# block 1

==> src/rtl/dm_if.sv <==
// dm_if: data-memory request/ack bus between the MEM stage (master) and memory (slave).
interface dm_if;
  logic        req;
  logic        we;
  logic [31:0] addr;
  logic [3:0]  wstrb;
  logic [31:0] wdata;
  logic        ack;
  logic [31:0] rdata;
  modport master (output req, we, addr, wstrb, wdata, input ack, rdata);
  modport slave  (input req, we, addr, wstrb, wdata, output ack, rdata);
endinterface

==> src/rtl/mem_stage.sv <==
// mem_stage: pipeline MEM stage issuing aligned loads/stores on dm_if, with timeout abort.
module mem_stage (
  input  logic        clk,
  input  logic        rst,
  input  logic        mem_valid_i,
  input  logic        mem_reg_we_i,
  input  logic        mem_ren_i,
  input  logic        mem_wen_i,
  input  logic        mem_unsigned_i,
  input  logic [1:0]  mem_size_i,
  input  logic [31:0] mem_addr_i,
  input  logic [31:0] mem_wdata_i,
  dm_if.master        dm,
  output logic        mem_reg_we_o,
  output logic [31:0] mem_wD_o,
  output logic        mem_stall_o,
  output logic        mem_misalign_o,
  output logic        mem_bus_err_o
);
  typedef enum logic [1:0] {IDLE, BUSY, DONE} state_t;
  state_t      state;
  logic [7:0]  cnt;
  logic [31:0] ld_data;
  logic        reg_we_q, wen_q, uns_q, err_q;
  logic [1:0]  size_q, off_q;
  logic        mem_op, mis, idle, busy, done, go;
  logic [3:0]  strb;
  logic [31:0] wdat, lane, ext;
  always_comb begin
    mem_op = mem_valid_i & (mem_ren_i | mem_wen_i);
    mis = mem_size_i == 2'b01 ? mem_addr_i[0] : mem_size_i[1] ? |mem_addr_i[1:0] : 1'b0;
    idle = state == IDLE && !rst;
    busy = state == BUSY && !rst;
    done = state == DONE && !rst;
    go = idle & mem_op & ~mis;
    strb = mem_size_i == 2'b00 ? 4'b0001 << mem_addr_i[1:0] :
           mem_size_i == 2'b01 ? 4'b0011 << mem_addr_i[1:0] : 4'b1111;
    wdat = mem_size_i == 2'b00 ? {4{mem_wdata_i[7:0]}} :
           mem_size_i == 2'b01 ? {2{mem_wdata_i[15:0]}} : mem_wdata_i;
    lane = dm.rdata >> {off_q, 3'b000};
    ext = size_q == 2'b00 ? {{24{~uns_q & lane[7]}}, lane[7:0]} :
          size_q == 2'b01 ? {{16{~uns_q & lane[15]}}, lane[15:0]} : lane;
    mem_misalign_o = idle & mem_op & mis;
    mem_stall_o = go | busy;
    mem_reg_we_o = idle ? mem_valid_i & ~mem_op & mem_reg_we_i : done & reg_we_q & ~wen_q & ~err_q;
    mem_wD_o = idle ? mem_addr_i : ld_data;
    mem_bus_err_o = done & err_q;
  end
  always_ff @(posedge clk) begin
    if (rst) begin
      state <= IDLE;
      dm.req <= 1'b0;
      dm.we <= 1'b0;
      dm.addr <= '0;
      dm.wstrb <= '0;
      dm.wdata <= '0;
      cnt <= '0;
      ld_data <= '0;
      reg_we_q <= 1'b0;
      wen_q <= 1'b0;
      uns_q <= 1'b0;
      err_q <= 1'b0;
      size_q <= '0;
      off_q <= '0;
    end else begin
      case (state)
        IDLE: if (go) begin
          state <= BUSY;
          dm.req <= 1'b1;
          dm.we <= mem_wen_i;
          dm.addr <= {mem_addr_i[31:2], 2'b00};
          dm.wstrb <= mem_wen_i ? strb : 4'b0000;
          dm.wdata <= wdat;
          cnt <= '0;
          err_q <= 1'b0;
          reg_we_q <= mem_reg_we_i;
          wen_q <= mem_wen_i;
          uns_q <= mem_unsigned_i;
          size_q <= mem_size_i;
          off_q <= mem_addr_i[1:0];
        end
        BUSY: if (dm.ack) begin
          state <= DONE;
          dm.req <= 1'b0;
          dm.we <= 1'b0;
          dm.wstrb <= '0;
          if (!wen_q) ld_data <= ext;
        end else begin
          cnt <= cnt + 8'd1;
          // this no-ack cycle brings the counter to 255: give up
          if (cnt == 8'd254) begin
            state <= DONE;
            dm.req <= 1'b0;
            dm.we <= 1'b0;
            dm.wstrb <= '0;
            err_q <= 1'b1;
          end
        end
        default: state <= IDLE;
      endcase
    end
  end
endmodule

==> src/flat_wrapper.sv <==
// flat-port wrapper written by rule: the top's interface ports become plain ports
module mem_stage_flat 
  (clk, rst, mem_valid_i, mem_reg_we_i, mem_ren_i, mem_wen_i, mem_unsigned_i, mem_size_i, mem_addr_i, mem_wdata_i, mem_reg_we_o, mem_wD_o, mem_stall_o, mem_misalign_o, mem_bus_err_o, dm_req, dm_we, dm_addr, dm_wstrb, dm_wdata, dm_ack, dm_rdata);
  dm_if dm_i ();
  input  logic clk;
  input  logic rst;
  input  logic mem_valid_i;
  input  logic mem_reg_we_i;
  input  logic mem_ren_i;
  input  logic mem_wen_i;
  input  logic mem_unsigned_i;
  input  logic [1:0] mem_size_i;
  input  logic [31:0] mem_addr_i;
  input  logic [31:0] mem_wdata_i;
  output logic mem_reg_we_o;
  output logic [31:0] mem_wD_o;
  output logic mem_stall_o;
  output logic mem_misalign_o;
  output logic mem_bus_err_o;
  output wire logic [$bits(dm_i.req)-1:0] dm_req;
  output wire logic [$bits(dm_i.we)-1:0] dm_we;
  output wire logic [$bits(dm_i.addr)-1:0] dm_addr;
  output wire logic [$bits(dm_i.wstrb)-1:0] dm_wstrb;
  output wire logic [$bits(dm_i.wdata)-1:0] dm_wdata;
  input wire logic [$bits(dm_i.ack)-1:0] dm_ack;
  input wire logic [$bits(dm_i.rdata)-1:0] dm_rdata;
  assign dm_req = dm_i.req;
  assign dm_we = dm_i.we;
  assign dm_addr = dm_i.addr;
  assign dm_wstrb = dm_i.wstrb;
  assign dm_wdata = dm_i.wdata;
  assign dm_i.ack = dm_ack;
  assign dm_i.rdata = dm_rdata;
  mem_stage u_core (.clk(clk), .rst(rst), .mem_valid_i(mem_valid_i), .mem_reg_we_i(mem_reg_we_i), .mem_ren_i(mem_ren_i), .mem_wen_i(mem_wen_i), .mem_unsigned_i(mem_unsigned_i), .mem_size_i(mem_size_i), .mem_addr_i(mem_addr_i), .mem_wdata_i(mem_wdata_i), .dm(dm_i), .mem_reg_we_o(mem_reg_we_o), .mem_wD_o(mem_wD_o), .mem_stall_o(mem_stall_o), .mem_misalign_o(mem_misalign_o), .mem_bus_err_o(mem_bus_err_o));
endmodule
==> config.mk <==
export PLATFORM = sky130hd
export DESIGN_NAME = mem_stage_flat
export DESIGN_NICKNAME = d
export VERILOG_FILES = /design/src/rtl/dm_if.sv /design/src/rtl/mem_stage.sv /design/src/flat_wrapper.sv
export SDC_FILE = /design/constraint.sdc
export NUM_CORES = 1
export LEC_CHECK = 0
export ABC_AREA = 1
export CAP_MARGIN = 20
export CORE_MARGIN = 2
export CORE_UTILIZATION = 35
export CTS_BUF_LIST = sky130_fd_sc_hd__clkbuf_8 sky130_fd_sc_hd__clkbuf_16
export DETAILED_ROUTE_END_ITERATION = 12
export DONT_BUFFER_PORTS = 1
export PLACE_DENSITY = 0.59
export SLEW_MARGIN = 10
export SYNTH_ARGS = -nofsm -noshare
export SYNTH_HDL_FRONTEND = slang
export SYNTH_SLANG_ARGS = --single-unit
==> constraint.sdc <==
create_clock -name clk -period 2 [get_ports clk]
set_input_delay 0.4 -clock clk [delete_from_list [all_inputs] [get_ports clk]]
set_output_delay 0.4 -clock clk [all_outputs]
set_load 0.03 [all_outputs]
# block 2

--- src/rtl/clk_div_multi_pkg.sv ---
// Shared types and helpers for the multi-channel tick generator.
package clk_div_multi_pkg;

  typedef enum logic {
    MODE_TOGGLE = 1'b0,
    MODE_PULSE  = 1'b1
  } mode_e;

  // Never returns less than 1, so a single-channel build still has a legal select port.
  function automatic int clog2(input int n);
    int r;
    r = 0;
    while ((1 << r) < n) r++;
    return (r < 1) ? 1 : r;
  endfunction

endpackage

--- src/rtl/clk_div_multi_chan.sv ---
// One divider channel: period counter, active/pending config and registered tick/LED.
module clk_div_multi_chan
  import clk_div_multi_pkg::*;
#(
  parameter int   CNT_W    = 16,
  parameter int   DEF_DIV  = 50000,
  parameter logic DEF_MODE = 1'b0
) (
  input  logic             CLK,
  input  logic             RSTn,
  input  logic             we,
  input  logic [CNT_W-1:0] cfg_div,
  input  logic             cfg_mode,
  input  logic             en,
  input  logic             sync_clr,
  output logic             tick,
  output logic             led,
  output logic             busy
);

  logic [CNT_W-1:0] cnt, act_div, pend_div;
  mode_e            act_mode, pend_mode;
  logic             pend;

  logic [CNT_W-1:0] deff, cnt_next, new_div;
  mode_e            new_mode, eff_mode;
  logic             wrap, apply, load, led_next;

  // NOTE: every combinational output gets a default before any branch, so no latch can be inferred.
  always_comb begin
    deff     = (act_div < CNT_W'(2)) ? CNT_W'(1) : act_div;
    wrap     = en && !sync_clr && (cnt == deff - CNT_W'(1));
    apply    = wrap || !en || sync_clr;
    load     = apply && (we || pend);
    // A write landing in an apply cycle bypasses the pending registers.
    new_div  = we ? cfg_div : pend_div;
    new_mode = we ? mode_e'(cfg_mode) : pend_mode;
    eff_mode = load ? new_mode : act_mode;

    cnt_next = '0;
    if (en && !sync_clr && !wrap) cnt_next = cnt + CNT_W'(1);

    led_next = led;
    if (sync_clr)                              led_next = 1'b0;
    else if (eff_mode == MODE_PULSE)           led_next = wrap;
    else if (load && act_mode == MODE_PULSE)   led_next = 1'b0;
    else if (wrap)                             led_next = ~led;
  end

  // NOTE: sequential state uses non-blocking assignments so all registers update from pre-edge values.
  always_ff @(posedge CLK or negedge RSTn) begin
    if (!RSTn) begin
      cnt       <= '0;
      act_div   <= CNT_W'(DEF_DIV);
      act_mode  <= mode_e'(DEF_MODE);
      pend_div  <= '0;
      pend_mode <= MODE_TOGGLE;
      pend      <= 1'b0;
      tick      <= 1'b0;
      led       <= 1'b0;
    end else begin
      cnt  <= cnt_next;
      tick <= wrap;
      led  <= led_next;
      if (load) begin
        act_div  <= new_div;
        act_mode <= new_mode;
      end
      if (apply) begin
        pend <= 1'b0;
      end else if (we) begin
        pend      <= 1'b1;
        pend_div  <= cfg_div;
        pend_mode <= mode_e'(cfg_mode);
      end
    end
  end

  assign busy = pend;

endmodule

--- src/rtl/clk_div_multi.sv ---
// NCH-channel programmable tick generator: config select decode and per-channel fan-out.
module clk_div_multi
  import clk_div_multi_pkg::*;
#(
  parameter int NCH      = 4,
  parameter int CNT_W    = 16,
  parameter int DEF_DIV  = 50000,
  parameter int DEF_MODE = 0,
  localparam int CH_W    = clog2(NCH)
) (
  input  logic             CLK,
  input  logic             RSTn,
  input  logic             cfg_we,
  input  logic [CH_W-1:0]  cfg_ch,
  input  logic [CNT_W-1:0] cfg_div,
  input  logic             cfg_mode,
  input  logic [NCH-1:0]   en,
  input  logic             sync_clr,
  output logic [NCH-1:0]   tick,
  output logic [NCH-1:0]   LED_Out,
  output logic [NCH-1:0]   busy
);

  logic [NCH-1:0] ch_we;

  // Selects at or above NCH match no channel and are dropped.
  for (genvar i = 0; i < NCH; i++) begin : g_chan
    assign ch_we[i] = cfg_we && (cfg_ch == CH_W'(i));

    clk_div_multi_chan #(
      .CNT_W   (CNT_W),
      .DEF_DIV (DEF_DIV),
      .DEF_MODE(1'(DEF_MODE))
    ) u_chan (
      .CLK     (CLK),
      .RSTn    (RSTn),
      .we      (ch_we[i]),
      .cfg_div (cfg_div),
      .cfg_mode(cfg_mode),
      .en      (en[i]),
      .sync_clr(sync_clr),
      .tick    (tick[i]),
      .led     (LED_Out[i]),
      .busy    (busy[i])
    );
  end

endmodule

--- config.mk ---
export PLATFORM = sky130hd
export DESIGN_NAME = clk_div_multi
export DESIGN_NICKNAME = d
export VERILOG_FILES = /design/src/rtl/clk_div_multi_pkg.sv /design/src/rtl/clk_div_multi_chan.sv /design/src/rtl/clk_div_multi.sv
export SDC_FILE = /design/constraint.sdc
export NUM_CORES = 1
export LEC_CHECK = 0
export CAP_MARGIN = 5
export CORE_MARGIN = 4
export CORE_UTILIZATION = 51
export CTS_CLUSTER_DIAMETER = 200
export DETAILED_ROUTE_END_ITERATION = 6
export GPL_TIMING_DRIVEN = 0
export PLACE_DENSITY_LB_ADDON = 0.3
export SYNTH_ARGS = -nofsm -noshare
export SYNTH_HDL_FRONTEND = slang
export SYNTH_SLANG_ARGS = --single-unit
--- constraint.sdc ---
create_clock -name CLK -period 5.8 [get_ports CLK]
set_clock_uncertainty 0.1 [all_clocks]
set_input_delay 1.16 -clock CLK [delete_from_list [all_inputs] [get_ports CLK]]
set_output_delay 1.16 -clock CLK [all_outputs]
set_load 0.01 [all_outputs]
### M2 wires, block 1

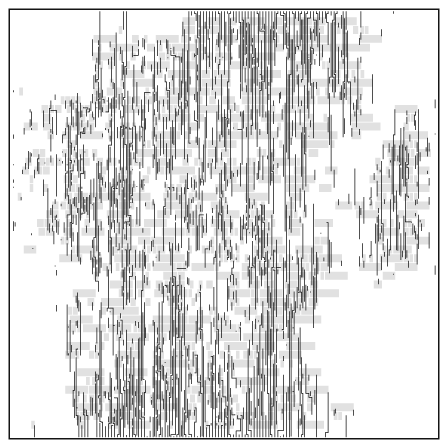
longest straight run = 64.1 um
wire length on this layer = 8460 um
main direction = vertical
nets with wire on the layer = 756
share of all routed wire = 45%

==> results.sh, block 1 <==
# flow metrics
export IMPL_worst_clock_skew_ns=0.00848
export IMPL_yosys_warnings=0
export IMPL_worst_hold_path_num_cells=1
export IMPL_cell_area_synth_um2=5800
export IMPL_global_route_wire_length_before_repair_mm=29.4
export IMPL_min_period_over_period_pct=100
export IMPL_setup_violations_final=2
export IMPL_setup_ws_ns=-0.00415
export IMPL_power_density_cell_area_nw_per_um2=913
export IMPL_grt_start_max_net_pins=75
export IMPL_worst_r2r_endpoint="u_core.ld_data[25]"
export IMPL_finalWirelength_mm=18.8
export IMPL_run_status="complete, but fails checks"
export IMPL_totalPowerFinal_mw=6.78
export IMPL_failing_checks="setup timing"
export IMPL_simple_gate_area_share_pct=31.8
export IMPL_fin_setup_tns_ns=-0.00520
[block 1: cells in the final DEF (no fill, tap or decap), drive strengths merged, types with 5 or more instances in the layout]
master,instances
nand2,226
nor2,166
o21ai,134
dfxtp,118
buf,63
inv,60
a21oi,51
nand3,26
clkbuf,19
or2,14
o211ai,8
nor4,8
ha,6
clkinv,5
nor3,5
[block 1: final cells by class]
type	count	area, um^2
clock buffers	17	425
clock inverters	15	193
fillers	1703	8980
inverters	56	221
multi-input cells	654	3260
flip-flops and latches	118	2370
well taps	220	275
repair buffers	65	684
[block 1: worst max-delay path by stage]
| stage | from | cells past startpoint | end | slack, ns |
|---|---|---|---|---|
| after detailed placement | mem_addr_i[0] | 12 | u_core.dm.wdata[16] | 0.19 |
| after global routing | u_core.state[0] | 8 | mem_wD_o[25] | -0.06 |
| after CTS | u_core.state[0] | 6 | mem_reg_we_o | -0.05 |
| after global placement | mem_addr_i[0] | 12 | u_core.dm.wstrb[2] | 0.19 |
| final | u_core.state[1] | 8 | mem_wD_o[14] | -0.004 |
| after floorplan | rst | 6 | mem_wD_o[10] | -0.004 |
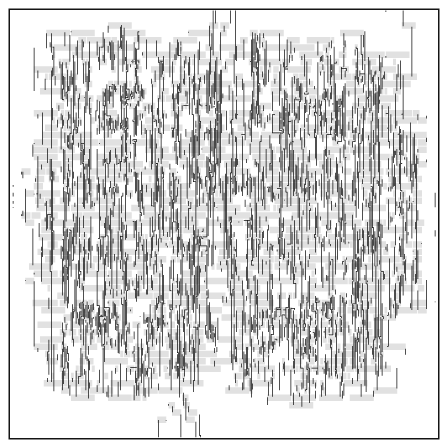
*M2 wires, block 2*
nets with wire on the layer = 1074
main direction = vertical
share of all routed wire = 45%
longest straight run = 47.3 um
wire length on this layer = 11800 um

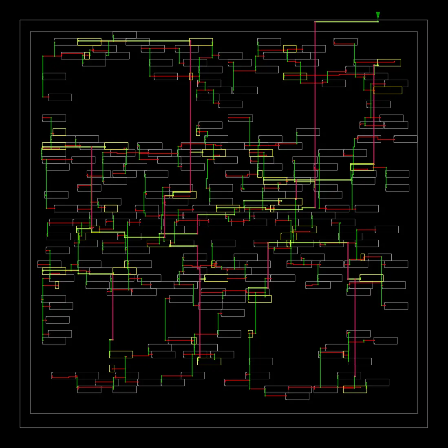
*Clock routing, block 2*
total clock buffers created by CTS: 24
Layout clock buffers: 35
Num Clock Sinks: 212

==> results.sh, block 2 <==
# flow metrics
export IMPL_run_status="complete, no violations"
export IMPL_setup_violations_final=0
export IMPL_synth_async_sr_flop_share_pct=100
export IMPL_layout_top_cell="sky130_fd_sc_hd__dfrtp_1"
export IMPL_enable_flop_cells=0
export IMPL_layout_cell_area_non_filler_um2=13200
export IMPL_cts_resized=0
export IMPL_fp_coreArea_um2=22600
export IMPL_timing_critical_path_from_type="register"
export IMPL_synth_cell_type_count=82
export IMPL_grt_antenna_before_repair=0
export IMPL_detailed_place_hpwl_mm=18.5
export IMPL_synth_area_top_cells="sky130_fd_sc_hd__dfrtp_1, sky130_fd_sc_hd__mux2_2, sky130_fd_sc_hd__dfstp_2"
export IMPL_worst_path_dominant_cell_family="simple AND/OR/NAND/NOR gates"
export IMPL_place_worst_setup_slack_ns=0.883
export IMPL_die_size_x_um=159
export IMPL_clock_tree_root_cell="sky130_fd_sc_hd__clkbuf_16"
[block 2: sequential cells by signal, indices dropped and copies added (netlist names)]
register,flops
g_chan.u_chan.busy,4
g_chan.u_chan.tick,4
g_chan.u_chan.led,4
g_chan.u_chan.cnt,64
g_chan.u_chan.act_mode,4
g_chan.u_chan.pend_mode,4
g_chan.u_chan.act_div,64
g_chan.u_chan.pend_div,64
[block 2: stage by stage]
stage               power, mW  std cells  setup TNS [ns]
global placement         2.78       1455        -1073.38
floorplan                2.56       1132               0
global route             4.45       1500               0
CTS                      4.27       1500               0
detailed placement       2.81       1456               0
finish                   4.24       1500               0
[block 2: routing by layer]
layer | GRT usage, % | wire, um | vias to the layer above
met1 | 30.0 | 12500 | 4398
met5 | 0 | 0 | -
met4 | 5.01 | 537 | 0
met3 | 3.26 | 1350 | 37
li1 | - | - | 4279
met2 | 31.1 | 11800 | 205
[block 2: power by group]
part,internal [mW],total [mW],switching (mW)
Clock,0.849,1.45,0.597
Combinational,0.428,0.855,0.427
Sequential,1.73,1.94,0.215
Total,3.00,4.24,1.24

==> layout pictures side by side <==
Cell sizes after repair.
Bar = 50 um.
panel A
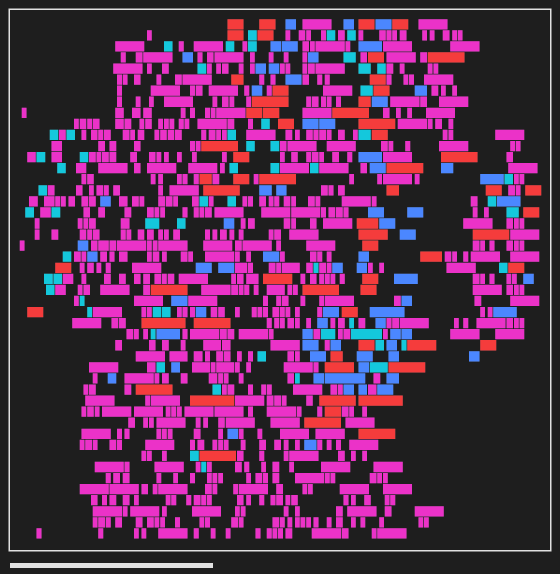
panel B
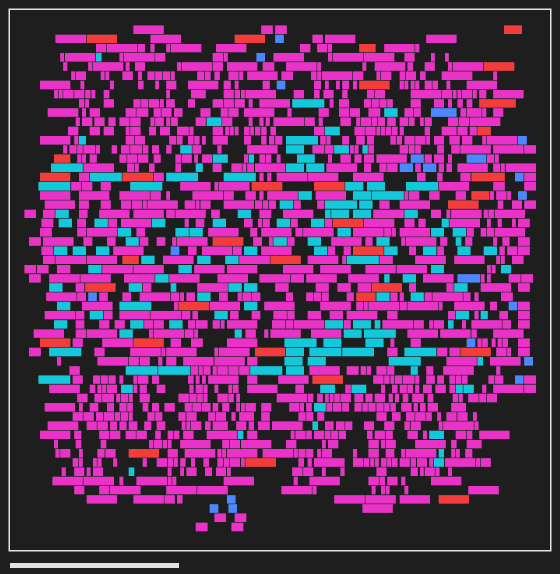
panel B -> block 2
panel A -> block 1


# block 3

### Clock routing, block 3

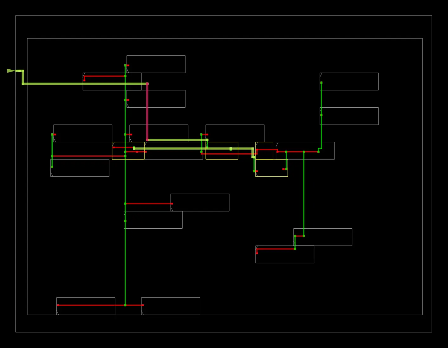

===== src/rtl/aeolus_sequencer.sv =====
// Control sequencer for a small accumulator CPU.
// Walks FETCH -> DECODE -> EXEC (-> MEM) per instruction and raises the
// datapath strobes for each phase. It supports free-running, single-step
// and halt operation, and keeps a saturating count of retired instructions.
// The strobes are decoded from the registered state and latched opcode.
// Only two things are taken straight from the inputs: the FETCH go decision,
// which reacts to run/step within its own cycle, and the conditional-jump
// flags, which are read live from the datapath.
module aeolus_sequencer #(
    parameter int COUNT_W = 8
) (
    input  logic               boardCLK,
    input  logic               reset,
    input  logic               run,
    input  logic               step_mode,
    input  logic               step_req,
    input  logic [3:0]         opcode,
    input  logic               zero_flag,
    input  logic               carry_flag,
    output logic               ir_load,
    output logic               pc_inc,
    output logic               pc_load,
    output logic               acc_load,
    output logic               mem_rd,
    output logic               mem_wr,
    output logic               out_load,
    output logic               halted,
    output logic [1:0]         acc_src,
    output logic [2:0]         alu_op,
    output logic [2:0]         state,
    output logic [COUNT_W-1:0] retired
);

    typedef enum logic [2:0] {
        ST_FETCH  = 3'b000,
        ST_DECODE = 3'b001,
        ST_EXEC   = 3'b010,
        ST_MEM    = 3'b011,
        ST_HALT   = 3'b100
    } state_t;

    localparam logic [3:0] OP_LDI = 4'h1;
    localparam logic [3:0] OP_ADD = 4'h2;
    localparam logic [3:0] OP_SUB = 4'h3;
    localparam logic [3:0] OP_AND = 4'h4;
    localparam logic [3:0] OP_OR  = 4'h5;
    localparam logic [3:0] OP_XOR = 4'h6;
    localparam logic [3:0] OP_LD  = 4'h7;
    localparam logic [3:0] OP_ST  = 4'h8;
    localparam logic [3:0] OP_OUT = 4'h9;
    localparam logic [3:0] OP_IN  = 4'hA;
    localparam logic [3:0] OP_JMP = 4'hB;
    localparam logic [3:0] OP_JZ  = 4'hC;
    localparam logic [3:0] OP_JC  = 4'hD;
    localparam logic [3:0] OP_HLT = 4'hF;

    localparam logic [COUNT_W-1:0] RETIRED_MAX = {COUNT_W{1'b1}};
    localparam logic [COUNT_W-1:0] RETIRED_ONE = {{(COUNT_W-1){1'b0}}, 1'b1};

    state_t             state_r;
    logic [3:0]         op_r;
    logic               pending_r;
    logic               step_d_r;
    logic [COUNT_W-1:0] retired_r;

    logic go_s;
    logic step_edge_s;
    logic retire_s;
    logic mem_op_s;

    // Instruction start, step-button edge, and retirement qualifiers.
    // Gating go with reset keeps the FETCH strobes low while reset is held.
    always_comb begin
        mem_op_s    = (op_r == OP_LD) || (op_r == OP_ST);
        go_s        = reset && run && (!step_mode || pending_r) && (state_r == ST_FETCH);
        step_edge_s = step_req && !step_d_r;
        if (state_r == ST_MEM) begin
            retire_s = 1'b1;
        end else if (state_r == ST_EXEC) begin
            retire_s = !mem_op_s;
        end else begin
            retire_s = 1'b0;
        end
    end

    // Datapath strobe decode for the current phase and latched opcode.
    always_comb begin
        ir_load  = 1'b0;
        pc_inc   = 1'b0;
        pc_load  = 1'b0;
        acc_load = 1'b0;
        mem_rd   = 1'b0;
        mem_wr   = 1'b0;
        out_load = 1'b0;
        halted   = 1'b0;
        acc_src  = 2'b00;
        alu_op   = 3'b000;
        case (state_r)
            ST_FETCH: begin
                ir_load = go_s;
                pc_inc  = go_s;
            end
            ST_EXEC: begin
                case (op_r)
                    OP_LDI: begin acc_load = 1'b1; acc_src = 2'b01; end
                    OP_ADD: begin acc_load = 1'b1; alu_op = 3'b000; end
                    OP_SUB: begin acc_load = 1'b1; alu_op = 3'b001; end
                    OP_AND: begin acc_load = 1'b1; alu_op = 3'b010; end
                    OP_OR:  begin acc_load = 1'b1; alu_op = 3'b011; end
                    OP_XOR: begin acc_load = 1'b1; alu_op = 3'b100; end
                    OP_LD:  mem_rd   = 1'b1;
                    OP_ST:  mem_wr   = 1'b1;
                    OP_OUT: out_load = 1'b1;
                    OP_IN:  begin acc_load = 1'b1; acc_src = 2'b11; end
                    OP_JMP: pc_load  = 1'b1;
                    OP_JZ:  pc_load  = zero_flag;
                    OP_JC:  pc_load  = carry_flag;
                    default: begin end
                endcase
            end
            ST_MEM: begin
                if (op_r == OP_LD) begin
                    acc_load = 1'b1;
                    acc_src  = 2'b10;
                end else begin
                    acc_load = 1'b0;
                end
            end
            ST_HALT: halted = 1'b1;
            default: begin end
        endcase
    end

    // Sequencer state, opcode latch, step pending flag and retire counter.
    always_ff @(posedge boardCLK or negedge reset) begin
        if (!reset) begin
            state_r   <= ST_FETCH;
            op_r      <= 4'h0;
            pending_r <= 1'b0;
            step_d_r  <= 1'b0;
            retired_r <= {COUNT_W{1'b0}};
        end else begin
            step_d_r <= step_req;

            if (!step_mode) begin
                pending_r <= 1'b0;
            end else if (state_r == ST_HALT) begin
                pending_r <= pending_r;
            end else if (go_s) begin
                pending_r <= 1'b0;
            end else if (step_edge_s) begin
                pending_r <= 1'b1;
            end else begin
                pending_r <= pending_r;
            end

            if (retire_s && (retired_r != RETIRED_MAX)) begin
                retired_r <= retired_r + RETIRED_ONE;
            end else begin
                retired_r <= retired_r;
            end

            case (state_r)
                ST_FETCH:  state_r <= go_s ? ST_DECODE : ST_FETCH;
                ST_DECODE: begin
                    op_r    <= opcode;
                    state_r <= ST_EXEC;
                end
                ST_EXEC: begin
                    if (mem_op_s) begin
                        state_r <= ST_MEM;
                    end else if (op_r == OP_HLT) begin
                        state_r <= ST_HALT;
                    end else begin
                        state_r <= ST_FETCH;
                    end
                end
                ST_MEM:    state_r <= ST_FETCH;
                ST_HALT:   state_r <= ST_HALT;
                default:   state_r <= ST_FETCH;
            endcase
        end
    end

    assign state   = state_r;
    assign retired = retired_r;

endmodule

===== config.mk =====
export PLATFORM = sky130hd
export DESIGN_NAME = aeolus_sequencer
export DESIGN_NICKNAME = d
export VERILOG_FILES = /design/src/rtl/aeolus_sequencer.sv
export SDC_FILE = /design/constraint.sdc
export NUM_CORES = 1
export LEC_CHECK = 0
export ABC_AREA = 0
export ABC_CLOCK_PERIOD_IN_PS = 3700
export CORE_ASPECT_RATIO = 0.75
export CORE_MARGIN = 1.5
export CORE_UTILIZATION = 35
export CTS_CLUSTER_SIZE = 25
export DETAILED_ROUTE_END_ITERATION = 6
export PLACE_DENSITY_LB_ADDON = 0.12
export REMOVE_ABC_BUFFERS = 1
export SLEW_MARGIN = 20
export SYNTH_ARGS = -nofsm -noshare
export SYNTH_HDL_FRONTEND = slang
export SYNTH_SLANG_ARGS = --single-unit
export TNS_END_PERCENT = 10

===== constraint.sdc =====
create_clock -name boardCLK -period 3.7 [get_ports boardCLK]
set_input_delay 0.74 -clock boardCLK [delete_from_list [all_inputs] [get_ports boardCLK]]
set_output_delay 0.74 -clock boardCLK [all_outputs]
set_load 0.1 [all_outputs]

# block 4

==> config.mk <==
export PLATFORM = sky130hd
export DESIGN_NAME = ftdi_rx_reader
export DESIGN_NICKNAME = d
export VERILOG_FILES = /design/src/rtl/ftdi_rx_reader.sv
export SDC_FILE = /design/constraint.sdc
export NUM_CORES = 1
export LEC_CHECK = 0
export CAP_MARGIN = 20
export CORE_ASPECT_RATIO = 1.1
export CORE_UTILIZATION = 50
export CTS_BUF_LIST = sky130_fd_sc_hd__clkbuf_16
export DETAILED_ROUTE_END_ITERATION = 16
export PLACE_DENSITY = 0.72
export SYNTH_ARGS = -nofsm -noshare
export SYNTH_HDL_FRONTEND = slang
export SYNTH_SLANG_ARGS = --single-unit
==> constraint.sdc <==
create_clock -name clock -period 4.69 [get_ports clock]
set_input_delay 0.7035 -clock clock [delete_from_list [all_inputs] [get_ports clock]]
set_output_delay 0.7035 -clock clock [all_outputs]
set_load 0.02 [all_outputs]
==> src/rtl/ftdi_rx_reader.sv <==
// ftdi_rx_reader
// Read front end for an FT232H in asynchronous 245-FIFO mode. It paces the
// RD# strobes, captures each byte into a two-entry buffer and presents the
// bytes downstream on a valid/ready stream. Every byte carries start and end
// of packet tags for fixed-length packets. A counter of completed packets is
// provided for debug displays.
//
// Ports
//   clock       in   system clock
//   resetN      in   asynchronous reset, active low
//   ftdi_rxf_n  in   FTDI RXF#, low while a byte is available (asynchronous)
//   ftdi_data   in   ADBUS read data, stable while ftdi_rd_n is low
//   ftdi_rd_n   out  FTDI RD#, active low, driven from a flop
//   out_data    out  byte at the head of the buffer
//   out_valid   out  out_data holds a byte
//   out_ready   in   downstream takes the byte when out_valid & out_ready
//   out_sop     out  head byte is byte 0 of a packet
//   out_eop     out  head byte is byte PKT_BYTES-1 of a packet
//   pkt_count   out  packets whose last byte was taken downstream, wraps
module ftdi_rx_reader #(
  parameter int PKT_BYTES   = 254,
  parameter int RD_LOW_CYC  = 3,
  parameter int RD_HIGH_CYC = 3,
  parameter int SYNC_STAGES = 2
) (
  input  logic       clock,
  input  logic       resetN,
  input  logic       ftdi_rxf_n,
  input  logic [7:0] ftdi_data,
  output logic       ftdi_rd_n,
  output logic [7:0] out_data,
  output logic       out_valid,
  input  logic       out_ready,
  output logic       out_sop,
  output logic       out_eop,
  output logic [7:0] pkt_count
);

  localparam int CNT_MAX = (RD_LOW_CYC > RD_HIGH_CYC) ? RD_LOW_CYC : RD_HIGH_CYC;
  localparam int CNT_W   = $clog2(CNT_MAX + 1);
  localparam int IDX_W   = (PKT_BYTES > 1) ? $clog2(PKT_BYTES) : 1;

  localparam logic [CNT_W-1:0] LOW_LAST  = CNT_W'(RD_LOW_CYC - 1);
  localparam logic [CNT_W-1:0] HIGH_LAST = CNT_W'(RD_HIGH_CYC - 1);
  localparam logic [IDX_W-1:0] IDX_LAST  = IDX_W'(PKT_BYTES - 1);

  typedef enum logic [1:0] {
    S_IDLE,
    S_RD_LOW,
    S_RD_HIGH
  } state_t;

  state_t           r_state;
  state_t           w_state_nxt;
  logic [CNT_W-1:0] r_cnt;
  logic [CNT_W-1:0] w_cnt_nxt;
  logic             r_rd_n;
  logic             w_rd_n_nxt;
  logic             w_push;

  logic [SYNC_STAGES-1:0] r_rxf_sync;
  logic                   w_rxf_s;

  // Buffer entry layout: {sop, eop, data}
  logic [9:0]       r_mem [2];
  logic             r_wr_ptr;
  logic             r_rd_ptr;
  logic [1:0]       r_count;
  logic [IDX_W-1:0] r_idx;
  logic [7:0]       r_pkt_count;

  logic       w_pop;
  logic [9:0] w_entry;
  logic [9:0] w_head;

  assign w_rxf_s = r_rxf_sync[SYNC_STAGES-1];
  assign w_entry = {(r_idx == '0), (r_idx == IDX_LAST), ftdi_data};
  assign w_head  = r_mem[r_rd_ptr];
  assign w_pop   = out_valid & out_ready;

  assign ftdi_rd_n = r_rd_n;
  assign out_valid = (r_count != 2'd0);
  assign out_data  = w_head[7:0];
  // Tags are masked when empty so a stale slot never shows a packet marker.
  assign out_sop   = w_head[9] & out_valid;
  assign out_eop   = w_head[8] & out_valid;
  assign pkt_count = r_pkt_count;

  // RXF# synchroniser; resets to "no data" so nothing is read straight out of reset.
  always_ff @(posedge clock or negedge resetN) begin
    if (!resetN) begin
      r_rxf_sync <= '1;
    end else begin
      r_rxf_sync[0] <= ftdi_rxf_n;
      for (int i = 1; i < SYNC_STAGES; i++) begin
        r_rxf_sync[i] <= r_rxf_sync[i-1];
      end
    end
  end

  // Strobe sequencer state register. Reset forces RD# high at once, which
  // abandons any half-finished read.
  always_ff @(posedge clock or negedge resetN) begin
    if (!resetN) begin
      r_state <= S_IDLE;
      r_cnt   <= '0;
      r_rd_n  <= 1'b1;
    end else begin
      r_state <= w_state_nxt;
      r_cnt   <= w_cnt_nxt;
      r_rd_n  <= w_rd_n_nxt;
    end
  end

  // Buffer space is checked only when a strobe starts. Nothing else can push
  // during the strobe, so the slot seen free here is still free at capture.
  // The RD_HIGH dwell lets the synchroniser flush the stale low RXF# left by
  // the previous byte before IDLE looks at it again.
  always_comb begin
    w_state_nxt = r_state;
    w_cnt_nxt   = r_cnt;
    w_rd_n_nxt  = r_rd_n;
    w_push      = 1'b0;
    case (r_state)
      S_IDLE: begin
        if (!w_rxf_s && (r_count < 2'd2)) begin
          w_rd_n_nxt  = 1'b0;
          w_cnt_nxt   = '0;
          w_state_nxt = S_RD_LOW;
        end
      end
      S_RD_LOW: begin
        if (r_cnt == LOW_LAST) begin
          w_push      = 1'b1;
          w_rd_n_nxt  = 1'b1;
          w_cnt_nxt   = '0;
          w_state_nxt = S_RD_HIGH;
        end else begin
          w_cnt_nxt = r_cnt + CNT_W'(1);
        end
      end
      S_RD_HIGH: begin
        if (r_cnt == HIGH_LAST) begin
          w_cnt_nxt   = '0;
          w_state_nxt = S_IDLE;
        end else begin
          w_cnt_nxt = r_cnt + CNT_W'(1);
        end
      end
      default: begin
        w_rd_n_nxt  = 1'b1;
        w_cnt_nxt   = '0;
        w_state_nxt = S_IDLE;
      end
    endcase
  end

  // Two-entry buffer, byte index and packet counter. Push and pop in the same
  // cycle leave the count unchanged at any fill level.
  always_ff @(posedge clock or negedge resetN) begin
    if (!resetN) begin
      r_mem[0]    <= '0;
      r_mem[1]    <= '0;
      r_wr_ptr    <= 1'b0;
      r_rd_ptr    <= 1'b0;
      r_count     <= 2'd0;
      r_idx       <= '0;
      r_pkt_count <= 8'd0;
    end else begin
      if (w_push) begin
        r_mem[r_wr_ptr] <= w_entry;
        r_wr_ptr        <= ~r_wr_ptr;
        r_idx           <= (r_idx == IDX_LAST) ? '0 : r_idx + IDX_W'(1);
      end
      if (w_pop) begin
        r_rd_ptr <= ~r_rd_ptr;
      end
      case ({w_push, w_pop})
        2'b10:   r_count <= r_count + 2'd1;
        2'b01:   r_count <= r_count - 2'd1;
        default: r_count <= r_count;
      endcase
      if (w_pop && out_eop) begin
        r_pkt_count <= r_pkt_count + 8'd1;
      end
    end
  end

endmodule
### Metal 1, block 3

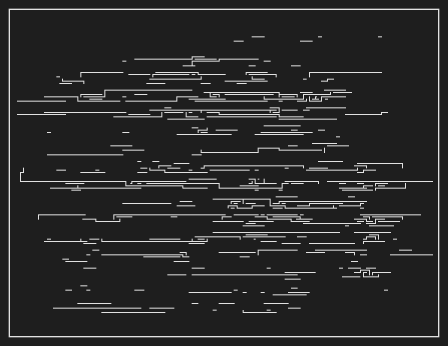
main direction = horizontal
longest straight run = 19.3 um

About 'Clock routing' of block 3:
Layout clock buffers: 3
Worst Skew: 0.00380 ns
total clock buffers created by CTS: 3
Flops: 17
Latency at later pin: 0.25 ns

==> results.sh, block 3 <==
# flow metrics
export IMPL_run_status="complete, no violations"
export IMPL_yosys_warnings=0
export IMPL_io_pins=35
export IMPL_worst_hold_path_num_cells=1
export IMPL_detailed_place_hpwl_mm=1.70
export IMPL_met3_length_um=137
export IMPL_ff_type="sky130_fd_sc_hd__dfrtp_1"
export IMPL_cell_area_synth_um2=1020
export IMPL_holdPathEnd="retired[6]"
export IMPL_instances_no_fill=178
export IMPL_grt_use_met3_pct=4.79
export IMPL_routed_wl_met2_um=939
export IMPL_place_worst_setup_slack_ns=0.960
export IMPL_cts_tree="done"
export IMPL_cts_hold_repair_buffers=0
export IMPL_warning_count=25
export IMPL_detailedRoute_firstIterationViolations=27
export IMPL_holdCritPathClass="reg2reg"
export IMPL_fin_setup_tns_ns=0
export IMPL_max_transition_viols_final=0
export IMPL_rsz0062_at_grt="no"
export IMPL_die_size_x_um=65.4
block 3: cells by family after synthesis:
| group | share of synthesized area (%) |
|---|---|
| AOI/OAI and AO/OA | 9.90 |
| muxes | 9.05 |
| and+or+nand+nor | 29.3 |
| buffers and inverters | 3.79 |
| xor gates and xnor gates | 5.13 |
| adders and majority gates | 1.22 |
| DFF | 41.6 |
block 3: how the worst max path moves through the flow:
stage / endpoint / cells after the start
after floorplan: alu_op[0] / 4
after global placement: pc_load / 6
after detailed placement: pc_load / 6
after CTS: pc_load / 6
after global routing: out_load / 5
final: pc_load / 6
block 3: worst max-delay path, cell delays in order:
cell,delay (ns)
sky130_fd_sc_hd__clkdlybuf4s50_1,0.41
sky130_fd_sc_hd__mux2_2,0.26
sky130_fd_sc_hd__nand2_1,0.06
sky130_fd_sc_hd__o22ai_1,0.07
sky130_fd_sc_hd__and3_2,0.22
sky130_fd_sc_hd__buf_4,0.23
block 3: registers in the layout (all words and copies together) (netlist names):
register and flops:
step_d_r 1, pending_r 1, state 3, retired 8
op_r 4
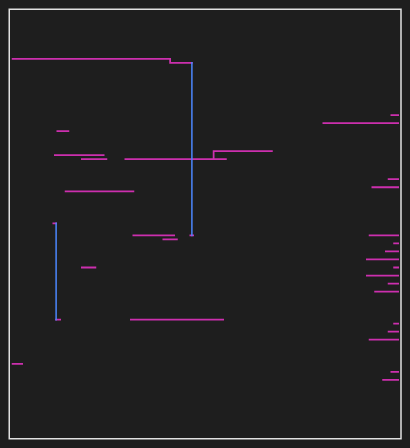
*Signal wires by layer, block 4*
Two of the layers only.
met4 -> blue  # wire length 45.6 um
met3 -> magenta  # wire length 170 um

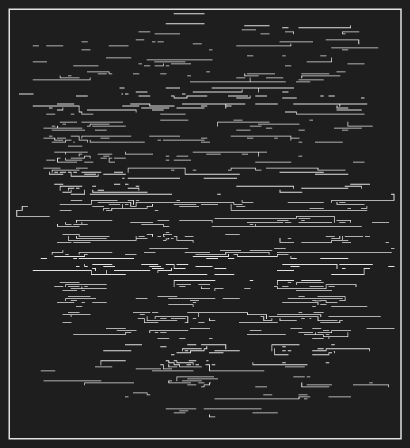
*Metal 1, block 4*
longest straight run = 25.3 um
nets with wire on the layer = 218

==> results.sh, block 4 <==
# flow metrics
export IMPL_ff_to_ff_setup_slack_ns=2.37
export IMPL_holdCritPathClass="in2async"
export IMPL_fillCellCount=324
export IMPL_max_transition_viols_final=0
export IMPL_grt_start_max_net_pins=48
export IMPL_top_usage_layer="met2"
export IMPL_run_status="complete, no violations"
export IMPL_synth_cellmix_compoundShare_pct=8.13
export IMPL_area_growth_syn_to_layout_pct=22.5
export IMPL_layout_non_clock_inverters=11
export IMPL_detailed_place_hpwl_mm=3.05
export IMPL_number_of_setup_buffers_added_after_cts=0
export IMPL_crit_path_cells="mux2i_1 > nor2_1 > clkdlybuf4s50_1"
export IMPL_synth_async_sr_flop_share_pct=100
export IMPL_routed_via_density=5.60
export IMPL_clock_insertion_delay_worst_skew_ns=0.28
export IMPL_cts_reportedPaths_clkPinSlew_ns=0.06
export IMPL_comb_area_share_pct=36.5
export IMPL_area_of_the_die_um2=4800
export IMPL_number_of_standard_cells_after_synthesis=193
export IMPL_placementRows=25
export IMPL_non_clock_buffer_count=32
export IMPL_taps=54
export IMPL_sequentialPower_uw=649
export IMPL_vias=1580
export IMPL_top_logic_kind="multiplexers"
export IMPL_worst_clock_skew_ns=0.00530
export IMPL_grt_use_met3_pct=5.35
export IMPL_fp_utilization_pct=52.4
export IMPL_setup_worst_path_start="r_rd_ptr"
export IMPL_clock_fmax_mhz=340
export IMPL_clock_sinks=47
export IMPL_grt_antenna_before_repair=0
==> block 4: metrics by stage <==
step | setup slack [ns] | cells
2_1_floorplan | 2.86 | 193
3_3_place_gp | 2.17 | 273
3_5_place_dp | 2.09 | 273
4_1_cts | 1.77 | 281
5_1_grt | 1.64 | 282
6_report | 1.75 | 282
==> block 4: cell usage in the layout (no fill, tap or decap), drive strengths merged, types with 2 or more instances in the layout <==
master         instances
dfrtp                 44
clkdlybuf4s50         30
mux2                  28
nand2                 15
inv                   12
o21ai                 10
ha                     9
xor2                   8
nor2                   8
nor4                   7
nand3                  5
clkbuf                 5
a21oi                  4
mux2i                  3
nor3                   3
xnor2                  3
a21o                   3
dfstp                  3
and4                   2
nand4b                 2
nand4                  2
a211o                  2
a311o                  2
clkinv                 2
buf                    2
==> block 4: sequential cells by signal, summed over array words and instances (netlist names), 2 cells and up <==
| signal | cells |
|---|---|
| r_mem | 20 |
| pkt_count | 8 |
| r_idx | 8 |
| r_cnt | 2 |
| r_count | 2 |
| r_rxf_sync | 2 |
| r_state | 2 |
==> block 4: worst max-delay path: cells and delay by family, from the launching register on <==
family	cells	cell delay, ns
buf+inv	1	0.56
simple gates	1	0.09
mux	1	0.64
flops	1	0.66

# block 5

File: src/rtl/raw_pack_pkg.sv
// Shared types and constants for the RAW pixel-pair DDR packer.
package raw_pack_pkg;

  typedef enum logic [1:0] {
    IDLE,
    WAIT_SOL,
    LINE
  } state_t;

  localparam int PIX_PER_WORD        = 4;
  localparam int DEF_PIX_PER_LINE    = 1280;
  localparam int DEF_LINES_PER_FRAME = 720;
  localparam int DEF_LCNT_W          = 10;

  typedef struct packed {
    logic        eop;
    logic        sop;
    logic [63:0] data;
  } pack_entry_t;

  localparam int ENTRY_W = $bits(pack_entry_t);

  // One pixel pair as it sits inside the packed word: camera 2 in the upper byte.
  function automatic logic [15:0] pix_pair(input logic [7:0] raw1, input logic [7:0] raw2);
    return {raw2, raw1};
  endfunction

endpackage

File: src/rtl/raw_pack_fifo2.sv
// Two-entry FIFO between the word assembler and the Avalon-ST source.
// A push into a full buffer is accepted only when a pop frees a slot in the same cycle.
module raw_pack_fifo2
  import raw_pack_pkg::*;
(
  input  logic               clk,
  input  logic               reset,
  input  logic               push,
  input  logic [ENTRY_W-1:0] din,
  input  logic               pop,
  output logic [ENTRY_W-1:0] dout,
  output logic               empty,
  output logic               drop
);

  logic [ENTRY_W-1:0] mem [2];
  logic               wr_ptr;
  logic               rd_ptr;
  logic [1:0]         count;
  logic               full;
  logic               do_push;
  logic               do_pop;

  assign empty   = (count == 2'd0);
  assign full    = (count == 2'd2);
  assign do_pop  = pop & ~empty;
  assign do_push = push & (~full | do_pop);
  assign drop    = push & full & ~do_pop;
  assign dout    = mem[rd_ptr];

  always_ff @(posedge clk) begin
    if (reset) begin
      for (int i = 0; i < 2; i++) mem[i] <= '0;
      wr_ptr <= 1'b0;
      rd_ptr <= 1'b0;
      count  <= 2'd0;
    end else begin
      if (do_push) begin
        mem[wr_ptr] <= din;
        wr_ptr      <= ~wr_ptr;
      end
      if (do_pop) rd_ptr <= ~rd_ptr;
      count <= count + 2'(do_push) - 2'(do_pop);
    end
  end

endmodule

File: src/rtl/raw_pair_ddr_packer.sv
// Packs four RAW_1/RAW_2 pixel pairs into one 64-bit Avalon-ST word with frame framing and error flags.
// Optional test pattern source is compiled in with `define PACKER_TEST_PATTERN_EN.
module raw_pair_ddr_packer
  import raw_pack_pkg::*;
#(
  parameter int PIX_PER_LINE    = DEF_PIX_PER_LINE,
  parameter int LINES_PER_FRAME = DEF_LINES_PER_FRAME,
  parameter int LCNT_W          = DEF_LCNT_W
) (
  input  logic              clk_sys,
  input  logic              reset,
  input  logic              valid_RAW,
  input  logic [7:0]        RAW_1,
  input  logic [7:0]        RAW_2,
  input  logic              SOF,
  input  logic              EOF,
  input  logic              start_frame,
  input  logic              test_mode,
  output logic [63:0]       data_ddr,
  output logic              valid_data_ddr,
  input  logic              ready_ddr,
  output logic              sop_ddr,
  output logic              eop_ddr,
  output logic [LCNT_W-1:0] line_cnt,
  output logic              frame_done,
  output logic              err_align,
  output logic              err_len,
  output logic              err_ovf
);

  localparam int PCNT_W = $clog2(PIX_PER_LINE) + 1;

  state_t             state, state_nx;
  logic [PCNT_W-1:0]  pix_cnt, pix_nx, idx;
  logic [LCNT_W-1:0]  line_nx;
  logic [2:0][15:0]   slots;
  logic [15:0]        pix;
  logic [7:0]         pix_a, pix_b;

  logic               sof_hit, take, eof_hit, good_eof, last_line;
  logic               wr_slot, word_done, push_word, push_eop;
  logic               set_align, set_len, clr_err;

  logic               pend_vld;
  pack_entry_t        pend;
  pack_entry_t        head;
  logic [ENTRY_W-1:0] fifo_dout;
  logic               fifo_empty, fifo_drop, pop;

  // A SOF restarts the line, so the pixel index is 0 whatever pix_cnt holds.
  assign sof_hit   = valid_RAW & SOF & (state != IDLE);
  assign take      = valid_RAW & (sof_hit | (state == LINE));
  assign idx       = sof_hit ? '0 : pix_cnt;
  assign eof_hit   = take & EOF;
  assign good_eof  = (idx == PCNT_W'(PIX_PER_LINE - 1));
  assign last_line = (line_cnt == LCNT_W'(LINES_PER_FRAME - 1));

`ifdef PACKER_TEST_PATTERN_EN
  assign pix_a = test_mode ? 8'(idx) : RAW_1;
  assign pix_b = test_mode ? 8'(line_cnt) : RAW_2;
`else
  logic unused_test_mode;
  assign unused_test_mode = test_mode;
  assign pix_a = RAW_1;
  assign pix_b = RAW_2;
`endif

  assign pix = pix_pair(pix_a, pix_b);

  always_comb begin
    state_nx  = state;
    pix_nx    = pix_cnt;
    line_nx   = line_cnt;
    set_align = 1'b0;
    set_len   = 1'b0;
    clr_err   = 1'b0;
    wr_slot   = 1'b0;
    word_done = 1'b0;
    push_word = 1'b0;
    push_eop  = 1'b0;
    if (start_frame) begin
      // Restart from any state; errors clear only on a clean start from IDLE.
      clr_err  = (state == IDLE);
      line_nx  = '0;
      pix_nx   = '0;
      state_nx = WAIT_SOL;
    end else if (take) begin
      set_align = sof_hit & (state == LINE);
      wr_slot   = 1'b1;
      word_done = (idx[1:0] == 2'(PIX_PER_WORD - 1));
      if (eof_hit) begin
        set_len   = ~good_eof;
        push_word = word_done & good_eof;
        push_eop  = last_line;
        pix_nx    = '0;
        if (last_line) begin
          state_nx = IDLE;
        end else begin
          line_nx  = line_cnt + 1'b1;
          state_nx = WAIT_SOL;
        end
      end else begin
        push_word = word_done;
        pix_nx    = idx + 1'b1;
        state_nx  = LINE;
      end
    end
  end

  always_ff @(posedge clk_sys) begin
    if (reset) begin
      state      <= IDLE;
      pix_cnt    <= '0;
      line_cnt   <= '0;
      slots      <= '0;
      pend_vld   <= 1'b0;
      pend       <= '0;
      err_align  <= 1'b0;
      err_len    <= 1'b0;
      err_ovf    <= 1'b0;
      frame_done <= 1'b0;
    end else begin
      state    <= state_nx;
      pix_cnt  <= pix_nx;
      line_cnt <= line_nx;
      if (wr_slot) begin
        case (idx[1:0])
          2'd0:    slots[0] <= pix;
          2'd1:    slots[1] <= pix;
          2'd2:    slots[2] <= pix;
          default: ;
        endcase
      end
      // The 4th pixel bypasses the slots straight into the staging word.
      pend_vld <= push_word;
      if (push_word) begin
        pend.data <= {pix, slots[2], slots[1], slots[0]};
        pend.sop  <= (line_cnt == '0) && (idx == PCNT_W'(PIX_PER_WORD - 1));
        pend.eop  <= push_eop;
      end
      err_align  <= (err_align & ~clr_err) | set_align;
      err_len    <= (err_len & ~clr_err) | set_len;
      err_ovf    <= (err_ovf & ~clr_err) | fifo_drop;
      frame_done <= pop & head.eop;
    end
  end

  raw_pack_fifo2 u_fifo (
    .clk   (clk_sys),
    .reset (reset),
    .push  (pend_vld),
    .din   (pend),
    .pop   (pop),
    .dout  (fifo_dout),
    .empty (fifo_empty),
    .drop  (fifo_drop)
  );

  assign head           = fifo_dout;
  assign valid_data_ddr = ~fifo_empty;
  assign pop            = valid_data_ddr & ready_ddr;
  assign data_ddr       = head.data;
  assign sop_ddr        = head.sop & ~fifo_empty;
  assign eop_ddr        = head.eop & ~fifo_empty;

endmodule

File: config.mk
export PLATFORM = sky130hd
export DESIGN_NAME = raw_pair_ddr_packer
export DESIGN_NICKNAME = d
export VERILOG_FILES = /design/src/rtl/raw_pack_pkg.sv /design/src/rtl/raw_pack_fifo2.sv /design/src/rtl/raw_pair_ddr_packer.sv
export SDC_FILE = /design/constraint.sdc
export NUM_CORES = 1
export LEC_CHECK = 0
export CORE_MARGIN = 5
export CORE_UTILIZATION = 46
export DETAILED_ROUTE_END_ITERATION = 10
export HOLD_SLACK_MARGIN = 0.12
export PLACE_DENSITY = 0.69
export SYNTH_ARGS = -nofsm -noshare
export SYNTH_HDL_FRONTEND = slang
export SYNTH_HIERARCHICAL = 1
export SYNTH_SLANG_ARGS = --single-unit
File: constraint.sdc
create_clock -name clk_sys -period 6.4 [get_ports clk_sys]
set_clock_uncertainty 0.05 [all_clocks]
set_input_delay 1.92 -clock clk_sys [delete_from_list [all_inputs] [get_ports clk_sys]]
set_output_delay 1.92 -clock clk_sys [all_outputs]
set_load 0.02 [all_outputs]
# block 6

## src/rtl/apb_master_pkg.sv

```systemverilog
`default_nettype none
// ============================================================================
// apb_master_pkg : shared FSM states and default command payload for the
//                  queued APB requester.
// Revision: 1.0
// ============================================================================
package apb_master_pkg;

  localparam int c_ADDR_W = 32;
  localparam int c_DATA_W = 32;
  localparam int c_STRB_W = c_DATA_W / 8;

  typedef enum logic [1:0] {
    IDLE   = 2'd0,
    SETUP  = 2'd1,
    ACCESS = 2'd2
  } state_e;

  typedef struct packed {
    logic                write;
    logic [c_ADDR_W-1:0] addr;
    logic [c_DATA_W-1:0] wdata;
    logic [c_STRB_W-1:0] strb;
  } apb_cmd_t;

endpackage
`default_nettype wire

```

## src/rtl/apb_cmd_fifo.sv

```systemverilog
`default_nettype none
// ============================================================================
// apb_cmd_fifo : power-of-two command FIFO, pointers carry an extra wrap bit.
// Revision: 1.0
// ============================================================================
module apb_cmd_fifo
  import apb_master_pkg::*;
#(
  parameter int  DEPTH = 4,
  parameter type T     = apb_cmd_t
) (
  input  logic clk,
  input  logic rst_n,
  input  logic i_push,
  input  T     i_data,
  input  logic i_pop,
  output T     o_data,
  output logic o_full,
  output logic o_empty
);

  localparam int               c_PTR_W   = $clog2(DEPTH);
  localparam logic [c_PTR_W:0] c_PTR_ONE = (c_PTR_W + 1)'(1);

  T                 r_mem [DEPTH];
  logic [c_PTR_W:0] r_wr_ptr;
  logic [c_PTR_W:0] r_rd_ptr;
  logic             w_push;
  logic             w_pop;

  // Same index with differing wrap bits means every slot is occupied.
  assign o_empty = (r_wr_ptr == r_rd_ptr);
  assign o_full  = (r_wr_ptr[c_PTR_W] != r_rd_ptr[c_PTR_W]) &&
                   (r_wr_ptr[c_PTR_W-1:0] == r_rd_ptr[c_PTR_W-1:0]);
  assign w_push  = i_push && !o_full;
  assign w_pop   = i_pop && !o_empty;
  assign o_data  = r_mem[r_rd_ptr[c_PTR_W-1:0]];

  always_ff @(posedge clk or negedge rst_n) begin
    if (!rst_n) begin
      r_wr_ptr <= '0;
      r_rd_ptr <= '0;
    end else begin
      if (w_push) r_wr_ptr <= r_wr_ptr + c_PTR_ONE;
      if (w_pop)  r_rd_ptr <= r_rd_ptr + c_PTR_ONE;
    end
  end

  always_ff @(posedge clk) begin
    if (w_push) r_mem[r_wr_ptr[c_PTR_W-1:0]] <= i_data;
  end

endmodule
`default_nettype wire

```

## src/rtl/apb_master_queued.sv

```systemverilog
`default_nettype none
// ============================================================================
// apb_master_queued : FIFO-buffered APB3/APB4 requester with wait states.
//   Define APB_MASTER_TIMEOUT_EN to abort transfers stuck in ACCESS.
// Revision: 1.0
// ============================================================================
module apb_master_queued
  import apb_master_pkg::*;
#(
  parameter int ADDR_W      = 32,
  parameter int DATA_W      = 32,
  parameter int DEPTH       = 4,
  parameter int TIMEOUT_CYC = 64
) (
  input  logic                PCLK,
  input  logic                PRESETn,
  input  logic                cmd_valid,
  output logic                cmd_ready,
  input  logic                cmd_write,
  input  logic [ADDR_W-1:0]   cmd_addr,
  input  logic [DATA_W-1:0]   cmd_wdata,
  input  logic [DATA_W/8-1:0] cmd_strb,
  output logic                rsp_valid,
  output logic [DATA_W-1:0]   rsp_rdata,
  output logic                rsp_err,
  output logic                rsp_timeout,
  output logic                PSEL,
  output logic                PENABLE,
  output logic                PWRITE,
  output logic [ADDR_W-1:0]   PADDR,
  output logic [DATA_W-1:0]   PWDATA,
  output logic [DATA_W/8-1:0] PSTRB,
  input  logic [DATA_W-1:0]   PRDATA,
  input  logic                PREADY,
  input  logic                PSLVERR
);

  localparam int c_STRB_W = DATA_W / 8;

  typedef struct packed {
    logic                write;
    logic [ADDR_W-1:0]   addr;
    logic [DATA_W-1:0]   wdata;
    logic [c_STRB_W-1:0] strb;
  } cmd_t;

  cmd_t   w_push_cmd;
  cmd_t   w_head;
  logic   w_full;
  logic   w_empty;
  logic   w_pop;
  logic   w_timeout;
  state_e r_state;

  assign w_push_cmd = '{write: cmd_write, addr: cmd_addr, wdata: cmd_wdata, strb: cmd_strb};
  assign cmd_ready  = !w_full;
  assign w_pop      = !w_empty && ((r_state == IDLE) || ((r_state == ACCESS) && PREADY));

  apb_cmd_fifo #(
    .DEPTH (DEPTH),
    .T     (cmd_t)
  ) u_cmd_fifo (
    .clk     (PCLK),
    .rst_n   (PRESETn),
    .i_push  (cmd_valid),
    .i_data  (w_push_cmd),
    .i_pop   (w_pop),
    .o_data  (w_head),
    .o_full  (w_full),
    .o_empty (w_empty)
  );

`ifdef APB_MASTER_TIMEOUT_EN
  localparam int                 c_CNT_W    = $clog2(TIMEOUT_CYC + 1);
  localparam logic [c_CNT_W-1:0] c_CNT_ONE  = c_CNT_W'(1);
  localparam logic [c_CNT_W-1:0] c_CNT_LAST = c_CNT_W'(TIMEOUT_CYC - 1);

  logic [c_CNT_W-1:0] r_wait_cnt;

  // Counts completed ACCESS cycles with PREADY low; the current one is the last.
  assign w_timeout = (r_state == ACCESS) && !PREADY && (r_wait_cnt == c_CNT_LAST);

  always_ff @(posedge PCLK or negedge PRESETn) begin
    if (!PRESETn) begin
      r_wait_cnt <= '0;
    end else if (w_pop) begin
      r_wait_cnt <= '0;
    end else if ((r_state == ACCESS) && !PREADY) begin
      r_wait_cnt <= r_wait_cnt + c_CNT_ONE;
    end
  end
`else
  // Timeout disabled: ACCESS waits on PREADY indefinitely.
  assign w_timeout = (TIMEOUT_CYC < 0);
`endif

  always_ff @(posedge PCLK or negedge PRESETn) begin
    if (!PRESETn) begin
      PWRITE <= 1'b0;
      PADDR  <= '0;
      PWDATA <= '0;
      PSTRB  <= '0;
    end else if (w_pop) begin
      PWRITE <= w_head.write;
      PADDR  <= w_head.addr;
      PWDATA <= w_head.wdata;
      PSTRB  <= w_head.write ? w_head.strb : '0;
    end
  end

  always_ff @(posedge PCLK or negedge PRESETn) begin
    if (!PRESETn) begin
      r_state     <= IDLE;
      PSEL        <= 1'b0;
      PENABLE     <= 1'b0;
      rsp_valid   <= 1'b0;
      rsp_rdata   <= '0;
      rsp_err     <= 1'b0;
      rsp_timeout <= 1'b0;
    end else begin
      rsp_valid   <= 1'b0;
      rsp_rdata   <= '0;
      rsp_err     <= 1'b0;
      rsp_timeout <= 1'b0;
      case (r_state)
        IDLE: begin
          if (!w_empty) begin
            PSEL    <= 1'b1;
            PENABLE <= 1'b0;
            r_state <= SETUP;
          end
        end
        SETUP: begin
          PENABLE <= 1'b1;
          r_state <= ACCESS;
        end
        ACCESS: begin
          if (PREADY) begin
            rsp_valid <= 1'b1;
            rsp_rdata <= PWRITE ? '0 : PRDATA;
            rsp_err   <= PSLVERR;
            PENABLE   <= 1'b0;
            if (!w_empty) begin
              r_state <= SETUP;
            end else begin
              PSEL    <= 1'b0;
              r_state <= IDLE;
            end
          end else if (w_timeout) begin
            rsp_valid   <= 1'b1;
            rsp_err     <= 1'b1;
            rsp_timeout <= 1'b1;
            PSEL        <= 1'b0;
            PENABLE     <= 1'b0;
            r_state     <= IDLE;
          end
        end
        default: begin
          PSEL    <= 1'b0;
          PENABLE <= 1'b0;
          r_state <= IDLE;
        end
      endcase
    end
  end

endmodule
`default_nettype wire
```

## config.mk

```make
export PLATFORM = sky130hd
export DESIGN_NAME = apb_master_queued
export DESIGN_NICKNAME = d
export VERILOG_FILES = /design/src/rtl/apb_master_pkg.sv /design/src/rtl/apb_cmd_fifo.sv /design/src/rtl/apb_master_queued.sv
export SDC_FILE = /design/constraint.sdc
export NUM_CORES = 1
export LEC_CHECK = 0
export ABC_CLOCK_PERIOD_IN_PS = 8900
export CORE_UTILIZATION = 48
export DETAILED_ROUTE_END_ITERATION = 12
export PLACE_DENSITY = 0.76
export SYNTH_ARGS = -nofsm -noshare
export SYNTH_HDL_FRONTEND = slang
export SYNTH_SLANG_ARGS = --single-unit
```

## constraint.sdc

```tcl
create_clock -name PCLK -period 8.9 [get_ports PCLK]
set_clock_uncertainty 0.2 [all_clocks]
set_input_delay 1.78 -clock PCLK [delete_from_list [all_inputs] [get_ports PCLK]]
set_output_delay 1.78 -clock PCLK [all_outputs]
set_load 0.05 [all_outputs]
```

### M2 wires, block 5

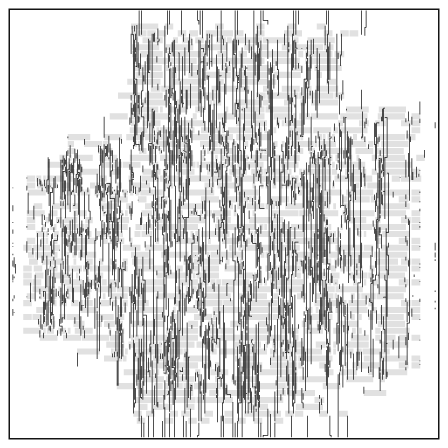
longest straight run = 58.1 um
main direction = vertical
wire length on this layer = 12400 um
nets with wire on the layer = 957
share of all routed wire = 49%

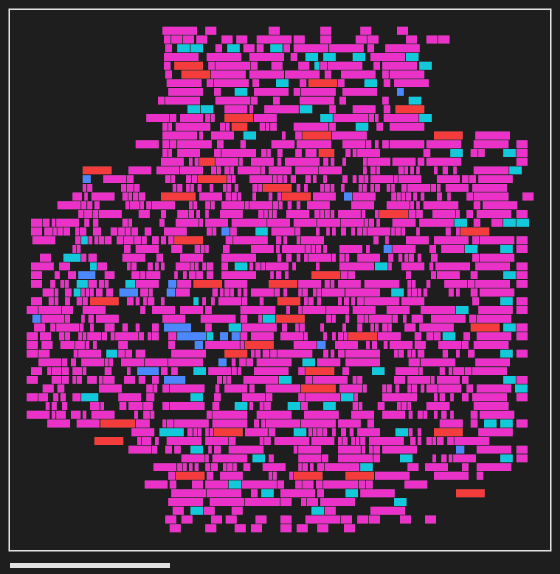
*Cell sizes after repair, block 5*
Bar = 50 um.
drive 3 to 4 -> blue  # cells 20
drive 2 -> cyan  # cells 78
drive 1 or less -> magenta  # cells 1051
drive 6 and up -> red  # cells 38

==> results.sh, block 5 <==
# flow metrics
export IMPL_run_status="complete, no violations"
export IMPL_post_route_min_period_ns=4.80
export IMPL_switchingPower_uw=777
export IMPL_comb_power_share_pct=4.7
export IMPL_grt_pass1_vias=7744
export IMPL_routed_wl_met2_mm=12.4
export IMPL_ant_nets=0
export IMPL_global_route_wire_length_before_repair_mm=40.1
export IMPL_worstPathRequired_ns=6.80
export IMPL_io_pins=105
export IMPL_metal1_wirelength_mm=11.3
export IMPL_placementRows=58
export IMPL_worst_path_largest_cell_delay_ns=0.63
export IMPL_fin_setup_tns_ns=0
export IMPL_detail_route_first_pass_iterations=4
export IMPL_timing_critical_path_mode_cell="sky130_fd_sc_hd__nand2_1"
export IMPL_clock_insertion_delay_worst_skew_ns=0.53
export IMPL_cts_hold_repair_buffers=0
export IMPL_synth_cells_yosys=1083
export IMPL_seq_cell_share_pct=50.6
export IMPL_worst_slew_pin_slew_ns=1.25
export IMPL_sequential_cell_area_in_the_final_layout_um2=6930
export IMPL_count_of_buffer_and_inverter_cells_on_the_critical_path=3
export IMPL_max_transition_viols_final=0
export IMPL_rsz0062_at_grt="no"
export IMPL_clock_tree_root_cell="sky130_fd_sc_hd__clkbuf_16"
export IMPL_die_h_um=168
export IMPL_fp_utilization_pct=46.2
export IMPL_layout_non_clock_buf_share_pct=8.34
export IMPL_cts_reportedPaths_clkPinSlew_ns=0.06
export IMPL_sequentialPower_mw=1.93
export IMPL_vdd_ir_drop_worst_mv=0.145
export IMPL_enable_flop_cells=132
export IMPL_detailed_place_hpwl_mm=15.4
export IMPL_grt_antenna_before_repair=2
export IMPL_static_leakage_power_nw=4.61
## block 5: worst max-delay path by stage
stage               startpoint               end  slack, ns  cells after the start
finish               valid_RAW          pend[51]       1.60                     11
global route         valid_RAW           pend[7]       1.33                     11
CTS                  valid_RAW          pend[51]       1.62                     11
detailed placement   valid_RAW          pend[13]       1.10                     11
global placement     valid_RAW           pend[6]       1.14                     11
floorplan            ready_ddr  u_fifo/mem[0][0]       0.34                      4
## block 5: kinds of logic (layout without fill, tap and decap cells)
| logic type | count (synthesis) | count (layout) | share of synthesized area (%) |
|---|---|---|---|
| muxes | 67 | 67 | 6.58 |
| xor gates and xnor gates | 11 | 11 | 0.836 |
| buffers and inverters | 74 | 178 | 3.46 |
| adders and majority gates | 8 | 8 | 0.868 |
| DFF | 280 | 280 | 60.1 |
| and+or+nand+nor | 484 | 484 | 20.9 |
| AOI/OAI and AO/OA | 159 | 159 | 7.29 |
## block 5: sequential cells by signal, summed over array words and instances, names as in the netlist, 2 cells and up, named ones only
signal,cells
line_cnt,10
pend,66
pix_cnt,12
slots,48
state,2
u_fifo/count,2
u_fifo/mem,132
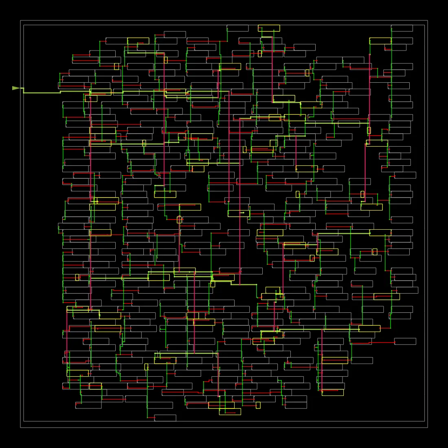
*Clock routing, block 6*
Flops: 388
Clk. pwr: 1.69 mW

==> results.sh, block 6 <==
# flow metrics
export IMPL_cts_buffers_inserted=38
export IMPL_setup_worst_path_end="cmd_ready"
export IMPL_cts_resized=0
export IMPL_xor_share_pct=0.604
export IMPL_p_seq_share_pct=40.8
export IMPL_r2r_start="u_cmd_fifo.r_rd_ptr[1]"
export IMPL_r2r_cells=3
export IMPL_run_status="complete, no violations"
export IMPL_setup_worst_path_start="u_cmd_fifo.r_rd_ptr[1]"
export IMPL_ant_nets=0
export IMPL_enable_flop_cells=276
export IMPL_static_leakage_power_nw=6.36
export IMPL_fin_setup_tns_ns=0
export IMPL_number_of_setup_buffers_added_after_cts=0
export IMPL_grt_start_max_net_pins=78
export IMPL_layout_drive_gt1_share_pct=21.3
block 6: final cells by class:
class / instances / area [um^2]
repair buffers: 215 / 2140
well taps: 384 / 480
fillers: 1976 / 10900
diodes: 1 / 2.50
clock inverters: 18 / 282
multi-input cells: 210 / 2850
inverters: 7 / 26.3
clock buffers: 52 / 1050
flip-flops and latches: 388 / 11100
block 6: layer usage:
layer	share of wire [%]	GRT usage [%]
met3	5.8	3.49
met5	0	0
met1	42	23.3
met2	49	29.5
met4	2.8	5.94
block 6: metrics by stage:
step | area, um^2 | utilization (%) | std cells | setup slack (ns) | hold slack [ns]
3_3_place_gp | 16600 | 57.6 | 1204 | 4.44 | 0.271
4_1_cts | 17900 | 62.3 | 1274 | 3.85 | 0.292
3_5_place_dp | 16600 | 57.6 | 1204 | 4.43 | 0.278
5_1_grt | 17900 | 62.3 | 1275 | 3.80 | 0.306
6_report | 17900 | 62.3 | 1275 | 3.92 | 0.288
2_1_floorplan | 14100 | - | 633 | 4.42 | 0.298

==> gallery <==
Met4 routing.
Bar = 50 um.
Plate I
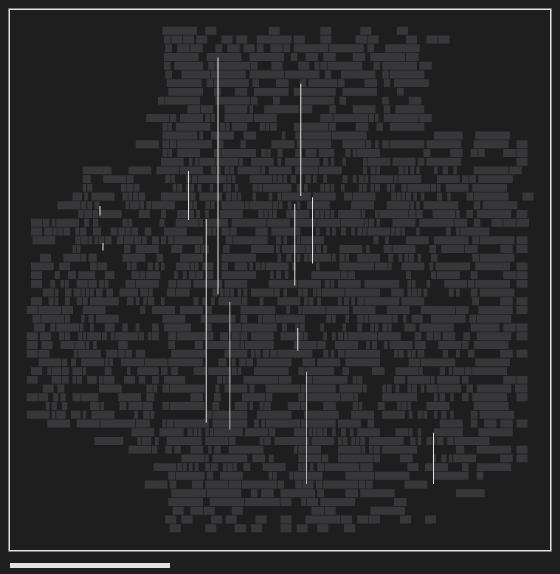
Plate II
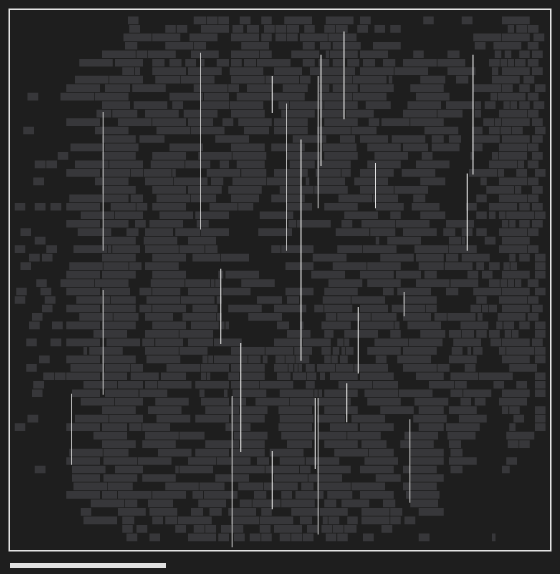
Block 6 is Plate II.
Block 5 is Plate I.

Key to Plate I:
nets with wire on the layer = 7
share of all routed wire = 1.3%
longest straight run = 73.4 um
main direction = vertical
wire length on this layer = 333 um


# block 7

### Signal wires by layer, block 7

Two of the layers only.
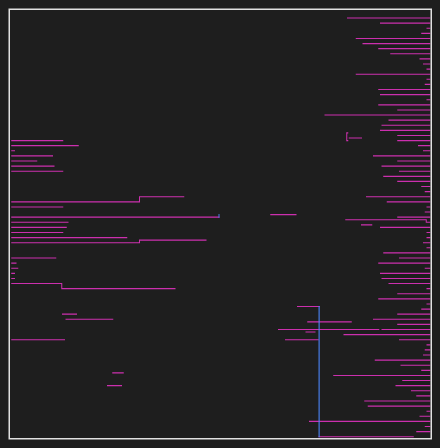
### Clock routing, block 7

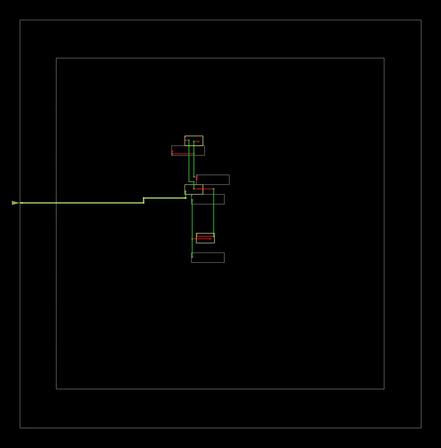
`config.mk`:
```
export PLATFORM = sky130hd
export DESIGN_NAME = bus_arbiter
export DESIGN_NICKNAME = d
export VERILOG_FILES = /design/src/rtl/polaris_bus_pkg.sv /design/src/rtl/bus_arbiter_mux.sv /design/src/rtl/bus_arbiter.sv
export SDC_FILE = /design/constraint.sdc
export NUM_CORES = 1
export LEC_CHECK = 0
export CORE_AREA = 10 10 102 104
export DETAILED_ROUTE_END_ITERATION = 10
export DIE_AREA = 0 0 112 114
export PLACE_DENSITY = 0.69
export SYNTH_ARGS = -nofsm -noshare
export SYNTH_HDL_FRONTEND = slang
export SYNTH_SLANG_ARGS = --single-unit
```
`constraint.sdc`:
```
create_clock -name clk_i -period 5.1 [get_ports clk_i]
set_clock_uncertainty 0.2 [all_clocks]
set_input_delay 1.53 -clock clk_i [delete_from_list [all_inputs] [get_ports clk_i]]
set_output_delay 1.53 -clock clk_i [all_outputs]
set_load 0.02 [all_outputs]
```
`src/rtl/polaris_bus_pkg.sv`:
```
// Shared definitions for the Polaris 16-bit external bus.
// Contents:
//   SZ_*      transfer size encodings (00 idle, 01 byte, 10 halfword, 11 illegal)
//   own_e     arbiter ownership state
//   bus_req_t one master's outbound bundle (address, size, write enable, vpa, data)
//   is_req    returns 1 when a size field is a real request (byte or halfword)
package polaris_bus_pkg;

  localparam logic [1:0] SZ_IDLE = 2'b00;
  localparam logic [1:0] SZ_BYTE = 2'b01;
  localparam logic [1:0] SZ_HALF = 2'b10;
  localparam logic [1:0] SZ_ILL  = 2'b11;

  typedef enum logic [1:0] {
    OWN_IDLE = 2'd0,
    OWN_I    = 2'd1,
    OWN_D    = 2'd2
  } own_e;

  typedef struct packed {
    logic [63:0] adr;
    logic [1:0]  size;
    logic        we;
    logic        vpa;
    logic [15:0] dat;
  } bus_req_t;

  // The illegal encoding is deliberately treated the same as idle.
  function automatic logic is_req(input logic [1:0] size);
    return (size == SZ_BYTE) || (size == SZ_HALF);
  endfunction

endpackage

```
`src/rtl/bus_arbiter_mux.sv`:
```
// Pure 2:1 routing of the outbound bus bundle.
// Ports:
//   sel_i_i  route the fetch bundle
//   sel_d_i  route the data bundle (never asserted together with sel_i_i)
//   i_bus_i  fetch bundle
//   d_bus_i  data bundle
//   bus_o    external bundle; all zero when nothing is selected
module bus_arbiter_mux
  import polaris_bus_pkg::*;
(
  input  logic     sel_i_i,
  input  logic     sel_d_i,
  input  bus_req_t i_bus_i,
  input  bus_req_t d_bus_i,
  output bus_req_t bus_o
);

  always_comb begin
    bus_o = '0;
    if (sel_i_i) begin
      bus_o = i_bus_i;
    end else if (sel_d_i) begin
      bus_o = d_bus_i;
    end
  end

endmodule

```
`src/rtl/bus_arbiter.sv`:
```
// Two-master (fetch I-port, load/store D-port), one-slave arbiter for the
// Polaris external bus. A grant is held from the first cycle until ack; in
// IDLE the winner is passed through in the same cycle.
// Ports:
//   clk_i, reset_i             clock, asynchronous active-low reset
//   i_adr_i/i_size_i/i_vpa_i   fetch request; i_dat_o/i_ack_o fetch response
//   d_adr_i/d_size_i/d_we_i/d_dat_i  data request; d_dat_o/d_ack_o data response
//   adr_o/size_o/we_o/vpa_o/dat_o    external request
//   dat_i/ack_i                external response
module bus_arbiter
  import polaris_bus_pkg::*;
#(
  parameter int unsigned STARVE_LIMIT = 2
) (
  input  logic        clk_i,
  input  logic        reset_i,
  input  logic [63:0] i_adr_i,
  input  logic [1:0]  i_size_i,
  input  logic        i_vpa_i,
  output logic [15:0] i_dat_o,
  output logic        i_ack_o,
  input  logic [63:0] d_adr_i,
  input  logic [1:0]  d_size_i,
  input  logic        d_we_i,
  input  logic [15:0] d_dat_i,
  output logic [15:0] d_dat_o,
  output logic        d_ack_o,
  output logic [63:0] adr_o,
  output logic [1:0]  size_o,
  output logic        we_o,
  output logic        vpa_o,
  output logic [15:0] dat_o,
  input  logic [15:0] dat_i,
  input  logic        ack_i
);

  localparam logic [1:0] LIMIT = 2'(STARVE_LIMIT);

  own_e       own_q, own_d;
  logic [1:0] scnt_q, scnt_d;

  logic     i_req, d_req, i_win, d_win;
  logic     route_i, route_d;   // whose bundle drives the external bus
  logic     tgt_i, tgt_d;       // who receives ack_i/dat_i
  bus_req_t i_bus, d_bus, ext_bus;

  // Gating with reset_i drops the bus at once while reset is held, even
  // though the masters keep requesting.
  assign i_req = reset_i && is_req(i_size_i);
  assign d_req = reset_i && is_req(d_size_i);

  // D has priority unless I has already been passed over LIMIT times.
  assign i_win = i_req && (!d_req || (scnt_q == LIMIT));
  assign d_win = d_req && !i_win;

  always_comb begin
    route_i = 1'b0;
    route_d = 1'b0;
    tgt_i   = 1'b0;
    tgt_d   = 1'b0;
    own_d   = own_q;
    scnt_d  = scnt_q;
    case (own_q)
      OWN_IDLE: begin
        route_i = i_win;
        route_d = d_win;
        tgt_i   = i_win;
        tgt_d   = d_win;
        if (i_win && !ack_i) begin
          own_d = OWN_I;
        end else if (d_win && !ack_i) begin
          own_d = OWN_D;
        end
      end
      OWN_I: begin
        // A dropped request aborts the bus but a coincident ack still
        // reaches the owner and counts as completion.
        route_i = i_req;
        tgt_i   = 1'b1;
        if (ack_i || !i_req) begin
          own_d = OWN_IDLE;
        end
      end
      OWN_D: begin
        route_d = d_req;
        tgt_d   = 1'b1;
        if (ack_i || !d_req) begin
          own_d = OWN_IDLE;
        end
      end
      default: begin
        own_d = OWN_IDLE;
      end
    endcase

    if (tgt_d && ack_i) begin
      if (i_req) begin
        scnt_d = (scnt_q == LIMIT) ? LIMIT : scnt_q + 2'd1;
      end else begin
        scnt_d = 2'd0;
      end
    end
    if (tgt_i && ack_i) begin
      scnt_d = 2'd0;
    end
  end

  always_ff @(posedge clk_i or negedge reset_i) begin
    if (!reset_i) begin
      own_q  <= OWN_IDLE;
      scnt_q <= 2'd0;
    end else begin
      own_q  <= own_d;
      scnt_q <= scnt_d;
    end
  end

  // Fetch never writes and carries no store data; data never sets vpa.
  assign i_bus = '{adr: i_adr_i, size: i_size_i, we: 1'b0, vpa: i_vpa_i, dat: 16'h0000};
  assign d_bus = '{adr: d_adr_i, size: d_size_i, we: d_we_i, vpa: 1'b0, dat: d_dat_i};

  bus_arbiter_mux u_mux (
    .sel_i_i (route_i),
    .sel_d_i (route_d),
    .i_bus_i (i_bus),
    .d_bus_i (d_bus),
    .bus_o   (ext_bus)
  );

  assign adr_o  = ext_bus.adr;
  assign size_o = ext_bus.size;
  assign we_o   = ext_bus.we;
  assign vpa_o  = ext_bus.vpa;
  assign dat_o  = ext_bus.dat;

  assign i_ack_o = tgt_i && ack_i;
  assign d_ack_o = tgt_d && ack_i;
  assign i_dat_o = tgt_i ? dat_i : 16'h0000;
  assign d_dat_o = tgt_d ? dat_i : 16'h0000;

endmodule

```
==> results.sh <==
# flow metrics
export IMPL_worstPathMaxFanout=15
export IMPL_top_logic_kind="AND-OR/OR-AND gates"
export IMPL_top_cell_area_share_pct=42.1
export IMPL_layout_drive_gt1_share_pct=20.1
export IMPL_instances_no_fill=584
export IMPL_port_buffer_count=286
export IMPL_grt_use_met2_pct=36.6
export IMPL_run_status="complete, no violations"
export IMPL_detail_route_first_pass_iterations=4
export IMPL_maxSlewHeadroom_pct=55.4
export IMPL_holdCritPathClass="reg2reg"
export IMPL_io_pins=287
export IMPL_synth_area_top_cells="sky130_fd_sc_hd__a22o_1, sky130_fd_sc_hd__and2_1, sky130_fd_sc_hd__dfrtp_1"
export IMPL_fin_hold_ws_ns=0.302
export IMPL_area_of_the_die_um2=12800
export IMPL_synth_area_yosys_um2=1370
export IMPL_vdd_ir_drop_worst_mv=0.0590
export IMPL_crit_path_cells="dlygate4sd2_1 > xor2_2 > a2111oi_4 > nor3_4 > buf_4 > buf_4 > a22o_1 > clkdlybuf4s15_1"
About 'Signal wires by layer' of block 7:
met3 -> magenta  # wire length 1240 um
met4 -> blue  # wire length 35.4 um

About 'Clock routing' of block 7:
Num Clock Sinks: 4
total clock buffers created by CTS: 3
Flops: 4
Layout clock buffers: 3

Yosys cell counts:
master,number
sky130_fd_sc_hd__xor2_1,1
sky130_fd_sc_hd__clkbuf_1,5
sky130_fd_sc_hd__dfrtp_1,4
sky130_fd_sc_hd__a41o_1,1
sky130_fd_sc_hd__a22o_2,2
sky130_fd_sc_hd__a22o_1,66
sky130_fd_sc_hd__ha_1,2
sky130_fd_sc_hd__o211ai_1,2
sky130_fd_sc_hd__and2_1,48
sky130_fd_sc_hd__nor3_2,2
sky130_fd_sc_hd__nand2_1,4
sky130_fd_sc_hd__nor4_1,2
sky130_fd_sc_hd__a21oi_1,3
sky130_fd_sc_hd__xnor2_1,2
sky130_fd_sc_hd__nor3_1,1
sky130_fd_sc_hd__a2111oi_4,1
sky130_fd_sc_hd__xor2_2,1
sky130_fd_sc_hd__o21ai_0,1
sky130_fd_sc_hd__a2111oi_0,1
sky130_fd_sc_hd__buf_6,7
sky130_fd_sc_hd__and2_2,3
sky130_fd_sc_hd__inv_1,6
sky130_fd_sc_hd__clkbuf_2,1
sky130_fd_sc_hd__buf_2,5
state kept, by name, indices dropped and copies added, names as in the netlist:
register,cells
own_q,2
scnt_q,2


## Gallery

Cell sizes after repair.
image #1
Bar = 20 um.
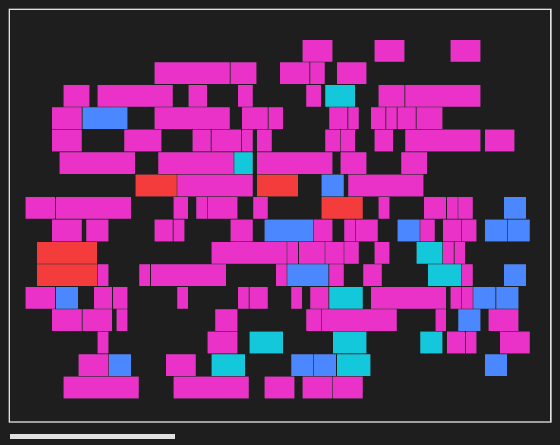
image #2
Bar = 20 um.
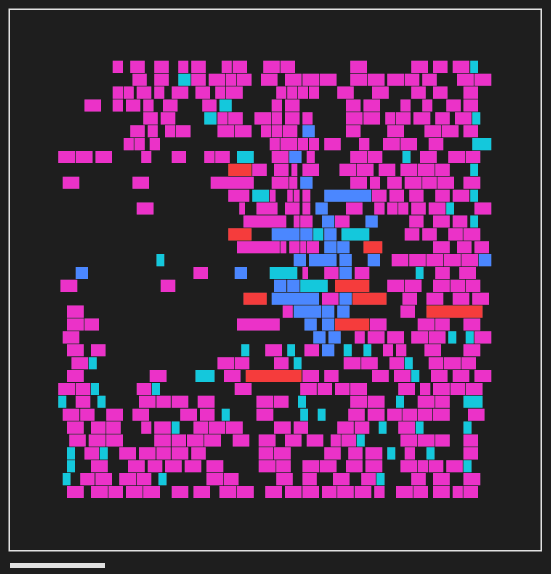
image #3
Bar = 20 um.
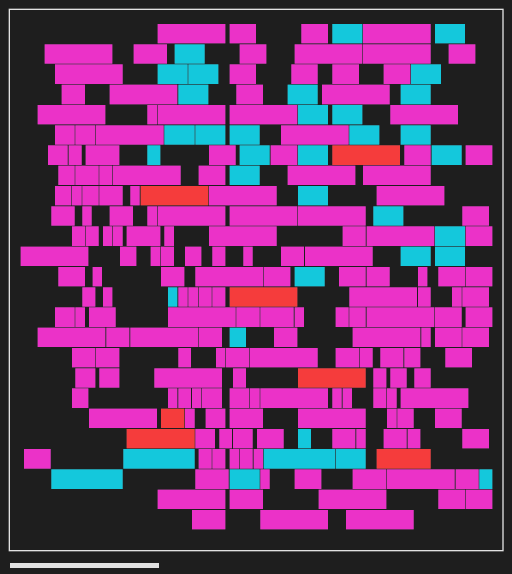
image #4
Bar = 50 um.
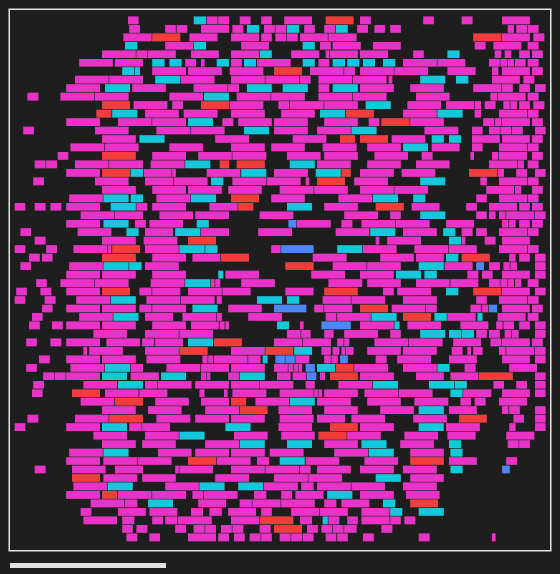
block 7 -> image #2
block 4 -> image #3
block 6 -> image #4
block 3 -> image #1
- most cells: image #4


## Gallery

Signal wires by layer.
Two of the layers only.
picture 1
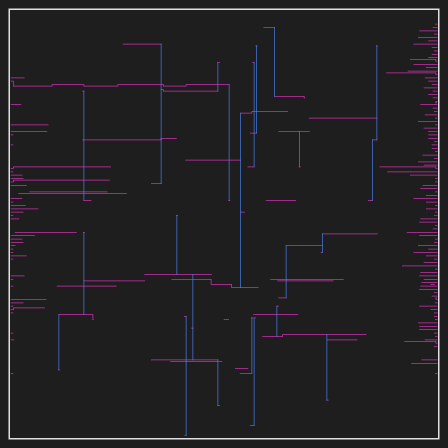
picture 2
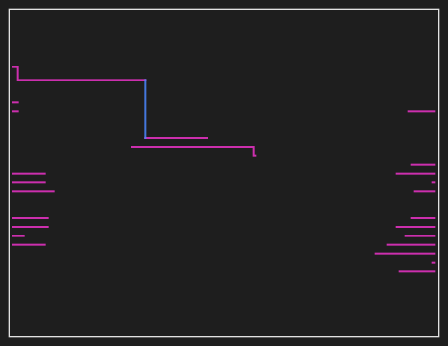
picture 3
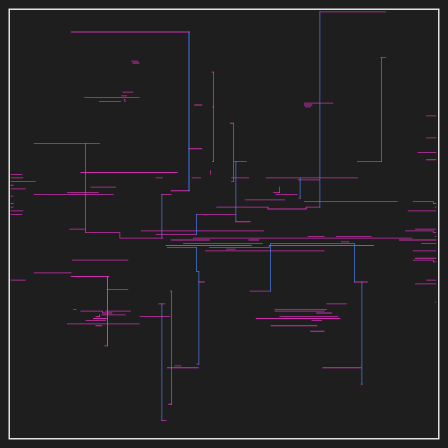
picture 4
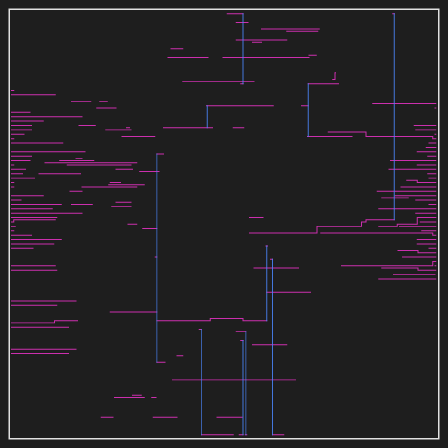
picture 5
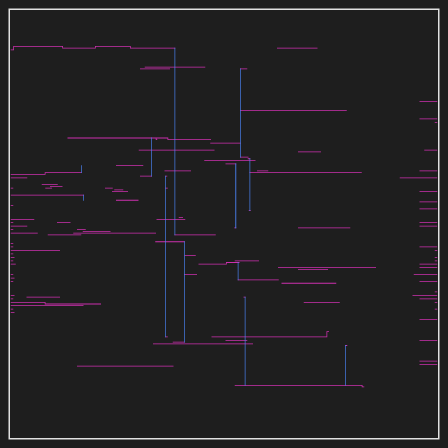
The one with the least wire is picture 2.
Picture 4 is block 1.
Picture 2 is block 3.
Picture 3 is block 2.
Picture 5 is block 5.
Picture 1 is block 6.

No activity file was given, so power comes from the tool's default toggle rates.
